######## cic_acq_ctrl ########
## src/rtl/cic_acq_ctrl.sv

```systemverilog
// Acquisition controller for the 2nd-order CIC decimator.
// Holds the CIC in reset while idle, discards pipeline-fill samples after
// release, captures a programmed number of decimated samples into a
// show-ahead FIFO and streams them out on a valid/ready port.
//
// state     | meaning
// ----------+-------------------------------------------------------------
// ST_IDLE   | CIC held in reset, waiting for a start command
// ST_SETTLE | CIC running, decimated samples discarded while the CIC fills
// ST_ACQ    | CIC running, each decimated sample pushed into the FIFO
// ST_DRAIN  | CIC stopped, waiting for downstream to empty the FIFO
module cic_acq_ctrl #(
   parameter int DATA_W         = 20,
   parameter int FIFO_DEPTH     = 8,
   parameter int CNT_W          = 16,
   parameter int SETTLE_SAMPLES = 2
) (
   input  logic                          clk_i,
   input  logic                          rstn_i,
   input  logic                          start_i,
   input  logic                          abort_i,
   input  logic [CNT_W-1:0]              num_samples_i,
   input  logic [DATA_W-1:0]             cic_data_i,
   input  logic                          cic_clk_i,
   output logic                          cic_rstn_o,
   output logic [DATA_W-1:0]             m_data_o,
   output logic                          m_valid_o,
   input  logic                          m_ready_i,
   output logic                          busy_o,
   output logic                          done_o,
   output logic                          overflow_o,
   output logic [$clog2(FIFO_DEPTH):0]   fifo_level_o
);

   localparam int AW    = $clog2(FIFO_DEPTH);
   localparam int LVL_W = AW + 1;
   localparam int SET_W = (SETTLE_SAMPLES < 1) ? 1 : $clog2(SETTLE_SAMPLES + 1);
   localparam logic [SET_W-1:0] SETTLE_INIT = SET_W'(SETTLE_SAMPLES);

   typedef enum logic [1:0] {
      ST_IDLE   = 2'd0,
      ST_SETTLE = 2'd1,
      ST_ACQ    = 2'd2,
      ST_DRAIN  = 2'd3
   } state_t;

   state_t             state_q;
   logic [CNT_W-1:0]   sample_cnt_q;
   logic [SET_W-1:0]   settle_cnt_q;
   logic               cic_rstn_q;
   logic               busy_q;
   logic               done_q;
   logic               overflow_q;
   logic               cic_clk_q;

   logic [DATA_W-1:0]  mem_q [FIFO_DEPTH];
   logic [AW-1:0]      wr_ptr_q;
   logic [AW-1:0]      rd_ptr_q;
   logic [LVL_W-1:0]   level_q;

   logic               strb;
   logic               pop;
   logic               full;
   logic               push;

   // Rising edge of the decimated clock; same clock domain, so no synchronizer.
   assign strb = cic_clk_i & ~cic_clk_q;
   assign full = (level_q == LVL_W'(FIFO_DEPTH));
   assign pop  = m_valid_o & m_ready_i;
   // A full FIFO still accepts a write when the head leaves in the same cycle.
   assign push = (state_q == ST_ACQ) & strb & ~abort_i & (~full | pop);

   assign m_valid_o    = (level_q != '0);
   assign m_data_o     = m_valid_o ? mem_q[rd_ptr_q] : '0;
   assign fifo_level_o = level_q;
   assign cic_rstn_o   = cic_rstn_q;
   assign busy_o       = busy_q;
   assign done_o       = done_q;
   assign overflow_o   = overflow_q;

   // Delayed copy of the CIC decimated clock for edge detection.
   always_ff @(posedge clk_i or negedge rstn_i) begin
      if (!rstn_i) cic_clk_q <= 1'b0;
      else         cic_clk_q <= cic_clk_i;
   end

   // Sequencing FSM with registered CIC reset, busy, done and overflow.
   always_ff @(posedge clk_i or negedge rstn_i) begin
      if (!rstn_i) begin
         state_q      <= ST_IDLE;
         sample_cnt_q <= '0;
         settle_cnt_q <= '0;
         cic_rstn_q   <= 1'b0;
         busy_q       <= 1'b0;
         done_q       <= 1'b0;
         overflow_q   <= 1'b0;
      end else begin
         done_q <= 1'b0;
         if (abort_i) begin
            // Abort wins over everything; overflow is kept for post-mortem.
            state_q    <= ST_IDLE;
            cic_rstn_q <= 1'b0;
            busy_q     <= 1'b0;
         end else begin
            case (state_q)
               ST_IDLE: begin
                  if (start_i && (num_samples_i != '0)) begin
                     sample_cnt_q <= num_samples_i;
                     settle_cnt_q <= SETTLE_INIT;
                     overflow_q   <= 1'b0;
                     busy_q       <= 1'b1;
                     cic_rstn_q   <= 1'b1;
                     state_q      <= (SETTLE_SAMPLES == 0) ? ST_ACQ : ST_SETTLE;
                  end
               end
               ST_SETTLE: begin
                  if (strb) begin
                     if (settle_cnt_q != '0) settle_cnt_q <= settle_cnt_q - SET_W'(1);
                     if (settle_cnt_q <= SET_W'(1)) state_q <= ST_ACQ;
                  end
               end
               ST_ACQ: begin
                  if (strb) begin
                     // Dropped samples still consume the window: acquisition is time-based.
                     if (full && !pop) overflow_q <= 1'b1;
                     if (sample_cnt_q != '0) sample_cnt_q <= sample_cnt_q - CNT_W'(1);
                     if (sample_cnt_q <= CNT_W'(1)) begin
                        state_q    <= ST_DRAIN;
                        cic_rstn_q <= 1'b0;
                     end
                  end
               end
               ST_DRAIN: begin
                  if (level_q == '0) begin
                     state_q <= ST_IDLE;
                     busy_q  <= 1'b0;
                     done_q  <= 1'b1;
                  end
               end
               default: begin
                  state_q    <= ST_IDLE;
                  cic_rstn_q <= 1'b0;
                  busy_q     <= 1'b0;
               end
            endcase
         end
      end
   end

   // FIFO pointers and occupancy; abort flushes the contents.
   always_ff @(posedge clk_i or negedge rstn_i) begin
      if (!rstn_i) begin
         wr_ptr_q <= '0;
         rd_ptr_q <= '0;
         level_q  <= '0;
      end else if (abort_i) begin
         wr_ptr_q <= '0;
         rd_ptr_q <= '0;
         level_q  <= '0;
      end else begin
         if (push) wr_ptr_q <= wr_ptr_q + AW'(1);
         if (pop)  rd_ptr_q <= rd_ptr_q + AW'(1);
         case ({push, pop})
            2'b10:   level_q <= level_q + LVL_W'(1);
            2'b01:   level_q <= level_q - LVL_W'(1);
            default: level_q <= level_q;
         endcase
      end
   end

   // FIFO storage; contents are don't-care until written, the head is gated by valid.
   always_ff @(posedge clk_i) begin
      if (push) mem_q[wr_ptr_q] <= cic_data_i;
   end

endmodule

```

## config.mk

```make
export PLATFORM = sky130hd
export DESIGN_NAME = cic_acq_ctrl
export DESIGN_NICKNAME = d
export VERILOG_FILES = /design/src/rtl/cic_acq_ctrl.sv
export SDC_FILE = /design/constraint.sdc
export NUM_CORES = 1
export LEC_CHECK = 0
export CAP_MARGIN = 10
export CORE_UTILIZATION = 35
export CTS_BUF_LIST = sky130_fd_sc_hd__clkbuf_16
export CTS_CLUSTER_SIZE = 8
export DETAILED_ROUTE_END_ITERATION = 12
export PLACE_DENSITY = 0.53
export SLEW_MARGIN = 20
export SYNTH_ARGS = -nofsm -noshare
export SYNTH_HDL_FRONTEND = slang
export SYNTH_SLANG_ARGS = --single-unit
```

## constraint.sdc

```tcl
create_clock -name clk_i -period 3.2 [get_ports clk_i]
set_input_delay 0.64 -clock clk_i [delete_from_list [all_inputs] [get_ports clk_i]]
set_output_delay 0.64 -clock clk_i [all_outputs]
set_load 0.005 [all_outputs]
```

######## vr_fifo_param ########
<file path="config.mk">
export PLATFORM = sky130hd
export DESIGN_NAME = vr_fifo_param
export DESIGN_NICKNAME = d
export VERILOG_FILES = /design/src/rtl/vr_fifo_param.sv
export SDC_FILE = /design/constraint.sdc
export NUM_CORES = 1
export LEC_CHECK = 0
export CORE_ASPECT_RATIO = 0.9
export CORE_UTILIZATION = 57
export CTS_CLUSTER_SIZE = 8
export DETAILED_ROUTE_END_ITERATION = 10
export PLACE_DENSITY = 0.79
export REMOVE_ABC_BUFFERS = 1
export SYNTH_ARGS = -nofsm -noshare
export SYNTH_HDL_FRONTEND = slang
export SYNTH_SLANG_ARGS = --single-unit
</file>
<file path="constraint.sdc">
create_clock -name clk -period 3.8 [get_ports clk]
set_clock_uncertainty 0.05 [all_clocks]
set_input_delay 0.76 -clock clk [delete_from_list [all_inputs] [get_ports clk]]
set_output_delay 0.76 -clock clk [all_outputs]
set_load 0.01 [all_outputs]
</file>
<file path="src/rtl/vr_fifo_param.sv">
`default_nettype none
// ============================================================================
// Module   : vr_fifo_param
// Purpose  : Parametrised valid/ready synchronous FIFO with fill level, flags,
//            flush and high-water mark. Optional bypass: VR_FIFO_BYPASS_EN.
// Revision : 1.0 - initial release
// ============================================================================
module vr_fifo_param #(
  parameter int WIDTH     = 8,
  parameter int DEPTH     = 8,
  parameter int AF_THRESH = DEPTH - 2,
  parameter int AE_THRESH = 1
) (
  input  logic                       clk,
  input  logic                       reset,
  input  logic                       flush,
  input  logic                       put_valid,
  output logic                       put_ready,
  input  logic [WIDTH-1:0]           put_data,
  output logic                       get_valid,
  input  logic                       get_ready,
  output logic [WIDTH-1:0]           get_data,
  output logic [$clog2(DEPTH+1)-1:0] count,
  output logic                       almost_full,
  output logic                       almost_empty,
  output logic [$clog2(DEPTH+1)-1:0] max_level
);

  localparam int c_aw    = $clog2(DEPTH);
  localparam int c_ptr_w = c_aw + 1;
  localparam int c_cnt_w = $clog2(DEPTH + 1);
  localparam logic [c_cnt_w-1:0] c_af = c_cnt_w'(AF_THRESH);
  localparam logic [c_cnt_w-1:0] c_ae = c_cnt_w'(AE_THRESH);

  if ((DEPTH < 2) || ((DEPTH & (DEPTH - 1)) != 0)) begin : g_err_depth
    $error("vr_fifo_param: DEPTH must be a power of two >= 2");
  end
  if (AF_THRESH > DEPTH) begin : g_err_af
    $error("vr_fifo_param: AF_THRESH must not exceed DEPTH");
  end
  if (AE_THRESH >= DEPTH) begin : g_err_ae
    $error("vr_fifo_param: AE_THRESH must be below DEPTH");
  end

  logic [WIDTH-1:0]   mem_q [DEPTH];
  logic [c_ptr_w-1:0] wr_ptr_q, wr_ptr_d;
  logic [c_ptr_w-1:0] rd_ptr_q, rd_ptr_d;
  logic [c_cnt_w-1:0] count_q, count_d;
  logic [c_cnt_w-1:0] max_q, max_d;

  logic w_full, w_empty, w_pass, w_wr_en, w_rd_en;

  assign w_empty = (wr_ptr_q == rd_ptr_q);
  assign w_full  = (wr_ptr_q[c_aw] != rd_ptr_q[c_aw]) &&
                   (wr_ptr_q[c_aw-1:0] == rd_ptr_q[c_aw-1:0]);

  assign put_ready = !w_full && !reset;

`ifdef VR_FIFO_BYPASS_EN
  // Empty FIFO presents the incoming word directly; a same-cycle get consumes it unstored.
  assign get_valid = !reset && (!w_empty || put_valid);
  assign get_data  = w_empty ? put_data : mem_q[rd_ptr_q[c_aw-1:0]];
  assign w_pass    = w_empty && put_valid && get_ready && !reset;
`else
  assign get_valid = !reset && !w_empty;
  assign get_data  = mem_q[rd_ptr_q[c_aw-1:0]];
  assign w_pass    = 1'b0;
`endif

  assign w_wr_en = put_valid && put_ready && !flush && !w_pass;
  assign w_rd_en = get_valid && get_ready && !w_empty && !flush;

  always_comb begin
    wr_ptr_d = wr_ptr_q;
    rd_ptr_d = rd_ptr_q;
    count_d  = count_q;
    if (flush) begin
      wr_ptr_d = '0;
      rd_ptr_d = '0;
      count_d  = '0;
    end else begin
      if (w_wr_en) wr_ptr_d = wr_ptr_q + c_ptr_w'(1);
      if (w_rd_en) rd_ptr_d = rd_ptr_q + c_ptr_w'(1);
      case ({w_wr_en, w_rd_en})
        2'b10:   count_d = count_q + c_cnt_w'(1);
        2'b01:   count_d = count_q - c_cnt_w'(1);
        default: count_d = count_q;
      endcase
    end
    max_d = (count_d > max_q) ? count_d : max_q;
  end

  always_ff @(posedge clk) begin
    if (reset) begin
      wr_ptr_q <= '0;
      rd_ptr_q <= '0;
      count_q  <= '0;
      max_q    <= '0;
    end else begin
      wr_ptr_q <= wr_ptr_d;
      rd_ptr_q <= rd_ptr_d;
      count_q  <= count_d;
      max_q    <= max_d;
    end
  end

  always_ff @(posedge clk) begin
    if (w_wr_en && !reset) mem_q[wr_ptr_q[c_aw-1:0]] <= put_data;
  end

  assign count        = count_q;
  assign max_level    = max_q;
  assign almost_full  = (count_q >= c_af);
  assign almost_empty = (count_q <= c_ae);

endmodule
`default_nettype wire
</file>
Fig. 1: vr_fifo_param, cell sizes after repair
(4 px per µm)
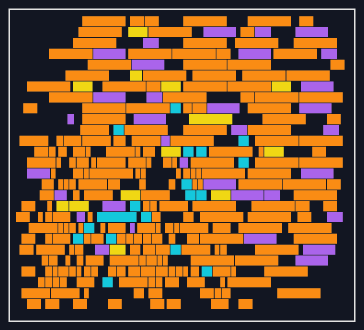
_3 and _4 cells -> cyan  # cells 18, share 6.1%, most used buf_4
_0 and _1 cells -> orange  # cells 233, share 78%, most used edfxtp_1
_6 and larger -> yellow  # cells 13, share 4.4%, most used clkbuf_8
_2 cells -> purple  # cells 33, share 11%, most used mux4_2

==> CHANGELOG.md, vr_fifo_param <==
## Implementation

* Final min period at roughly 3600 ps
* Combinational Gates at ~140
* Min-delay src: max_level[3]
* # H-tree levels at 3
* Met2 wire len at 3.278 mm
* Fa+ha+maj area frac at around 4.1%
* Synth mux share at roughly 13%
* Critical path's slowest cell: clkdlybuf4s50_1
* Critical setup path kind: in -> reg
* Worst setup EP type: flip-flop
* Core Footprint at approximately 6100 µm²
* Worst VDD drop at around 0.0003 V
* Register Area at about 2300 µm²
* Signal buf overhead at about a tenth
* Met3 WL at between 300 and 400 µm
* Post_cts resized at 0
* Overflow after GRT at 0
* WP data required at 4030 ps
* Chip Width at about 86 µm
* Clk buf depth at 2
* Synth area leader: edfxtp_1
* WL final at between 6 and 7 mm
* Vias in the first global route at 2133
* Placed Instances at between 300 and 400
* CTS root buf: clkbuf_8
* Share of layout cells above drive strength 1 at between 20% and 30%
* Detailed Route Iter0 Violations at roughly 100
* Hold Violations, Final at 0
* Max incr delay on CP at roughly 430 ps
* P_sw at 0.0003686 W
* Pre-CTS setup slack at -179.3 ps
* Buffers on Ports at 32
* I/O pins at 33
* Combinational cell fraction of total power at 5.4%
* Max Cap Viol at 0
* Post-synthesis sequential area ratio at 63.60%
* Xor+xnor area frac at under 10%
* Hold_buf cts at 0
* Clock buffers and inverters, area share at 4.602%
* Top cells by count: edfxtp_1, nor2_1, dfxtp_1
* Via/cell ratio at around 5.4
* Max power group: registers
* Combinational Area at 1235 µm²
* Clock Power Share at 36.8%
* Cell Int Power at roughly 0.0013 W
* Hpwl dp at ~4.4 mm
* ANT cells at 0
* Status: completed
* Final TNS setup at 0 ps
* Uppermost routed layer: met4
* Post-Syn Instances at between 200 and 250
* Non-clk bufs at between 40 and 50
* M3 GR Usage at 7.128%
* Seq pwr at between 0.0009 and 0.001 W
* Pwr/cell area at between 300 and 400 nW/µm²
* Critical path startpoint: flush
* Post-synth top area share at 53.09%
* CTS Sinks at just over 80
* DR vias at between 2000 and 2500
* Largest net degree at the start of global routing at 17
* Max-area cell class: sequential cells
* Simple share at under 10%
* Register-to-Register Path Depth at 13
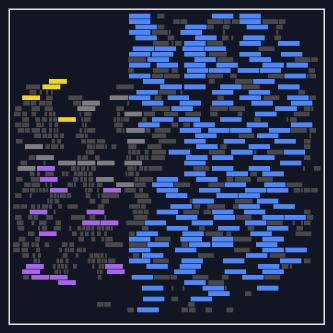
Fig. 2. Sequential cells coloured by netlist name (cic_acq_ctrl).
(2 px per µm) Other sequential cells in the stronger grey, the rest of the logic in the fainter grey.
fifo_level_o -> yellow  # flops 4, where north-west
sample_cnt_q -> purple  # flops 16
mem_q -> blue  # flops 160

==> CHANGELOG.md, cic_acq_ctrl <==
## Implementation

* Cells on Worst Hold Path at 1
* Slew HR at about 45%
* Max power group: registers
* Hold slack at 503.6 ps
* Critical path buffer and inverter count at 2
* Clk_buf instances at 17
* Synth warn at 0
* Buffers on Ports at ~70
* YS chip area at about 8400 µm²
* Worst VDD drop at 0.0003439 V
* CTS root buf: clkbuf_16
* Combinational Area at roughly 2600 µm²
* Endpoint, Worst Hold: overflow_o
* Final min period at approximately 3000 ps
* Hold_buf cts at 0
* Flip-flops at around 200
* Fa+ha+maj area frac at approximately 2.2%
* Yosys reg bits at around 200
* RSZ-0062 raised after global routing: false
* Comb pwr at around 0.0014 W
* Drt wl/cell at 19.48 µm
* Worst Tran Pin Value at between 800 and 900 ps
* Compound-Gate Fraction of Synth Area at 6.644%
* Logic inverters at 14
* Critical path startpoint: rd_ptr_q[0]
* Via/cell ratio at 5.198
* M1 wire length at between 7 and 8 mm
* Sequential group share of total power at a little under half
* Tool warnings at 32
* Nets at around 670
* Sw Ratio at between 20 and 30%
* Xor+xnor area frac at less than 1%
* Met3 WL at a little under 800 µm
* Seq pwr at 0.00306 W
* Post-synthesis sequential area ratio at slightly below 70%
* Reg-to-reg critical path endpoint: fifo_level_o[3]
* P_sw at between 0.0015 and 0.002 W
* Remaining routing DRC violations at 0
* Chip height at between 150 and 200 µm
* Max-slew violations at 0
* Status: completed
* Register-to-Register Path Depth at 7

==> gallery <==
Cell outlines without signal wires.
shot_01.png
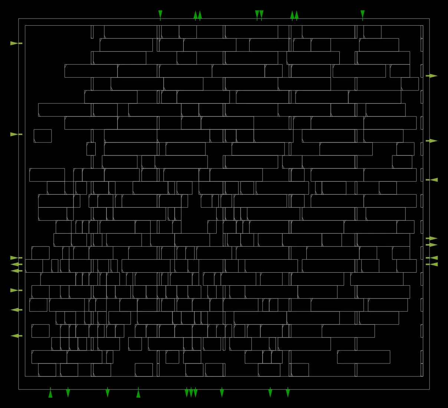
shot_02.png
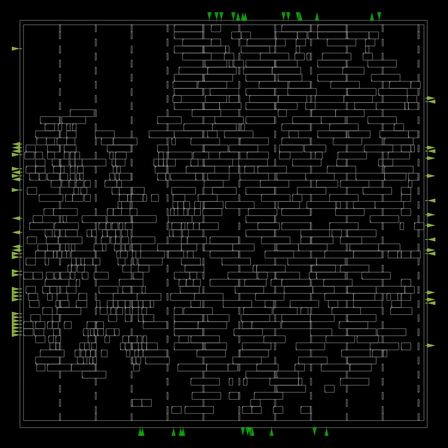
The one with the most cells is shot_02.png.
| picture | from |
|---|---|
| shot_01.png | vr_fifo_param |
| shot_02.png | cic_acq_ctrl |


######## cache_miss_ctrl ########
Fig. 3: cache_miss_ctrl, M3 wires
(3 px per µm)
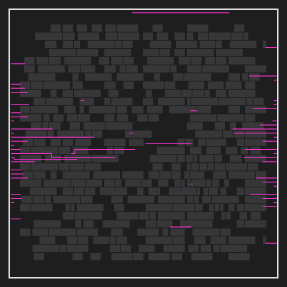

<file path="src/rtl/cache_pkg.sv">
// Shared types and helpers for the cache miss sequencer.
package cache_pkg;

    typedef enum logic [2:0] {
        IDLE,
        LOOKUP,
        WB,
        REFILL,
        FILL
    } state_t;

    localparam int unsigned BYTE_OFF   = 2;
    localparam int unsigned MAX_ADDR_W = 64;

    function automatic int unsigned clog2(input int unsigned v);
        int unsigned r;
        int unsigned x;
        r = 0;
        x = 1;
        while (x < v) begin
            x = x << 1;
            r = r + 1;
        end
        return r;
    endfunction

    // Clears the word-index and byte-offset bits; idx_w is 0 for one-word lines.
    function automatic logic [MAX_ADDR_W-1:0] blk_base(input logic [MAX_ADDR_W-1:0] addr,
                                                       input int unsigned          idx_w);
        logic [MAX_ADDR_W-1:0] mask;
        mask = '1;
        mask = mask << (idx_w + BYTE_OFF);
        return addr & mask;
    endfunction

endpackage

</file>
<file path="src/rtl/cache_word_seq.sv">
// Word sequencer for line transfers: counts transactions k and produces the
// wrapped word index w = (s + k) mod BLK_WORDS.
module cache_word_seq
    import cache_pkg::*;
#(
    parameter int unsigned BLK_WORDS = 4,
    parameter int unsigned OFF_W     = 2
) (
    input  logic             clk,
    input  logic             rst_n,
    input  logic             start,
    input  logic             adv,
    input  logic [OFF_W-1:0] s_in,
    output logic [OFF_W-1:0] k,
    output logic [OFF_W-1:0] w,
    output logic             last
);

    localparam logic [OFF_W-1:0] K_LAST = OFF_W'(BLK_WORDS - 1);

    logic [OFF_W-1:0] k_q;
    logic [OFF_W-1:0] s_q;

    always_ff @(posedge clk or negedge rst_n) begin
        if (!rst_n) begin
            k_q <= '0;
            s_q <= '0;
        end else if (start) begin
            k_q <= '0;
            s_q <= s_in;
        end else if (adv) begin
            k_q <= last ? '0 : k_q + OFF_W'(1);
        end
    end

    always_comb begin
        k    = k_q;
        last = (k_q == K_LAST);
        w    = (BLK_WORDS == 1) ? '0 : s_q + k_q;
    end

endmodule

</file>
<file path="src/rtl/cache_miss_ctrl.sv">
// Cache miss sequencer: one-cycle hit lookup, dirty victim write-back, line refill, replay.
// Define CACHE_CWF_EN for critical-word-first refill order.
module cache_miss_ctrl
    import cache_pkg::*;
#(
    parameter int unsigned ADDR_W    = 32,
    parameter int unsigned DATA_W    = 32,
    parameter int unsigned BLK_WORDS = 4
) (
    input  logic              CLK,
    input  logic              CLR,
    input  logic              cpu_req,
    input  logic              cpu_we,
    input  logic [ADDR_W-1:0] cpu_addr,
    output logic              cpu_ready,
    output logic              busy,
    input  logic              tag_hit,
    input  logic              victim_dirty,
    input  logic [ADDR_W-1:0] victim_addr,
    output logic [(clog2(BLK_WORDS) == 0 ? 1 : clog2(BLK_WORDS))-1:0] line_word,
    output logic              line_we,
    output logic              line_inval,
    output logic              line_fill,
    output logic              mark_dirty,
    output logic              mem_req,
    output logic              mem_we,
    output logic [ADDR_W-1:0] mem_addr,
    input  logic              mem_ack
);

    localparam int unsigned IDX_W = clog2(BLK_WORDS);
    localparam int unsigned OFF_W = (IDX_W == 0) ? 1 : IDX_W;

    if (DATA_W != 32) begin : g_width_check
        $error("cache_miss_ctrl: DATA_W must be 32 to match the 2-bit byte offset");
    end

    state_t            state;
    state_t            state_nxt;
    logic [ADDR_W-1:0] addr_q;
    logic              we_q;
    logic [ADDR_W-1:0] vbase_q;
    logic              inval_q;

    logic [ADDR_W-1:0] lbase;
    logic [ADDR_W-1:0] vbase_in;
    logic [OFF_W-1:0]  refill_s;
    logic              seq_start;
    logic              seq_adv;
    logic [OFF_W-1:0]  seq_s;
    logic [OFF_W-1:0]  seq_k;
    logic [OFF_W-1:0]  seq_w;
    logic              seq_last;

    assign lbase    = ADDR_W'(blk_base(MAX_ADDR_W'(addr_q), IDX_W));
    assign vbase_in = ADDR_W'(blk_base(MAX_ADDR_W'(victim_addr), IDX_W));

`ifdef CACHE_CWF_EN
    assign refill_s = (BLK_WORDS == 1) ? '0 : addr_q[BYTE_OFF +: OFF_W];
`else
    assign refill_s = '0;
`endif

    cache_word_seq #(
        .BLK_WORDS (BLK_WORDS),
        .OFF_W     (OFF_W)
    ) u_seq (
        .clk   (CLK),
        .rst_n (CLR),
        .start (seq_start),
        .adv   (seq_adv),
        .s_in  (seq_s),
        .k     (seq_k),
        .w     (seq_w),
        .last  (seq_last)
    );

    // inval_q marks the first REFILL cycle so line_inval stays a registered decode.
    always_ff @(posedge CLK or negedge CLR) begin
        if (!CLR) begin
            state   <= IDLE;
            addr_q  <= '0;
            we_q    <= 1'b0;
            vbase_q <= '0;
            inval_q <= 1'b0;
        end else begin
            state   <= state_nxt;
            inval_q <= (state_nxt == REFILL) && (state != REFILL);
            if (state == IDLE && cpu_req) begin
                addr_q <= cpu_addr;
                we_q   <= cpu_we;
            end
            if (state == LOOKUP && !tag_hit && victim_dirty) begin
                vbase_q <= vbase_in;
            end
        end
    end

    always_comb begin
        state_nxt  = state;
        cpu_ready  = 1'b0;
        mark_dirty = 1'b0;
        line_word  = '0;
        line_we    = 1'b0;
        line_inval = 1'b0;
        line_fill  = 1'b0;
        mem_req    = 1'b0;
        mem_we     = 1'b0;
        mem_addr   = '0;
        seq_start  = 1'b0;
        seq_adv    = 1'b0;
        seq_s      = refill_s;

        case (state)
            IDLE: begin
                if (cpu_req) begin
                    state_nxt = LOOKUP;
                end
            end
            LOOKUP: begin
                if (tag_hit) begin
                    cpu_ready  = 1'b1;
                    mark_dirty = we_q;
                    state_nxt  = IDLE;
                end else begin
                    seq_start = 1'b1;
                    if (victim_dirty) begin
                        seq_s     = '0;
                        state_nxt = WB;
                    end else begin
                        state_nxt = REFILL;
                    end
                end
            end
            WB: begin
                mem_req   = 1'b1;
                mem_we    = 1'b1;
                line_word = seq_k;
                mem_addr  = vbase_q | ADDR_W'({seq_k, 2'b00});
                seq_adv   = mem_ack;
                if (mem_ack && seq_last) begin
                    seq_start = 1'b1;
                    state_nxt = REFILL;
                end
            end
            REFILL: begin
                mem_req    = 1'b1;
                line_word  = seq_w;
                mem_addr   = lbase | ADDR_W'({seq_w, 2'b00});
                line_we    = mem_ack;
                line_inval = inval_q;
                seq_adv    = mem_ack;
                if (mem_ack && seq_last) begin
                    state_nxt = FILL;
                end
            end
            FILL: begin
                line_fill = 1'b1;
                state_nxt = LOOKUP;
            end
            default: begin
                state_nxt = IDLE;
            end
        endcase

        busy = (state != IDLE);
    end

endmodule

</file>
<file path="config.mk">
export PLATFORM = sky130hd
export DESIGN_NAME = cache_miss_ctrl
export DESIGN_NICKNAME = d
export VERILOG_FILES = /design/src/rtl/cache_pkg.sv /design/src/rtl/cache_word_seq.sv /design/src/rtl/cache_miss_ctrl.sv
export SDC_FILE = /design/constraint.sdc
export NUM_CORES = 1
export LEC_CHECK = 0
export CORE_MARGIN = 3
export CORE_UTILIZATION = 44
export DETAILED_ROUTE_END_ITERATION = 6
export PLACE_DENSITY_LB_ADDON = 0.25
export SLEW_MARGIN = 40
export SYNTH_ARGS = -nofsm -noshare
export SYNTH_HDL_FRONTEND = slang
export SYNTH_SLANG_ARGS = --single-unit
</file>
<file path="constraint.sdc">
create_clock -name CLK -period 2.3 [get_ports CLK]
set_input_delay 0.345 -clock CLK [delete_from_list [all_inputs] [get_ports CLK]]
set_output_delay 0.345 -clock CLK [all_outputs]
set_load 0.1 [all_outputs]
</file>
######## chip8_sprite_blitter ########
## config.mk

```make
export PLATFORM = sky130hd
export DESIGN_NAME = chip8_sprite_blitter
export DESIGN_NICKNAME = d
export VERILOG_FILES = /design/src/rtl/chip8_sprite_blitter.sv
export SDC_FILE = /design/constraint.sdc
export NUM_CORES = 1
export LEC_CHECK = 0
export CORE_ASPECT_RATIO = 1.4
export CORE_MARGIN = 3
export CORE_UTILIZATION = 28
export CTS_CLUSTER_DIAMETER = 40
export DETAILED_ROUTE_END_ITERATION = 12
export GPL_ROUTABILITY_DRIVEN = 0
export GPL_TIMING_DRIVEN = 0
export PLACE_DENSITY = 0.61
export SLEW_MARGIN = 20
export SYNTH_ARGS = -nofsm -noshare
export SYNTH_HDL_FRONTEND = slang
export SYNTH_SLANG_ARGS = --single-unit
```

## constraint.sdc

```tcl
create_clock -name clk_in -period 2.8 [get_ports clk_in]
set_input_delay 0.56 -clock clk_in [delete_from_list [all_inputs] [get_ports clk_in]]
set_output_delay 0.56 -clock clk_in [all_outputs]
set_load 0.01 [all_outputs]
```

## src/rtl/chip8_sprite_blitter.sv

```systemverilog
// Multi-cycle CHIP-8 sprite draw / screen clear engine with clip or wrap edge handling.
// Define CHIP8_BLIT_SPRITE16_EN to make a DRAW with n=0 draw a 16x16 sprite.
module chip8_sprite_blitter #(
  parameter int SCREEN_W = 64,
  parameter int SCREEN_H = 32,
  parameter int ADDR_W   = 12,
  parameter int FB_AW    = $clog2(SCREEN_W*SCREEN_H)
) (
  input  logic              clk_in,
  input  logic              rst_in,
  input  logic              cmd_valid,
  output logic              cmd_ready,
  input  logic              cmd_op,
  input  logic [7:0]        cmd_x,
  input  logic [7:0]        cmd_y,
  input  logic [3:0]        cmd_n,
  input  logic [ADDR_W-1:0] cmd_index,
  input  logic              clip_en,
  output logic              mem_rd_en,
  output logic [ADDR_W-1:0] mem_rd_addr,
  input  logic [7:0]        mem_rd_data,
  output logic              fb_rd_en,
  output logic              fb_wr_en,
  output logic [FB_AW-1:0]  fb_addr,
  input  logic              fb_rd_data,
  output logic              fb_wr_data,
  output logic              busy,
  output logic              done,
  output logic              collision
);
  localparam int XW = $clog2(SCREEN_W);
  localparam int YW = $clog2(SCREEN_H);
  localparam logic [XW+4:0]    W_LIM    = (XW+5)'(SCREEN_W);
  localparam logic [YW+5:0]    H_LIM    = (YW+6)'(SCREEN_H);
  localparam logic [FB_AW-1:0] CLR_LAST = FB_AW'(SCREEN_W*SCREEN_H-1);

  typedef enum logic [2:0] {
    S_IDLE, S_FETCH, S_LATCH, S_COL, S_PIX_RD, S_PIX_WR, S_CLEAR, S_DONE
  } state_t;

  state_t            state_q, state_d;
  logic [XW-1:0]     x0_q, x0_d;
  logic [YW-1:0]     y0_q, y0_d;
  logic [4:0]        nrows_q, nrows_d;
  logic [4:0]        row_q, row_d;
  logic [3:0]        col_q, col_d;
  logic [15:0]       bits_q, bits_d;
  logic [ADDR_W-1:0] idx_q, idx_d;
  logic              clip_q, clip_d;
  logic              wide_q, wide_d;
  logic              hi_q, hi_d;
  logic [FB_AW-1:0]  clr_q, clr_d;
  logic              coll_q, coll_d;

  logic [XW+4:0]     xsum;
  logic [YW+5:0]     ysum;
  logic              col_clip, row_clip_next, pix_on, advance;
  logic [3:0]        last_col;
  logic [FB_AW-1:0]  pix_addr;
  logic [ADDR_W-1:0] rd_addr;

  always_comb begin
    xsum          = (XW+5)'(x0_q) + (XW+5)'(col_q);
    ysum          = (YW+6)'(y0_q) + (YW+6)'(row_q);
    col_clip      = clip_q && (xsum >= W_LIM);
    row_clip_next = clip_q && ((ysum + (YW+6)'(1)) >= H_LIM);
    // Row bytes sit left-justified in bits_q, so column c maps to bit 15-c.
    pix_on        = bits_q[~col_q] && !col_clip;
    last_col      = wide_q ? 4'd15 : 4'd7;
    pix_addr      = FB_AW'({ysum[YW-1:0], xsum[XW-1:0]});
    rd_addr       = idx_q + ADDR_W'(wide_q ? {row_q, hi_q} : {1'b0, row_q});
  end

  always_comb begin
    state_d = state_q; x0_d = x0_q; y0_d = y0_q; nrows_d = nrows_q;
    row_d = row_q; col_d = col_q; bits_d = bits_q; idx_d = idx_q;
    clip_d = clip_q; wide_d = wide_q; hi_d = hi_q; clr_d = clr_q; coll_d = coll_q;
    cmd_ready = 1'b0; busy = 1'b0; done = 1'b0;
    mem_rd_en = 1'b0; mem_rd_addr = '0;
    fb_rd_en = 1'b0; fb_wr_en = 1'b0; fb_addr = '0; fb_wr_data = 1'b0;
    advance = 1'b0;
    case (state_q)
      S_IDLE: cmd_ready = 1'b1;
      S_FETCH: begin
        busy = 1'b1; mem_rd_en = 1'b1; mem_rd_addr = rd_addr;
        state_d = S_LATCH;
      end
      S_LATCH: begin
        busy = 1'b1;
        if (wide_q && !hi_q) begin
          bits_d[15:8] = mem_rd_data; hi_d = 1'b1; state_d = S_FETCH;
        end else begin
          if (wide_q) bits_d[7:0] = mem_rd_data;
          else        bits_d = {mem_rd_data, 8'h00};
          hi_d = 1'b0; col_d = '0; state_d = S_COL;
        end
      end
      S_COL: begin
        busy = 1'b1;
        if (pix_on) state_d = S_PIX_RD;
        else        advance = 1'b1;
      end
      S_PIX_RD: begin
        busy = 1'b1; fb_rd_en = 1'b1; fb_addr = pix_addr;
        state_d = S_PIX_WR;
      end
      S_PIX_WR: begin
        busy = 1'b1; fb_wr_en = 1'b1; fb_addr = pix_addr;
        fb_wr_data = ~fb_rd_data;
        if (fb_rd_data) coll_d = 1'b1;
        advance = 1'b1;
      end
      S_CLEAR: begin
        busy = 1'b1; fb_wr_en = 1'b1; fb_addr = clr_q;
        if (clr_q == CLR_LAST) state_d = S_DONE;
        else                   clr_d = clr_q + 1'b1;
      end
      S_DONE: begin
        done = 1'b1; cmd_ready = 1'b1; state_d = S_IDLE;
      end
      default: state_d = S_IDLE;
    endcase

    // Rows below the screen in clip mode can only follow the current one, so stop here.
    if (advance) begin
      if (col_q != last_col) begin
        col_d = col_q + 1'b1; state_d = S_COL;
      end else if (row_q == 5'(nrows_q - 5'd1) || row_clip_next) begin
        state_d = S_DONE;
      end else begin
        row_d = row_q + 1'b1; state_d = S_FETCH;
      end
    end

    if (cmd_valid && cmd_ready) begin
      x0_d = XW'(int'(cmd_x) % SCREEN_W);
      y0_d = YW'(int'(cmd_y) % SCREEN_H);
      idx_d = cmd_index; clip_d = clip_en;
      row_d = '0; col_d = '0; hi_d = 1'b0; clr_d = '0; wide_d = 1'b0;
      if (cmd_op) begin
        state_d = S_CLEAR;
      end else begin
        coll_d = 1'b0;
        if (cmd_n != 4'd0) begin
          nrows_d = {1'b0, cmd_n}; state_d = S_FETCH;
        end else begin
`ifdef CHIP8_BLIT_SPRITE16_EN
          nrows_d = 5'd16; wide_d = 1'b1; state_d = S_FETCH;
`else
          nrows_d = 5'd0; state_d = S_DONE;
`endif
        end
      end
    end
  end

  always_ff @(posedge clk_in or posedge rst_in) begin
    if (rst_in) begin
      state_q <= S_IDLE; x0_q <= '0; y0_q <= '0; nrows_q <= '0;
      row_q <= '0; col_q <= '0; bits_q <= '0; idx_q <= '0;
      clip_q <= 1'b0; wide_q <= 1'b0; hi_q <= 1'b0; clr_q <= '0; coll_q <= 1'b0;
    end else begin
      state_q <= state_d; x0_q <= x0_d; y0_q <= y0_d; nrows_q <= nrows_d;
      row_q <= row_d; col_q <= col_d; bits_q <= bits_d; idx_q <= idx_d;
      clip_q <= clip_d; wide_q <= wide_d; hi_q <= hi_d; clr_q <= clr_d; coll_q <= coll_d;
    end
  end

  assign collision = coll_q;
endmodule

```


==> notes/layouts.md <==
Pictures saved along the way, in no particular order.

Sequential cells coloured by netlist name.
picture 1
(4 px per µm) Other sequential cells in the stronger grey, the rest of the logic in the fainter grey.
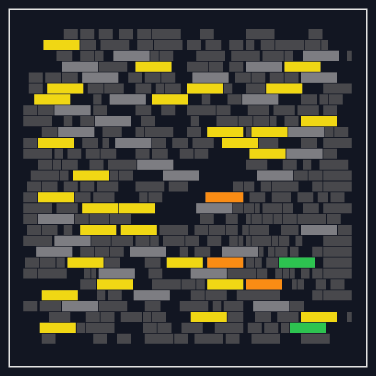
picture 2
(3 px per µm) Other sequential cells in the stronger grey, the rest of the logic in the fainter grey.
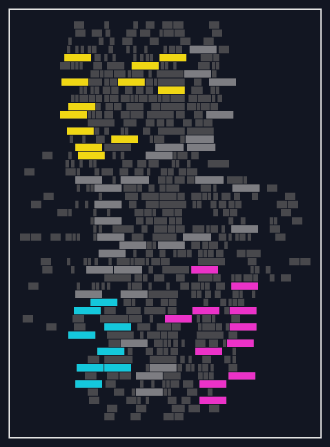
- most cells: picture 2
- largest die: picture 2
chip8_sprite_blitter is picture 2.
cache_miss_ctrl is picture 1.

Key to picture 1:
state -> orange  # flops 3
u_seq.k -> green  # flops 2
vbase_q -> yellow  # flops 28, where spread over the die
not coloured = 30

Fig. 4: cache_miss_ctrl, cell sizes after repair
(4 px per µm)
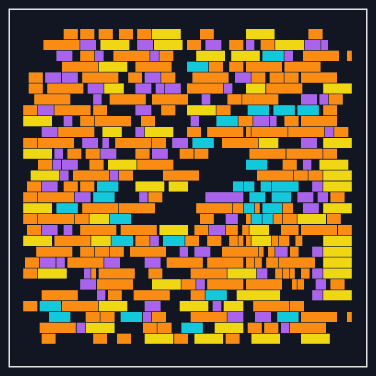
_2 cells -> purple  # cells 80, share 23%, most used mux2_2
_0 and _1 cells -> orange  # cells 181, share 53%, most used dfrtp_1
_6 and larger -> yellow  # cells 52, share 15%, most used buf_12
_3 and _4 cells -> cyan  # cells 30, share 8.7%, most used mux2_4

About Fig. 3:
share of all routed wire = 5.3%
nets with wire on the layer = 50

==> CHANGELOG.md, cache_miss_ctrl <==
## Implementation

* TritonCTS buffer count at 9
* Overall global routing resource usage at roughly a fifth
* Remaining routing DRC violations at 0
* Uppermost routed layer: met4
* Post-synth EDFFs at 0
* Register-to-Register Path Depth at 3
* Initial antenna violation count at 0
* Synth mux share at between 30% and 40%
* First-pass GRT wire length at between 10 and 15 mm
* FP Core Util at between 40% and 50%
* Most frequent cells in the layout: dfrtp_1, clkdlybuf4s50_1, buf_12, mux2_2, nor2_2
* Largest net degree at the start of global routing at 37
* Clock Pin Slew Worst Setup and Hold Paths at approximately 70 ps
* Fa+ha+maj area frac at less than 1%
* Core Footprint at ~6500 µm²
* Reg-to-reg critical path endpoint: vbase_q[18]
* Buffers on Ports at 102
* Status: completed
* Non-clk bufs at 109
* Met1 usage at around a quarter
* Total die area at a little under 8000 µm²
* Post-Syn Instances at 232
* Crit-path max FO at 10
* Critical path buffer and inverter count at 2
* # H-tree levels at 3
* WP data arrival at approximately 1700 ps
* WL final at ~7 mm
* Cycle use final at about nine tenths
* RSZ-0062 raised after global routing: false
* Max Cap Viol at 0
* Critical setup path kind: reg -> out
* Drt wl/cell at 16.59 µm
* I/O pins at 113
* Critical Path, Cell by Cell: nand2b_2 > inv_1 > and3_2 > buf_12
* Compound-Gate Fraction of Synth Area at ~1.2%
* Met3 WL at ~370 µm
* Drt first pass iters at 4
* WP data required at just under 2000 ps
* Placed Instances at 404
* YS chip area at about 3000 µm²
* Largest logic family: multiplexers
* Max-area cell class: sequential cells
* Cells in synth_stat.txt at 232
* Logic inverters at 2
* Reg2reg setup slack at approximately 310 ps
* Largest regs: addr_q x28, vbase_q x28, state x3
* Layer with the highest usage: met2
* Detailed Route Iter0 Violations at roughly 48
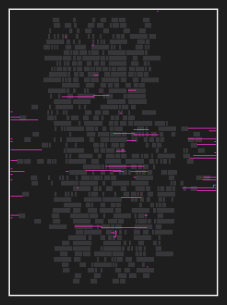
Fig. 5. M3 wires (chip8_sprite_blitter).
(2 px per µm)
main direction = horizontal
longest straight run = 22.8 µm
share of all routed wire = 3.4%

==> CHANGELOG.md, chip8_sprite_blitter <==
## Implementation

* Placed Instances at approximately 660
* Main flop type after synthesis: dfrtp_1
* Final setup fails at 5
* WP data required at about 2200 ps
* Largest register FFs at 12
* Worst setup EP type: primary output
* # H-tree levels at 3
* Critical setup path kind: reg -> out
* Synth mux share at 7.537%
* Non-clk bufs at between 100 and 150
* Clk_buf instances at 13
* Non-Filler Instances at 695
* Max Cap Viol at 0
* Critical path buffer and inverter count at 2
* Hold_buf cts at 0
* Tool warnings at 33
* Placed standard-cell area at ~4700 µm²
* Drt first pass iters at 4
* Most instantiated logic cell after routing: nand2_1
* Failing checks: setup timing
* Async SR Flop Fraction at 100.0%
* Clock Pin Slew Worst Setup and Hold Paths at around 50 ps
* Register-to-Register Path Depth at 9
* Drt wl/cell at 14.63 µm
* Final TNS setup at -112.1 ps
* WL final at 10.17 mm
* Cell Type Count at 55
* HP Class: reg -> reg
* Worst Tran Pin Value at about 840 ps
* YS chip area at roughly 3700 µm²
* Combinational Area at about 2300 µm²
* Reg-to-reg critical path endpoint: row_q[3]
* Crit-path most repeated cell: a21oi_2
* Post-CTS Setup Inserts at 12
* Nets at between 500 and 600
* Layout area overhead at 42.36%
* Simple share at approximately a quarter
* Clk buf depth at 2
* Uppermost routed layer: met4
* FP Core Util at approximately 29%
* Antenna viol nets, final at 0
* Final core utilization at slightly above 40%
* Max incr delay on CP at approximately 430 ps
* Crit-path max FO at 3
* First-pass GRT wire length at approximately 16 mm
* Top cells by count: nand2_1, dfrtp_1, nor2_1
* Cells on Worst Hold Path at 2
* Post-synth top area share at between 40% and 50%
* Status: finished with violations
* Final WS setup at -33.91 ps
* Signal buf overhead at roughly 18%
* Post-Syn Area per Cell at approximately 9 µm²
* Sequential share of cell area at around 29%
* TritonCTS buffer count at 9
* Overall global routing resource usage at 14.12%
* # Taps at ~180
* CTS root buf: clkbuf_16
* Slew HR at between 40 and 50%
* Top reg by flops: idx_q
* CP startpoint kind: flip-flop

######## fpu_exc_sequencer_flat ########
Fig. 6: fpu_exc_sequencer_flat, cell sizes after repair
(3 px per µm)
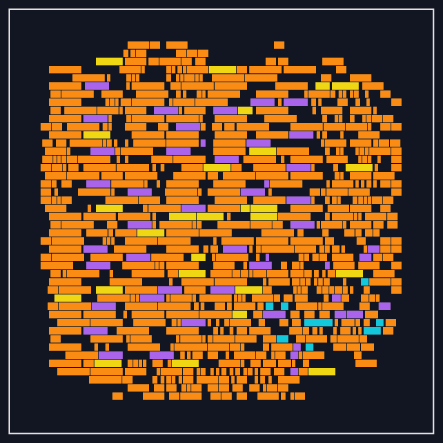

==> config.mk <==
export PLATFORM = sky130hd
export DESIGN_NAME = fpu_exc_sequencer_flat
export DESIGN_NICKNAME = d
export VERILOG_FILES = /design/src/rtl/fpu_pkg.sv /design/src/rtl/fpu_exc_sequencer_if.sv /design/src/rtl/fpu_sync_fifo.sv /design/src/rtl/fpu_exc_sequencer.sv /design/src/flat_wrapper.sv
export SDC_FILE = /design/constraint.sdc
export NUM_CORES = 1
export LEC_CHECK = 0
export CORE_MARGIN = 10
export CORE_UTILIZATION = 55
export DETAILED_ROUTE_END_ITERATION = 8
export PLACE_DENSITY = 0.8
export SYNTH_ARGS = -nofsm -noshare
export SYNTH_HDL_FRONTEND = slang
export SYNTH_SLANG_ARGS = --single-unit
==> constraint.sdc <==
create_clock -name CLK -period 5.25 [get_ports CLK]
set_input_delay 1.05 -clock CLK [delete_from_list [all_inputs] [get_ports CLK]]
set_output_delay 1.05 -clock CLK [all_outputs]
set_load 0.02 [all_outputs]
==> src/rtl/fpu_pkg.sv <==
// Shared FP-exception types: sequencer state encoding and the 3-bit checker codes.
package fpu_pkg;

   typedef enum logic [1:0] {
      SeqIdle,
      SeqDrive,
      SeqRelease,
      SeqOutput
   } ExcSeqState;

   localparam logic [2:0] EXC_NONE = 3'b000;
   localparam logic [2:0] EXC_INF  = 3'b011;
   localparam logic [2:0] EXC_NAN  = 3'b100;
   localparam logic [2:0] EXC_TMO  = 3'b111;

endpackage

==> src/rtl/fpu_exc_sequencer_if.sv <==
// Operand-in, checker handshake, result-out and status bundle of the exception sequencer.
interface fpu_exc_sequencer_if;

   logic [31:0] in_data;
   logic        in_valid;
   logic        in_ready;
   logic [31:0] chk_data;
   logic        chk_valid;
   logic        chk_ack;
   logic [2:0]  chk_aexc;
   logic [31:0] res_data;
   logic [2:0]  res_aexc;
   logic        res_valid;
   logic        res_ready;
   logic        sticky_inf;
   logic        sticky_nan;
   logic        clr_sticky;
   logic        timeout_err;

   modport master (
      input  in_data, in_valid, chk_ack, chk_aexc, res_ready, clr_sticky,
      output in_ready, chk_data, chk_valid, res_data, res_aexc, res_valid,
             sticky_inf, sticky_nan, timeout_err
   );

   modport slave (
      output in_data, in_valid, chk_ack, chk_aexc, res_ready, clr_sticky,
      input  in_ready, chk_data, chk_valid, res_data, res_aexc, res_valid,
             sticky_inf, sticky_nan, timeout_err
   );

endinterface

==> src/rtl/fpu_sync_fifo.sv <==
// Synchronous FIFO with extra-MSB pointers; push and pop may coincide even when full.
module fpu_sync_fifo #(
   parameter int WIDTH = 32,
   parameter int DEPTH = 4
) (
   input  logic             CLK,
   input  logic             RSTN,
   input  logic             push,
   input  logic             pop,
   input  logic [WIDTH-1:0] wdata,
   output logic             full,
   output logic             empty,
   output logic [WIDTH-1:0] head
);

   localparam int AW = $clog2(DEPTH);

   logic [AW:0]      wptr_q, wptr_d;
   logic [AW:0]      rptr_q, rptr_d;
   logic [WIDTH-1:0] mem_q [DEPTH];
   logic [WIDTH-1:0] mem_d [DEPTH];
   logic             do_push;
   logic             do_pop;

   assign full    = (wptr_q[AW] != rptr_q[AW]) && (wptr_q[AW-1:0] == rptr_q[AW-1:0]);
   assign empty   = (wptr_q == rptr_q);
   assign head    = mem_q[rptr_q[AW-1:0]];
   assign do_pop  = pop && !empty;
   assign do_push = push && (!full || do_pop);

   always_comb begin
      wptr_d = wptr_q;
      rptr_d = rptr_q;
      mem_d  = mem_q;
      if (do_push) begin
         mem_d[wptr_q[AW-1:0]] = wdata;
         wptr_d                = wptr_q + 1'b1;
      end
      if (do_pop) rptr_d = rptr_q + 1'b1;
   end

   always_ff @(posedge CLK) begin
      if (!RSTN) begin
         wptr_q <= '0;
         rptr_q <= '0;
      end else begin
         wptr_q <= wptr_d;
         rptr_q <= rptr_d;
      end
   end

   // Storage needs no reset: entries are only read between matching push/pop.
   always_ff @(posedge CLK) begin
      mem_q <= mem_d;
   end

endmodule

==> src/rtl/fpu_exc_sequencer.sv <==
// Feeds buffered FP operands to the exception checker one at a time and collects its codes.
//  state      | meaning
//  SeqIdle    | waiting for an operand in the FIFO
//  SeqDrive   | chk_valid high, waiting for chk_ack or timeout
//  SeqRelease | chk_valid low for two cycles so the checker can return to Compute
//  SeqOutput  | result presented downstream until accepted
module fpu_exc_sequencer #(
   parameter int DEPTH   = 4,
   parameter int TIMEOUT = 64
) (
   input logic                 CLK,
   input logic                 RSTN,
   fpu_exc_sequencer_if.master bus
);
   import fpu_pkg::*;

   localparam int TW = $clog2(TIMEOUT);
   localparam logic [TW-1:0] TMO_LAST = TW'(TIMEOUT - 1);

   ExcSeqState    state_q, state_d;
   logic [TW-1:0] timer_q, timer_d;
   logic [31:0]   chk_data_q, chk_data_d;
   logic          chk_valid_q, chk_valid_d;
   logic [31:0]   res_data_q, res_data_d;
   logic [2:0]    res_aexc_q, res_aexc_d;
   logic          sticky_inf_q, sticky_inf_d;
   logic          sticky_nan_q, sticky_nan_d;
   logic          timeout_err_q, timeout_err_d;
   logic          live_q;

   logic          fifo_full, fifo_empty, fifo_push, fifo_pop;
   logic [31:0]   fifo_head;
   logic          load, capture, abort;

   assign fifo_push = bus.in_valid && bus.in_ready;

   fpu_sync_fifo #(.WIDTH(32), .DEPTH(DEPTH)) u_fifo (
      .CLK   (CLK),
      .RSTN  (RSTN),
      .push  (fifo_push),
      .pop   (fifo_pop),
      .wdata (bus.in_data),
      .full  (fifo_full),
      .empty (fifo_empty),
      .head  (fifo_head)
   );

   always_ff @(posedge CLK) begin
      if (!RSTN) begin
         state_q <= SeqIdle;
         timer_q <= '0;
      end else begin
         state_q <= state_d;
         timer_q <= timer_d;
      end
   end

   always_comb begin
      state_d  = state_q;
      timer_d  = timer_q;
      fifo_pop = 1'b0;
      load     = 1'b0;
      capture  = 1'b0;
      abort    = 1'b0;
      unique case (state_q)
         SeqIdle: begin
            if (!fifo_empty) begin
               fifo_pop = 1'b1;
               load     = 1'b1;
               timer_d  = '0;
               state_d  = SeqDrive;
            end
         end
         SeqDrive: begin
            timer_d = timer_q + 1'b1;
            if (bus.chk_ack) begin
               capture = 1'b1;
               timer_d = '0;
               state_d = SeqRelease;
            end else if (timer_q == TMO_LAST) begin
               abort   = 1'b1;
               timer_d = '0;
               state_d = SeqRelease;
            end
         end
         SeqRelease: begin
            timer_d = timer_q + 1'b1;
            if (timer_q == TW'(1)) begin
               timer_d = '0;
               state_d = SeqOutput;
            end
         end
         SeqOutput: begin
            if (bus.res_ready) begin
               timer_d = '0;
               if (!fifo_empty) begin
                  fifo_pop = 1'b1;
                  load     = 1'b1;
                  state_d  = SeqDrive;
               end else begin
                  state_d = SeqIdle;
               end
            end
         end
         default: state_d = SeqIdle;
      endcase
   end

   // A sticky set in the capture cycle overrides a simultaneous clear.
   always_comb begin
      chk_valid_d   = load ? 1'b1 : ((capture || abort) ? 1'b0 : chk_valid_q);
      chk_data_d    = load ? fifo_head : chk_data_q;
      res_data_d    = (capture || abort) ? chk_data_q : res_data_q;
      res_aexc_d    = capture ? bus.chk_aexc : (abort ? EXC_TMO : res_aexc_q);
      timeout_err_d = abort;
      sticky_inf_d  = (capture && (bus.chk_aexc == EXC_INF)) || (sticky_inf_q && !bus.clr_sticky);
      sticky_nan_d  = (capture && (bus.chk_aexc == EXC_NAN)) || (sticky_nan_q && !bus.clr_sticky);
   end

   always_ff @(posedge CLK) begin
      if (!RSTN) begin
         chk_data_q    <= '0;
         chk_valid_q   <= 1'b0;
         res_data_q    <= '0;
         res_aexc_q    <= EXC_NONE;
         sticky_inf_q  <= 1'b0;
         sticky_nan_q  <= 1'b0;
         timeout_err_q <= 1'b0;
         live_q        <= 1'b0;
      end else begin
         chk_data_q    <= chk_data_d;
         chk_valid_q   <= chk_valid_d;
         res_data_q    <= res_data_d;
         res_aexc_q    <= res_aexc_d;
         sticky_inf_q  <= sticky_inf_d;
         sticky_nan_q  <= sticky_nan_d;
         timeout_err_q <= timeout_err_d;
         live_q        <= 1'b1;
      end
   end

   always_comb begin
      bus.in_ready    = live_q && !fifo_full;
      bus.chk_data    = chk_data_q;
      bus.chk_valid   = chk_valid_q;
      bus.res_data    = res_data_q;
      bus.res_aexc    = res_aexc_q;
      bus.res_valid   = (state_q == SeqOutput);
      bus.sticky_inf  = sticky_inf_q;
      bus.sticky_nan  = sticky_nan_q;
      bus.timeout_err = timeout_err_q;
   end

endmodule

==> src/flat_wrapper.sv <==
// flat-port wrapper written by rule: the top's interface ports become plain ports
module fpu_exc_sequencer_flat import fpu_pkg::*;
#(
   parameter int DEPTH   = 4,
   parameter int TIMEOUT = 64
)
  (CLK, RSTN, bus_in_data, bus_in_valid, bus_chk_ack, bus_chk_aexc, bus_res_ready, bus_clr_sticky, bus_in_ready, bus_chk_data, bus_chk_valid, bus_res_data, bus_res_aexc, bus_res_valid, bus_sticky_inf, bus_sticky_nan, bus_timeout_err);
  fpu_exc_sequencer_if bus_i ();
  input logic CLK;
  input logic RSTN;
  input wire logic [$bits(bus_i.in_data)-1:0] bus_in_data;
  input wire logic [$bits(bus_i.in_valid)-1:0] bus_in_valid;
  input wire logic [$bits(bus_i.chk_ack)-1:0] bus_chk_ack;
  input wire logic [$bits(bus_i.chk_aexc)-1:0] bus_chk_aexc;
  input wire logic [$bits(bus_i.res_ready)-1:0] bus_res_ready;
  input wire logic [$bits(bus_i.clr_sticky)-1:0] bus_clr_sticky;
  output wire logic [$bits(bus_i.in_ready)-1:0] bus_in_ready;
  output wire logic [$bits(bus_i.chk_data)-1:0] bus_chk_data;
  output wire logic [$bits(bus_i.chk_valid)-1:0] bus_chk_valid;
  output wire logic [$bits(bus_i.res_data)-1:0] bus_res_data;
  output wire logic [$bits(bus_i.res_aexc)-1:0] bus_res_aexc;
  output wire logic [$bits(bus_i.res_valid)-1:0] bus_res_valid;
  output wire logic [$bits(bus_i.sticky_inf)-1:0] bus_sticky_inf;
  output wire logic [$bits(bus_i.sticky_nan)-1:0] bus_sticky_nan;
  output wire logic [$bits(bus_i.timeout_err)-1:0] bus_timeout_err;
  assign bus_i.in_data = bus_in_data;
  assign bus_i.in_valid = bus_in_valid;
  assign bus_i.chk_ack = bus_chk_ack;
  assign bus_i.chk_aexc = bus_chk_aexc;
  assign bus_i.res_ready = bus_res_ready;
  assign bus_i.clr_sticky = bus_clr_sticky;
  assign bus_in_ready = bus_i.in_ready;
  assign bus_chk_data = bus_i.chk_data;
  assign bus_chk_valid = bus_i.chk_valid;
  assign bus_res_data = bus_i.res_data;
  assign bus_res_aexc = bus_i.res_aexc;
  assign bus_res_valid = bus_i.res_valid;
  assign bus_sticky_inf = bus_i.sticky_inf;
  assign bus_sticky_nan = bus_i.sticky_nan;
  assign bus_timeout_err = bus_i.timeout_err;
  fpu_exc_sequencer #(.DEPTH(DEPTH), .TIMEOUT(TIMEOUT)) u_core (.CLK(CLK), .RSTN(RSTN), .bus(bus_i));
endmodule
######## shift_unit_pipe ########
===== config.mk =====
export PLATFORM = sky130hd
export DESIGN_NAME = shift_unit_pipe
export DESIGN_NICKNAME = d
export VERILOG_FILES = /design/src/rtl/shift_unit_pipe.sv
export SDC_FILE = /design/constraint.sdc
export NUM_CORES = 1
export LEC_CHECK = 0
export ABC_AREA = 1
export CAP_MARGIN = 5
export CORE_MARGIN = 2
export CORE_UTILIZATION = 50
export DETAILED_ROUTE_END_ITERATION = 10
export PLACE_DENSITY_LB_ADDON = 0.08
export REMOVE_ABC_BUFFERS = 1
export SLEW_MARGIN = 0
export SYNTH_ARGS = -nofsm -noshare
export SYNTH_HDL_FRONTEND = slang
export SYNTH_SLANG_ARGS = --single-unit

===== constraint.sdc =====
create_clock -name clk -period 1.2 [get_ports clk]
set_clock_uncertainty 0.05 [all_clocks]
set_input_delay 0.18 -clock clk [delete_from_list [all_inputs] [get_ports clk]]
set_output_delay 0.18 -clock clk [all_outputs]
set_load 0.01 [all_outputs]

===== src/rtl/shift_unit_pipe.sv =====
// shift_unit_pipe
//   Pipelined barrel shifter. Stage k applies a shift of 2^k when bit k of the
//   shift amount is set, so SHW = log2(WIDTH) register stages give a latency of
//   SHW cycles. Modes: 00 SRL, 01 SRA, 10 SLL, 11 ROR.
//   A valid/ready handshake with a per-stage ready chain lets a full stage
//   forward and reload in the same cycle, which gives full throughput and lets
//   backpressure collapse bubbles.
//
// Ports
//   clk        clock, all state on the rising edge
//   rst_n      asynchronous active-low reset
//   in_valid   input transaction present
//   in_ready   unit accepts input this cycle (combinational from out_ready)
//   in_a       operand to shift
//   in_b       shift amount, only in_b[SHW-1:0] is used
//   in_mode    shift mode
//   out_valid  result present (registered)
//   out_ready  downstream accepts result
//   out_s      shifted result (registered)

module shift_unit_pipe #(
    parameter int WIDTH = 8
) (
    input  logic             clk,
    input  logic             rst_n,
    input  logic             in_valid,
    output logic             in_ready,
    input  logic [WIDTH-1:0] in_a,
    input  logic [WIDTH-1:0] in_b,
    input  logic [1:0]       in_mode,
    output logic             out_valid,
    input  logic             out_ready,
    output logic [WIDTH-1:0] out_s
);

    localparam int SHW = $clog2(WIDTH);

    typedef enum logic [1:0] {
        MODE_SRL = 2'b00,
        MODE_SRA = 2'b01,
        MODE_SLL = 2'b10,
        MODE_ROR = 2'b11
    } mode_e;

    // Shift x by n positions (n is always a power of two below WIDTH).
    function automatic logic [WIDTH-1:0] stage_shift(
        input logic [WIDTH-1:0] x,
        input mode_e            mode,
        input int               n
    );
        logic [WIDTH-1:0] r;
        case (mode)
            MODE_SRL: r = x >> n;
            MODE_SRA: r = $signed(x) >>> n;
            MODE_SLL: r = x << n;
            default:  r = (x >> n) | (x << (WIDTH - n));
        endcase
        return r;
    endfunction

    logic [SHW-1:0]   v_q;
    logic [SHW-1:0]   v_d;
    logic [SHW-1:0]   rdy;
    logic [WIDTH-1:0] d_q    [SHW];
    logic [WIDTH-1:0] d_d    [SHW];
    logic [SHW-1:0]   amt_q  [SHW];
    logic [SHW-1:0]   amt_d  [SHW];
    mode_e            mode_q [SHW];
    mode_e            mode_d [SHW];

    // Upstream view of each stage: the input port for stage 0, the previous
    // stage's registers otherwise.
    logic [SHW-1:0]   up_v;
    logic [WIDTH-1:0] up_d    [SHW];
    logic [SHW-1:0]   up_amt  [SHW];
    mode_e            up_mode [SHW];

    // Amount bits above SHW-1 are intentionally ignored.
    logic unused_b_hi;
    assign unused_b_hi = ^in_b[WIDTH-1:SHW];

    always_comb begin
        up_v       = '0;
        up_v[0]    = in_valid;
        up_d[0]    = in_a;
        up_amt[0]  = in_b[SHW-1:0];
        up_mode[0] = mode_e'(in_mode);
        for (int k = 1; k < SHW; k++) begin
            up_v[k]    = v_q[k-1];
            up_d[k]    = d_q[k-1];
            up_amt[k]  = amt_q[k-1];
            up_mode[k] = mode_q[k-1];
        end
    end

    // Ready chain from the output back to the input: a stage can load when it
    // is empty or when its own content moves on this cycle.
    always_comb begin
        rdy          = '0;
        rdy[SHW-1]   = !v_q[SHW-1] || out_ready;
        for (int k = SHW - 2; k >= 0; k--) begin
            rdy[k] = !v_q[k] || rdy[k+1];
        end
    end

    always_comb begin
        v_d = v_q;
        for (int k = 0; k < SHW; k++) begin
            d_d[k]    = d_q[k];
            amt_d[k]  = amt_q[k];
            mode_d[k] = mode_q[k];
            if (rdy[k]) begin
                v_d[k] = up_v[k];
                // Data fields only move with a real transaction; a bubble
                // leaves the previous payload in place.
                if (up_v[k]) begin
                    d_d[k]    = up_amt[k][k] ? stage_shift(up_d[k], up_mode[k], 1 << k)
                                             : up_d[k];
                    amt_d[k]  = up_amt[k];
                    mode_d[k] = up_mode[k];
                end
            end
        end
    end

    always_ff @(posedge clk or negedge rst_n) begin
        if (!rst_n) begin
            v_q <= '0;
            for (int k = 0; k < SHW; k++) begin
                d_q[k]    <= '0;
                amt_q[k]  <= '0;
                mode_q[k] <= MODE_SRL;
            end
        end else begin
            v_q <= v_d;
            for (int k = 0; k < SHW; k++) begin
                d_q[k]    <= d_d[k];
                amt_q[k]  <= amt_d[k];
                mode_q[k] <= mode_d[k];
            end
        end
    end

    assign in_ready  = rdy[0];
    assign out_valid = v_q[SHW-1];
    assign out_s     = d_q[SHW-1];

endmodule


######## pair_dist_engine ########
==> config.mk <==
export PLATFORM = sky130hd
export DESIGN_NAME = pair_dist_engine
export DESIGN_NICKNAME = d
export VERILOG_FILES = /design/src/rtl/pair_dist_engine.sv
export SDC_FILE = /design/constraint.sdc
export NUM_CORES = 2
export LEC_CHECK = 0
export ABC_AREA = 1
export CAP_MARGIN = 40
export CORE_MARGIN = 2
export CORE_UTILIZATION = 25
export CTS_BUF_LIST = sky130_fd_sc_hd__clkbuf_4 sky130_fd_sc_hd__clkbuf_8 sky130_fd_sc_hd__clkbuf_16
export DETAILED_ROUTE_END_ITERATION = 8
export GPL_TIMING_DRIVEN = 0
export PLACE_DENSITY = 0.47
export SLEW_MARGIN = 15
export SYNTH_ARGS = -nofsm -noshare
export SYNTH_HDL_FRONTEND = slang
export SYNTH_SLANG_ARGS = --single-unit
==> constraint.sdc <==
create_clock -name clk -period 5.6 [get_ports clk]
set_clock_uncertainty 0.05 [all_clocks]
set_input_delay 1.12 -clock clk [delete_from_list [all_inputs] [get_ports clk]]
set_output_delay 1.12 -clock clk [all_outputs]
set_load 0.03 [all_outputs]
==> src/rtl/pair_dist_engine.sv <==
// Min/max pairwise |a-b| engine: loads N big-endian values from byte memory, scans all pairs, writes results back.
// Define PAIR_IDX_WR_EN to also write the four pair-index bytes after the two result magnitudes.
module pair_dist_engine #(
  parameter int N         = 32,
  parameter int W         = 16,
  parameter int SIGNED    = 1,
  parameter int AW        = 8,
  parameter int BASE_ADDR = 0,
  parameter int RES_ADDR  = 66
) (
  input  logic                 clk,
  input  logic                 reset,
  input  logic                 start,
  output logic                 done,
  output logic                 busy,
  output logic [AW-1:0]        mem_addr,
  input  logic [7:0]           mem_rdata,
  output logic [7:0]           mem_wdata,
  output logic                 mem_wen,
  output logic [W-1:0]         min_dist,
  output logic [W-1:0]         max_dist,
  output logic [$clog2(N)-1:0] min_i,
  output logic [$clog2(N)-1:0] min_j,
  output logic [$clog2(N)-1:0] max_i,
  output logic [$clog2(N)-1:0] max_j
);

  localparam int B  = W / 8;
  localparam int IW = $clog2(N);
  localparam int L  = N * B;
`ifdef PAIR_IDX_WR_EN
  localparam int WB = 2 * B + 4;
`else
  localparam int WB = 2 * B;
`endif
  localparam int CW = $clog2(L + WB + 1);

  typedef enum logic [2:0] {IDLE_ST, LOAD_ST, SCAN_ST, WRITE_ST, DONE_ST} state_t;

  state_t          state_r, state_s;
  logic [CW-1:0]   cnt_r, cnt_s;
  logic [IW-1:0]   j_r, j_s, k_r, k_s;
  logic [IW-1:0]   min_i_r, min_i_s, min_j_r, min_j_s;
  logic [IW-1:0]   max_i_r, max_i_s, max_j_r, max_j_s;
  logic [W-1:0]    min_dist_r, min_dist_s, max_dist_r, max_dist_s;
  logic [N*W-1:0]  cache_r;
  logic            start_q_r;
  logic            shift_s;
  logic            done_r, done_s, busy_r, busy_s, wen_r, wen_s;
  logic [AW-1:0]   addr_r, addr_s;
  logic [7:0]      wdata_r, wdata_s;
  logic [W-1:0]    dist_s;
  logic [WB*8-1:0] wr_vec_s;

  // Exact magnitude of a-b, evaluated one bit wider so the full 2^W-1 range survives.
  function automatic logic [W-1:0] abs_dist(input logic [W-1:0] a, input logic [W-1:0] b);
    logic [W:0] ea;
    logic [W:0] eb;
    logic [W:0] d;
    ea = (SIGNED != 0) ? {a[W-1], a} : {1'b0, a};
    eb = (SIGNED != 0) ? {b[W-1], b} : {1'b0, b};
    d  = ea - eb;
    if (d[W]) begin
      d = (~d) + {{W{1'b0}}, 1'b1};
    end else begin
      d = d;
    end
    return d[W-1:0];
  endfunction

  // Value 0 is the first byte group read, so it ends up in the top W bits of the cache.
  assign dist_s = abs_dist(cache_r[(N - int'(j_r)) * W - 1 -: W],
                           cache_r[(N - int'(k_r)) * W - 1 -: W]);

`ifdef PAIR_IDX_WR_EN
  assign wr_vec_s = {min_dist_r, max_dist_r, 8'(min_i_r), 8'(min_j_r), 8'(max_i_r), 8'(max_j_r)};
`else
  assign wr_vec_s = {min_dist_r, max_dist_r};
`endif

  // Next-state, datapath updates and next values of the registered memory/handshake outputs.
  always_comb begin
    state_s    = state_r;
    cnt_s      = cnt_r;
    j_s        = j_r;
    k_s        = k_r;
    min_dist_s = min_dist_r;
    max_dist_s = max_dist_r;
    min_i_s    = min_i_r;
    min_j_s    = min_j_r;
    max_i_s    = max_i_r;
    max_j_s    = max_j_r;
    addr_s     = addr_r;
    wdata_s    = wdata_r;
    wen_s      = 1'b0;
    done_s     = 1'b0;
    shift_s    = 1'b0;
    case (state_r)
      IDLE_ST: begin
        if (start_q_r && !start) begin
          state_s    = LOAD_ST;
          cnt_s      = '0;
          min_dist_s = '1;
          max_dist_s = '0;
          min_i_s    = '0;
          min_j_s    = '0;
          max_i_s    = '0;
          max_j_s    = '0;
          addr_s     = AW'(BASE_ADDR);
        end else begin
          state_s = IDLE_ST;
        end
      end
      LOAD_ST: begin
        if (start) begin
          state_s = IDLE_ST;
        end else begin
          shift_s = 1'b1;
          if (cnt_r == CW'(L - 1)) begin
            state_s = SCAN_ST;
            cnt_s   = '0;
            j_s     = '0;
            k_s     = IW'(1);
          end else begin
            cnt_s  = cnt_r + CW'(1);
            addr_s = AW'(BASE_ADDR) + AW'(cnt_r) + AW'(1);
          end
        end
      end
      SCAN_ST: begin
        if (start) begin
          state_s = IDLE_ST;
        end else begin
          // Strict compares keep the earliest pair in scan order on ties.
          if (dist_s < min_dist_r) begin
            min_dist_s = dist_s;
            min_i_s    = j_r;
            min_j_s    = k_r;
          end else begin
            min_dist_s = min_dist_r;
          end
          if (dist_s > max_dist_r) begin
            max_dist_s = dist_s;
            max_i_s    = j_r;
            max_j_s    = k_r;
          end else begin
            max_dist_s = max_dist_r;
          end
          if (k_r == IW'(N - 1)) begin
            if (j_r == IW'(N - 2)) begin
              state_s = WRITE_ST;
              cnt_s   = '0;
            end else begin
              j_s = j_r + IW'(1);
              k_s = j_r + IW'(2);
            end
          end else begin
            k_s = k_r + IW'(1);
          end
        end
      end
      WRITE_ST: begin
        if (start) begin
          state_s = IDLE_ST;
        end else begin
          wen_s   = 1'b1;
          addr_s  = AW'(RES_ADDR) + AW'(cnt_r);
          wdata_s = wr_vec_s[(WB - int'(cnt_r)) * 8 - 1 -: 8];
          if (cnt_r == CW'(WB - 1)) begin
            state_s = DONE_ST;
            cnt_s   = '0;
          end else begin
            cnt_s = cnt_r + CW'(1);
          end
        end
      end
      DONE_ST: begin
        if (start) begin
          state_s = IDLE_ST;
        end else begin
          done_s = 1'b1;
        end
      end
      default: begin
        state_s = IDLE_ST;
      end
    endcase
    busy_s = (state_s == LOAD_ST) || (state_s == SCAN_ST) || (state_s == WRITE_ST) || wen_s;
  end

  // State, counters, results and registered outputs.
  always_ff @(posedge clk) begin
    if (reset) begin
      state_r    <= IDLE_ST;
      cnt_r      <= '0;
      j_r        <= '0;
      k_r        <= '0;
      start_q_r  <= 1'b0;
      min_dist_r <= '1;
      max_dist_r <= '0;
      min_i_r    <= '0;
      min_j_r    <= '0;
      max_i_r    <= '0;
      max_j_r    <= '0;
      done_r     <= 1'b0;
      busy_r     <= 1'b0;
      wen_r      <= 1'b0;
      addr_r     <= '0;
      wdata_r    <= '0;
    end else begin
      state_r    <= state_s;
      cnt_r      <= cnt_s;
      j_r        <= j_s;
      k_r        <= k_s;
      start_q_r  <= start;
      min_dist_r <= min_dist_s;
      max_dist_r <= max_dist_s;
      min_i_r    <= min_i_s;
      min_j_r    <= min_j_s;
      max_i_r    <= max_i_s;
      max_j_r    <= max_j_s;
      done_r     <= done_s;
      busy_r     <= busy_s;
      wen_r      <= wen_s;
      addr_r     <= addr_s;
      wdata_r    <= wdata_s;
    end
  end

  // Operand cache: one byte shifted in per LOAD cycle.
  always_ff @(posedge clk) begin
    if (reset) begin
      cache_r <= '0;
    end else if (shift_s) begin
      cache_r <= {cache_r[N*W-9:0], mem_rdata};
    end else begin
      cache_r <= cache_r;
    end
  end

  assign done      = done_r;
  assign busy      = busy_r;
  assign mem_wen   = wen_r;
  assign mem_addr  = addr_r;
  assign mem_wdata = wdata_r;
  assign min_dist  = min_dist_r;
  assign max_dist  = max_dist_r;
  assign min_i     = min_i_r;
  assign min_j     = min_j_r;
  assign max_i     = max_i_r;
  assign max_j     = max_j_r;

endmodule

######## mips_multicycle_ctrl ########
### src/rtl/mips_multicycle_ctrl_pkg.sv
// Shared definitions for the multicycle MIPS controller: state codes, opcodes
// and the select/ALU encodings driven onto the datapath.
package mips_multicycle_ctrl_pkg;

    typedef logic [3:0] state_t;

    localparam state_t ST_IDLE     = 4'd0;
    localparam state_t ST_FETCH    = 4'd1;
    localparam state_t ST_DECODE   = 4'd2;
    localparam state_t ST_MEMADR   = 4'd3;
    localparam state_t ST_MEMRD    = 4'd4;
    localparam state_t ST_MEMWB    = 4'd5;
    localparam state_t ST_MEMWR    = 4'd6;
    localparam state_t ST_EXEC     = 4'd7;
    localparam state_t ST_ALUWB    = 4'd8;
    localparam state_t ST_BRANCH   = 4'd9;
    localparam state_t ST_JUMP     = 4'd10;
    localparam state_t ST_ADDIEXEC = 4'd11;
    localparam state_t ST_ADDIWB   = 4'd12;

    localparam logic [5:0] OP_R    = 6'h00;
    localparam logic [5:0] OP_LW   = 6'h23;
    localparam logic [5:0] OP_SW   = 6'h2B;
    localparam logic [5:0] OP_BEQ  = 6'h04;
    localparam logic [5:0] OP_J    = 6'h02;
    localparam logic [5:0] OP_ADDI = 6'h08;

    localparam logic [1:0] ALUOP_ADD   = 2'b00;
    localparam logic [1:0] ALUOP_SUB   = 2'b01;
    localparam logic [1:0] ALUOP_FUNCT = 2'b10;

    localparam logic [1:0] SRCB_B     = 2'b00;
    localparam logic [1:0] SRCB_FOUR  = 2'b01;
    localparam logic [1:0] SRCB_IMM   = 2'b10;
    localparam logic [1:0] SRCB_IMMSH = 2'b11;

    localparam logic [1:0] PCSRC_ALU    = 2'b00;
    localparam logic [1:0] PCSRC_ALUOUT = 2'b01;
    localparam logic [1:0] PCSRC_JUMP   = 2'b10;

    function automatic logic is_legal_op(input logic [5:0] op);
        return (op == OP_R) || (op == OP_LW) || (op == OP_SW) ||
               (op == OP_BEQ) || (op == OP_J) || (op == OP_ADDI);
    endfunction

endpackage

### src/rtl/mips_multicycle_ctrl_outdec.sv
// Combinational output decoder: turns the current controller state (plus the
// memory handshake and opcode where they qualify a strobe) into datapath controls.
module mips_ctrl_outdec
    import mips_multicycle_ctrl_pkg::*;
(
    input  logic [3:0] state,
    input  logic       mem_ready,
    input  logic [5:0] op,
    output logic       pc_write,
    output logic       pc_write_cond,
    output logic       i_or_d,
    output logic       mem_read,
    output logic       mem_write,
    output logic       ir_write,
    output logic       mem_to_reg,
    output logic       reg_dst,
    output logic       reg_write,
    output logic       alu_src_a,
    output logic [1:0] alu_src_b,
    output logic [1:0] alu_op,
    output logic [1:0] pc_source,
    output logic       instr_done,
    output logic       illegal_op
);

    always_comb begin
        pc_write      = 1'b0;
        pc_write_cond = 1'b0;
        i_or_d        = 1'b0;
        mem_read      = 1'b0;
        mem_write     = 1'b0;
        ir_write      = 1'b0;
        mem_to_reg    = 1'b0;
        reg_dst       = 1'b0;
        reg_write     = 1'b0;
        alu_src_a     = 1'b0;
        alu_src_b     = SRCB_B;
        alu_op        = ALUOP_ADD;
        pc_source     = PCSRC_ALU;
        instr_done    = 1'b0;
        illegal_op    = 1'b0;

        case (state)
            ST_FETCH: begin
                // PC+4 and IR load commit only on the cycle memory returns data
                mem_read  = 1'b1;
                alu_src_b = SRCB_FOUR;
                alu_op    = ALUOP_ADD;
                pc_write  = mem_ready;
                ir_write  = mem_ready;
            end
            ST_DECODE: begin
                alu_src_b  = SRCB_IMMSH;
                alu_op     = ALUOP_ADD;
                illegal_op = !is_legal_op(op);
            end
            ST_MEMADR, ST_ADDIEXEC: begin
                alu_src_a = 1'b1;
                alu_src_b = SRCB_IMM;
            end
            ST_MEMRD: begin
                mem_read = 1'b1;
                i_or_d   = 1'b1;
            end
            ST_MEMWB: begin
                mem_to_reg = 1'b1;
                reg_write  = 1'b1;
                instr_done = 1'b1;
            end
            ST_MEMWR: begin
                mem_write  = 1'b1;
                i_or_d     = 1'b1;
                instr_done = mem_ready;
            end
            ST_EXEC: begin
                alu_src_a = 1'b1;
                alu_src_b = SRCB_B;
                alu_op    = ALUOP_FUNCT;
            end
            ST_ALUWB: begin
                reg_dst    = 1'b1;
                reg_write  = 1'b1;
                instr_done = 1'b1;
            end
            ST_BRANCH: begin
                alu_src_a     = 1'b1;
                alu_op        = ALUOP_SUB;
                pc_write_cond = 1'b1;
                pc_source     = PCSRC_ALUOUT;
                instr_done    = 1'b1;
            end
            ST_JUMP: begin
                pc_write   = 1'b1;
                pc_source  = PCSRC_JUMP;
                instr_done = 1'b1;
            end
            ST_ADDIWB: begin
                reg_write  = 1'b1;
                instr_done = 1'b1;
            end
            default: ;
        endcase
    end

endmodule

### src/rtl/mips_multicycle_ctrl.sv
// Multicycle MIPS control unit: state register and next-state logic; all
// datapath controls come from the mips_ctrl_outdec decoder.
module mips_multicycle_ctrl
    import mips_multicycle_ctrl_pkg::*;
(
    input  logic       clock,
    input  logic       reset_n,
    input  logic [5:0] Op,
    input  logic       MemReady,
    output logic       PCWrite,
    output logic       PCWriteCond,
    output logic       IorD,
    output logic       MemRead,
    output logic       MemWrite,
    output logic       IRWrite,
    output logic       MemtoReg,
    output logic       RegDst,
    output logic       RegWrite,
    output logic       ALUSrcA,
    output logic [1:0] ALUSrcB,
    output logic [1:0] ALUOp,
    output logic [1:0] PCSource,
    output logic       InstrDone,
    output logic       IllegalOp
);

    state_t state;
    state_t state_nxt;

    always_ff @(posedge clock) begin
        if (!reset_n) begin
            state <= ST_IDLE;
        end else begin
            state <= state_nxt;
        end
    end

    always_comb begin
        state_nxt = ST_IDLE;
        case (state)
            ST_IDLE:     state_nxt = ST_FETCH;
            ST_FETCH:    state_nxt = MemReady ? ST_DECODE : ST_FETCH;
            ST_DECODE: begin
                case (Op)
                    OP_R:         state_nxt = ST_EXEC;
                    OP_LW, OP_SW: state_nxt = ST_MEMADR;
                    OP_BEQ:       state_nxt = ST_BRANCH;
                    OP_J:         state_nxt = ST_JUMP;
                    OP_ADDI:      state_nxt = ST_ADDIEXEC;
                    default:      state_nxt = ST_FETCH;
                endcase
            end
            ST_MEMADR:   state_nxt = (Op == OP_LW) ? ST_MEMRD : ST_MEMWR;
            ST_MEMRD:    state_nxt = MemReady ? ST_MEMWB : ST_MEMRD;
            ST_MEMWB:    state_nxt = ST_FETCH;
            ST_MEMWR:    state_nxt = MemReady ? ST_FETCH : ST_MEMWR;
            ST_EXEC:     state_nxt = ST_ALUWB;
            ST_ALUWB:    state_nxt = ST_FETCH;
            ST_BRANCH:   state_nxt = ST_FETCH;
            ST_JUMP:     state_nxt = ST_FETCH;
            ST_ADDIEXEC: state_nxt = ST_ADDIWB;
            ST_ADDIWB:   state_nxt = ST_FETCH;
            // unreachable codes recover through IDLE
            default:     state_nxt = ST_IDLE;
        endcase
    end

    mips_ctrl_outdec u_outdec (
        .state         (state),
        .mem_ready     (MemReady),
        .op            (Op),
        .pc_write      (PCWrite),
        .pc_write_cond (PCWriteCond),
        .i_or_d        (IorD),
        .mem_read      (MemRead),
        .mem_write     (MemWrite),
        .ir_write      (IRWrite),
        .mem_to_reg    (MemtoReg),
        .reg_dst       (RegDst),
        .reg_write     (RegWrite),
        .alu_src_a     (ALUSrcA),
        .alu_src_b     (ALUSrcB),
        .alu_op        (ALUOp),
        .pc_source     (PCSource),
        .instr_done    (InstrDone),
        .illegal_op    (IllegalOp)
    );

endmodule
### config.mk
export PLATFORM = sky130hd
export DESIGN_NAME = mips_multicycle_ctrl
export DESIGN_NICKNAME = d
export VERILOG_FILES = /design/src/rtl/mips_multicycle_ctrl_pkg.sv /design/src/rtl/mips_multicycle_ctrl_outdec.sv /design/src/rtl/mips_multicycle_ctrl.sv
export SDC_FILE = /design/constraint.sdc
export NUM_CORES = 1
export LEC_CHECK = 0
export CAP_MARGIN = 20
export CORE_MARGIN = 2
export CORE_UTILIZATION = 42
export DETAILED_ROUTE_END_ITERATION = 12
export PLACE_DENSITY = 0.83
export SLEW_MARGIN = 20
export SYNTH_ARGS = -nofsm -noshare
export SYNTH_HDL_FRONTEND = slang
export SYNTH_SLANG_ARGS = --single-unit
### constraint.sdc
create_clock -name clock -period 2.4 [get_ports clock]
set_clock_uncertainty 0.05 [all_clocks]
set_input_delay 0.48 -clock clock [delete_from_list [all_inputs] [get_ports clock]]
set_output_delay 0.48 -clock clock [all_outputs]
set_load 0.01 [all_outputs]

==> notes/layouts.md <==
Pictures saved along the way, in no particular order.

Cell outlines without signal wires.
Plate I
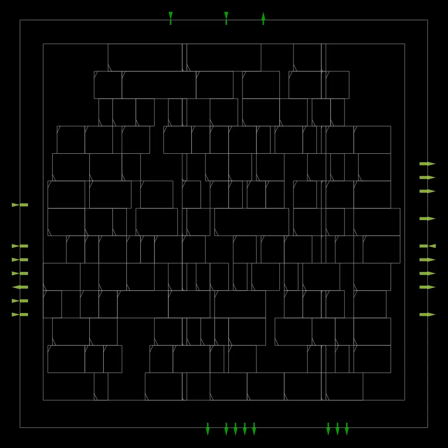
Plate II
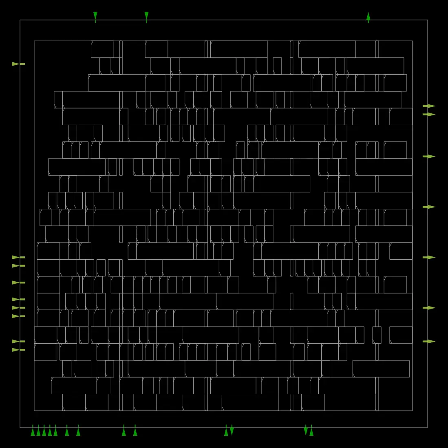
Plate III
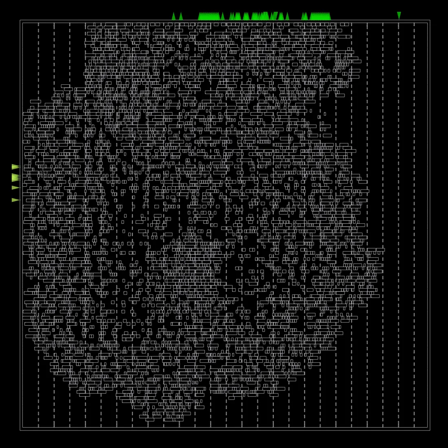
Plate IV
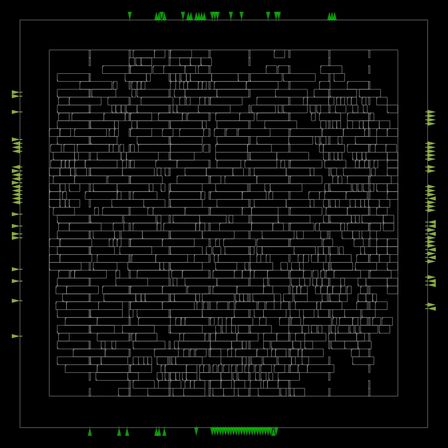
- Plate II = shift_unit_pipe
- Plate III = pair_dist_engine
- Plate IV = fpu_exc_sequencer_flat
- Plate I = mips_multicycle_ctrl
Of these, fewest cells: Plate I
Of these, most cells: Plate III

Fig. 7: fpu_exc_sequencer_flat, sequential cells coloured by netlist name
(3 px per µm) Other sequential cells in the stronger grey, the rest of the logic in the fainter grey.
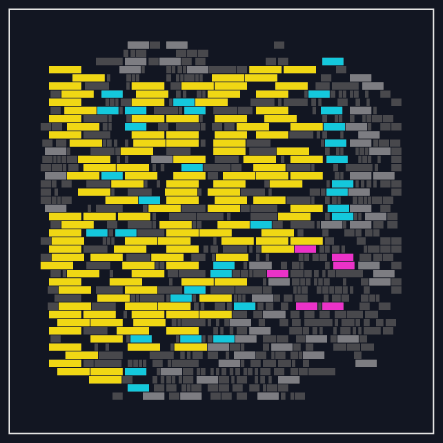
u_core.u_fifo.mem_q -> yellow  # flops 128
u_core.timer_q -> magenta  # flops 6, where east
u_core.bus.chk_data -> cyan  # flops 32
not coloured = 48

## Picture notes: Fig. 6
_6 and larger -> yellow  # cells 26, share 3.7%, most used clkbuf_16
_0 and _1 cells -> orange  # cells 622, share 88%, most used nand2_1
_3 and _4 cells -> cyan  # cells 8, share 1.1%, most used buf_4
_2 cells -> purple  # cells 47, share 6.7%, most used mux4_2

==> CHANGELOG.md, fpu_exc_sequencer_flat <==
## Implementation

* FP Core Util at a little under three fifths
* Top cells by count: nand2_1, edfxtp_1, dfxtp_1
* Vias in the first global route at between 5000 and 6000
* Comb pwr at 0.00109 W
* Combinational Area at approximately 2300 µm²
* Hold slack at ~460 ps
* Cells in synth_stat.txt at ~580
* Combinational share of cell area at between 20 and 25%
* Row count at 44
* Critical path buffer and inverter count at 1
* Register-to-Register Path Depth at 3
* # Taps at roughly 180
* Status: completed
* Xor+xnor area frac at less than 1%
* # H-tree levels at 1
* RD Place Congestion at between 0.7 and 0.8
* Synth mux share at under 10%
* M1 wire length at 6.892 mm
* Sequential share of cell area at a little under three fifths
* Max-slew violations at 0
* Pre-CTS setup slack at around 1800 ps
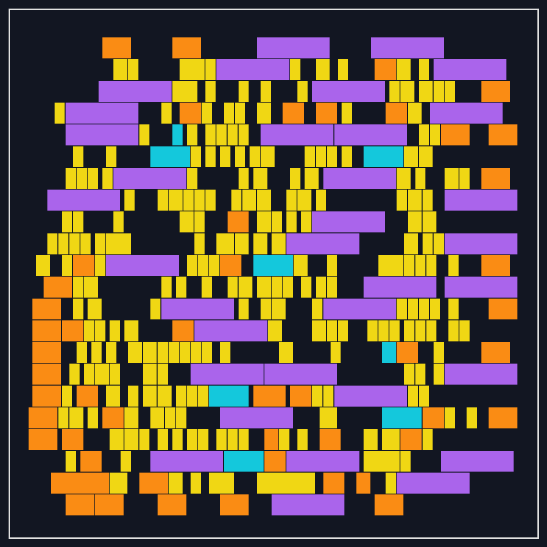
Fig. 8. Placement by cell class (shift_unit_pipe).
(8 px per µm)
flops -> purple  # cells 34, share of their area 36%
combinational and other logic -> yellow  # cells 226, share of their area 41%
other buffers and delay cells -> orange  # cells 49, share of their area 19%
clock drivers and dummy loads -> cyan  # cells 8, share of their area 3.9%

==> CHANGELOG.md, shift_unit_pipe <==
## Implementation

* TritonCTS buffer count at 5
* Top cells by count: nand2_1, dfrtp_1, nand3_1
* Main flop type after synthesis: dfrtp_1
* Share of layout cells above drive strength 1 at ~15%
* Synth area leader: dfrtp_1
* WP data arrival at 950 ps
* WP data required at 970 ps
* Simple share at between 30% and 40%
* Row count at 22
* CTS tree: built
* RSZ-0062 raised after global routing: true
* Hpwl dp at 2.921 mm
* Post-CTS Setup Inserts at 0
* Combinational share of cell area at 35.13%
* HP Class: in -> async
* Remaining routing DRC violations at 0
* Pwr/cell area at between 1500 and 2000 nW/µm²
* Clk_buf instances at 7
* Final TNS setup at 0 ps
* YS chip area at about 1900 µm²
* Worst VDD drop at roughly 0.00085 V
* Register-to-Register Path Depth at 6
* Design Area, Final at ~2400 µm²
* Biggest area cells: dfrtp_1, nand2_1, nand3_1
* Yosys reg bits at 34
* Met1 usage at between 20% and 30%
* WL final at 3.868 mm
* Status: completed
* ANT cells at 0
* # Taps at roughly 48
* Post-Syn Instances at around 280
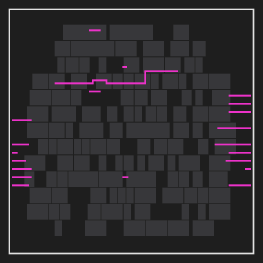
Fig. 9. M3 wires (mips_multicycle_ctrl).
(6 px per µm)
nets with wire on the layer = 19
wire length on this layer = 77.1 µm
main direction = horizontal

==> CHANGELOG.md, mips_multicycle_ctrl <==
## Implementation

* WP data required at 1870 ps
* Fa+ha+maj area frac at about 1.8%
* Synth warn at 0
* Hpwl dp at 1.192 mm
* # H-tree levels at 1
* Worst Tran Pin Value at between 400 and 500 ps
* Top reg by flops: state
* Post_cts resized at 3
* Biggest area cells: dfxtp_1, nor2_1, a21oi_1
* Crit path depth at 4
* Placed Instances at between 100 and 150
* Status: completed
* Leakage at ~0.4 nW
* Critical path's slowest cell: clkdlybuf4s50_1
* P_sw at 0.0001067 W
* Overall global routing resource usage at just over 20%
* Antenna viol nets, final at 0
* Sw Ratio at around 34%
* Largest regs: state x4
* CTS root buf: clkbuf_4
* Logic inverters at 2
* Final setup fails at 0
* WL final at 1.511 mm
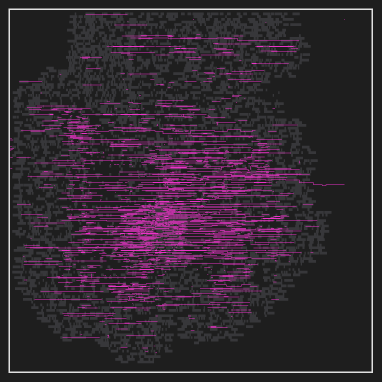
Fig. 10. M3 wires (pair_dist_engine).
(1 px per µm)
longest straight run = 126 µm
wire length on this layer = 17700 µm
nets with wire on the layer = 676
share of all routed wire = 9.2%

==> CHANGELOG.md, pair_dist_engine <==
## Implementation

* Status: finished with violations
* Failing checks: setup timing
* Post-Syn Area at ~32000 µm²
* CTS tree: built
* Synth area leader: dfxtp_1
* Synth warn at 0
* WP data required at approximately 6100 ps
* Top reg by flops: cache_r
* Row count at 131
* Non-clk bufs at between 500 and 600
* Crit-path max FO at 8
* Post-synth EDFFs at 0
* CTS root buf: clkbuf_16
* Final WS setup at -961.5 ps
* Main flop type after synthesis: dfxtp_1
* Nets at roughly 4900
* Cell Int Power at just under 0.009 W
* Register-to-Register Path Depth at around 44
* Simple share at between 10% and 20%
* RD Place Congestion at ~1.0
* Worst R2R Start: k_r[0]
* Combinational Gates at ~3000
* ANT cells at 7
* Most instantiated logic cell after routing: o21ai_0
* Flip-flops at 604
* Worst VDD drop at roughly 0.00024 V
* Layout area overhead at 29.07%
* Final setup fails at roughly 52
* Slew HR at approximately 37%
* Hold slack at 416.3 ps
* Max Clock Freq at between 0.15 and 0.2 GHz
* TritonCTS buffer count at approximately 73
* GR met2 Demand/Resource at between 40% and 50%
* Met2 wire len at ~80 mm
* Core Footprint at ~130000 µm²
* HP Class: reg -> reg
* Max power group: clock
* Clk_buf instances at 108
* Placed Instances at between 6000 and 7000
* Max Cap Viol at 0
* Largest net degree at the start of global routing at 13
* Antenna viol nets, final at 0
* Crit-path most repeated cell: nand2_1
* Compound-Gate Fraction of Synth Area at between 30% and 40%
* Endpoint, Worst Hold: mem_wdata[4]
* Via/cell ratio at 5.710
* Drt first pass iters at 7
* Combinational share of cell area at 43.33%
* Detailed Route Iter0 Violations at between 4000 and 5000
* Layer with the highest usage: met2
* Crit path depth at around 44
* Cycle use final at 117.2%
* Combinational Area at between 15000 and 20000 µm²
* Total die area at 130700 µm²
* Signal buf overhead at approximately 11%
* Clock Power Share at 37.9%


==> notes/layouts.md <==
Pictures saved along the way, in no particular order.

Sequential cells coloured by netlist name.
panel A
(6 px per µm) Other sequential cells in the stronger grey, the rest of the logic in the fainter grey.
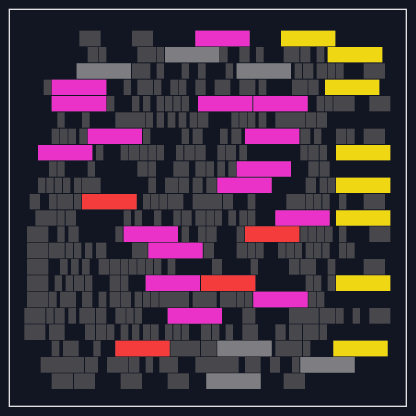
panel B
(1 px per µm) Other sequential cells in the stronger grey, the rest of the logic in the fainter grey.
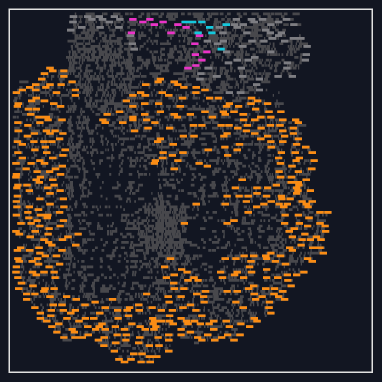
panel C
(4 px per µm) Other sequential cells in the stronger grey, the rest of the logic in the fainter grey.
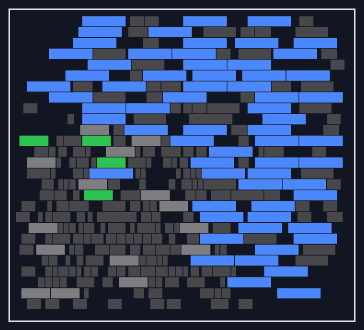
Panel C is vr_fifo_param.
Panel B is pair_dist_engine.
Panel A is shift_unit_pipe.
The one with the smallest die is panel A.

Key to panel C:
mem_q -> blue  # flops 64
rd_ptr_q -> green  # flops 4, where west
not coloured = 15


==> layout pictures side by side <==
Cell sizes after repair.
image #1
(2 px per µm)
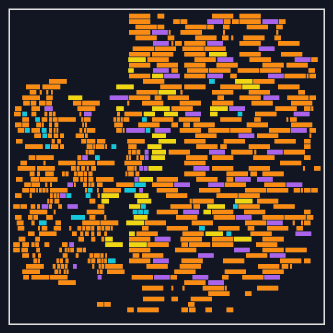
image #2
(6 px per µm)
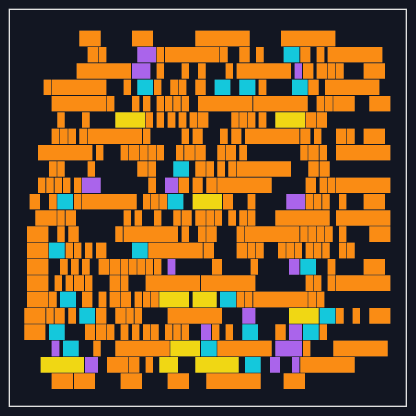
image #3
(3 px per µm)
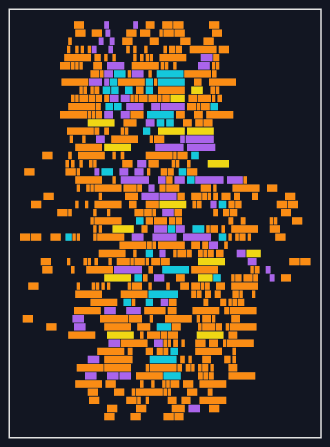
image #4
(10 px per µm)
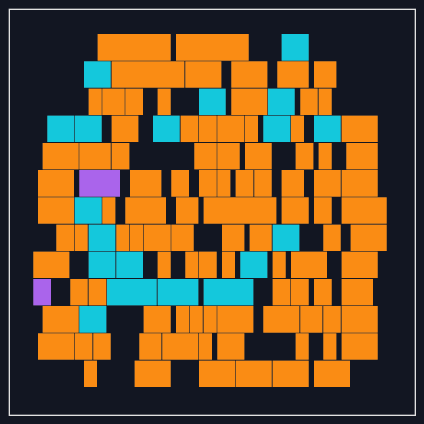
shift_unit_pipe: image #2
cic_acq_ctrl: image #1
chip8_sprite_blitter: image #3
mips_multicycle_ctrl: image #4
Of these, largest die: image #1

Power is estimated from default activity; no workload was simulated.
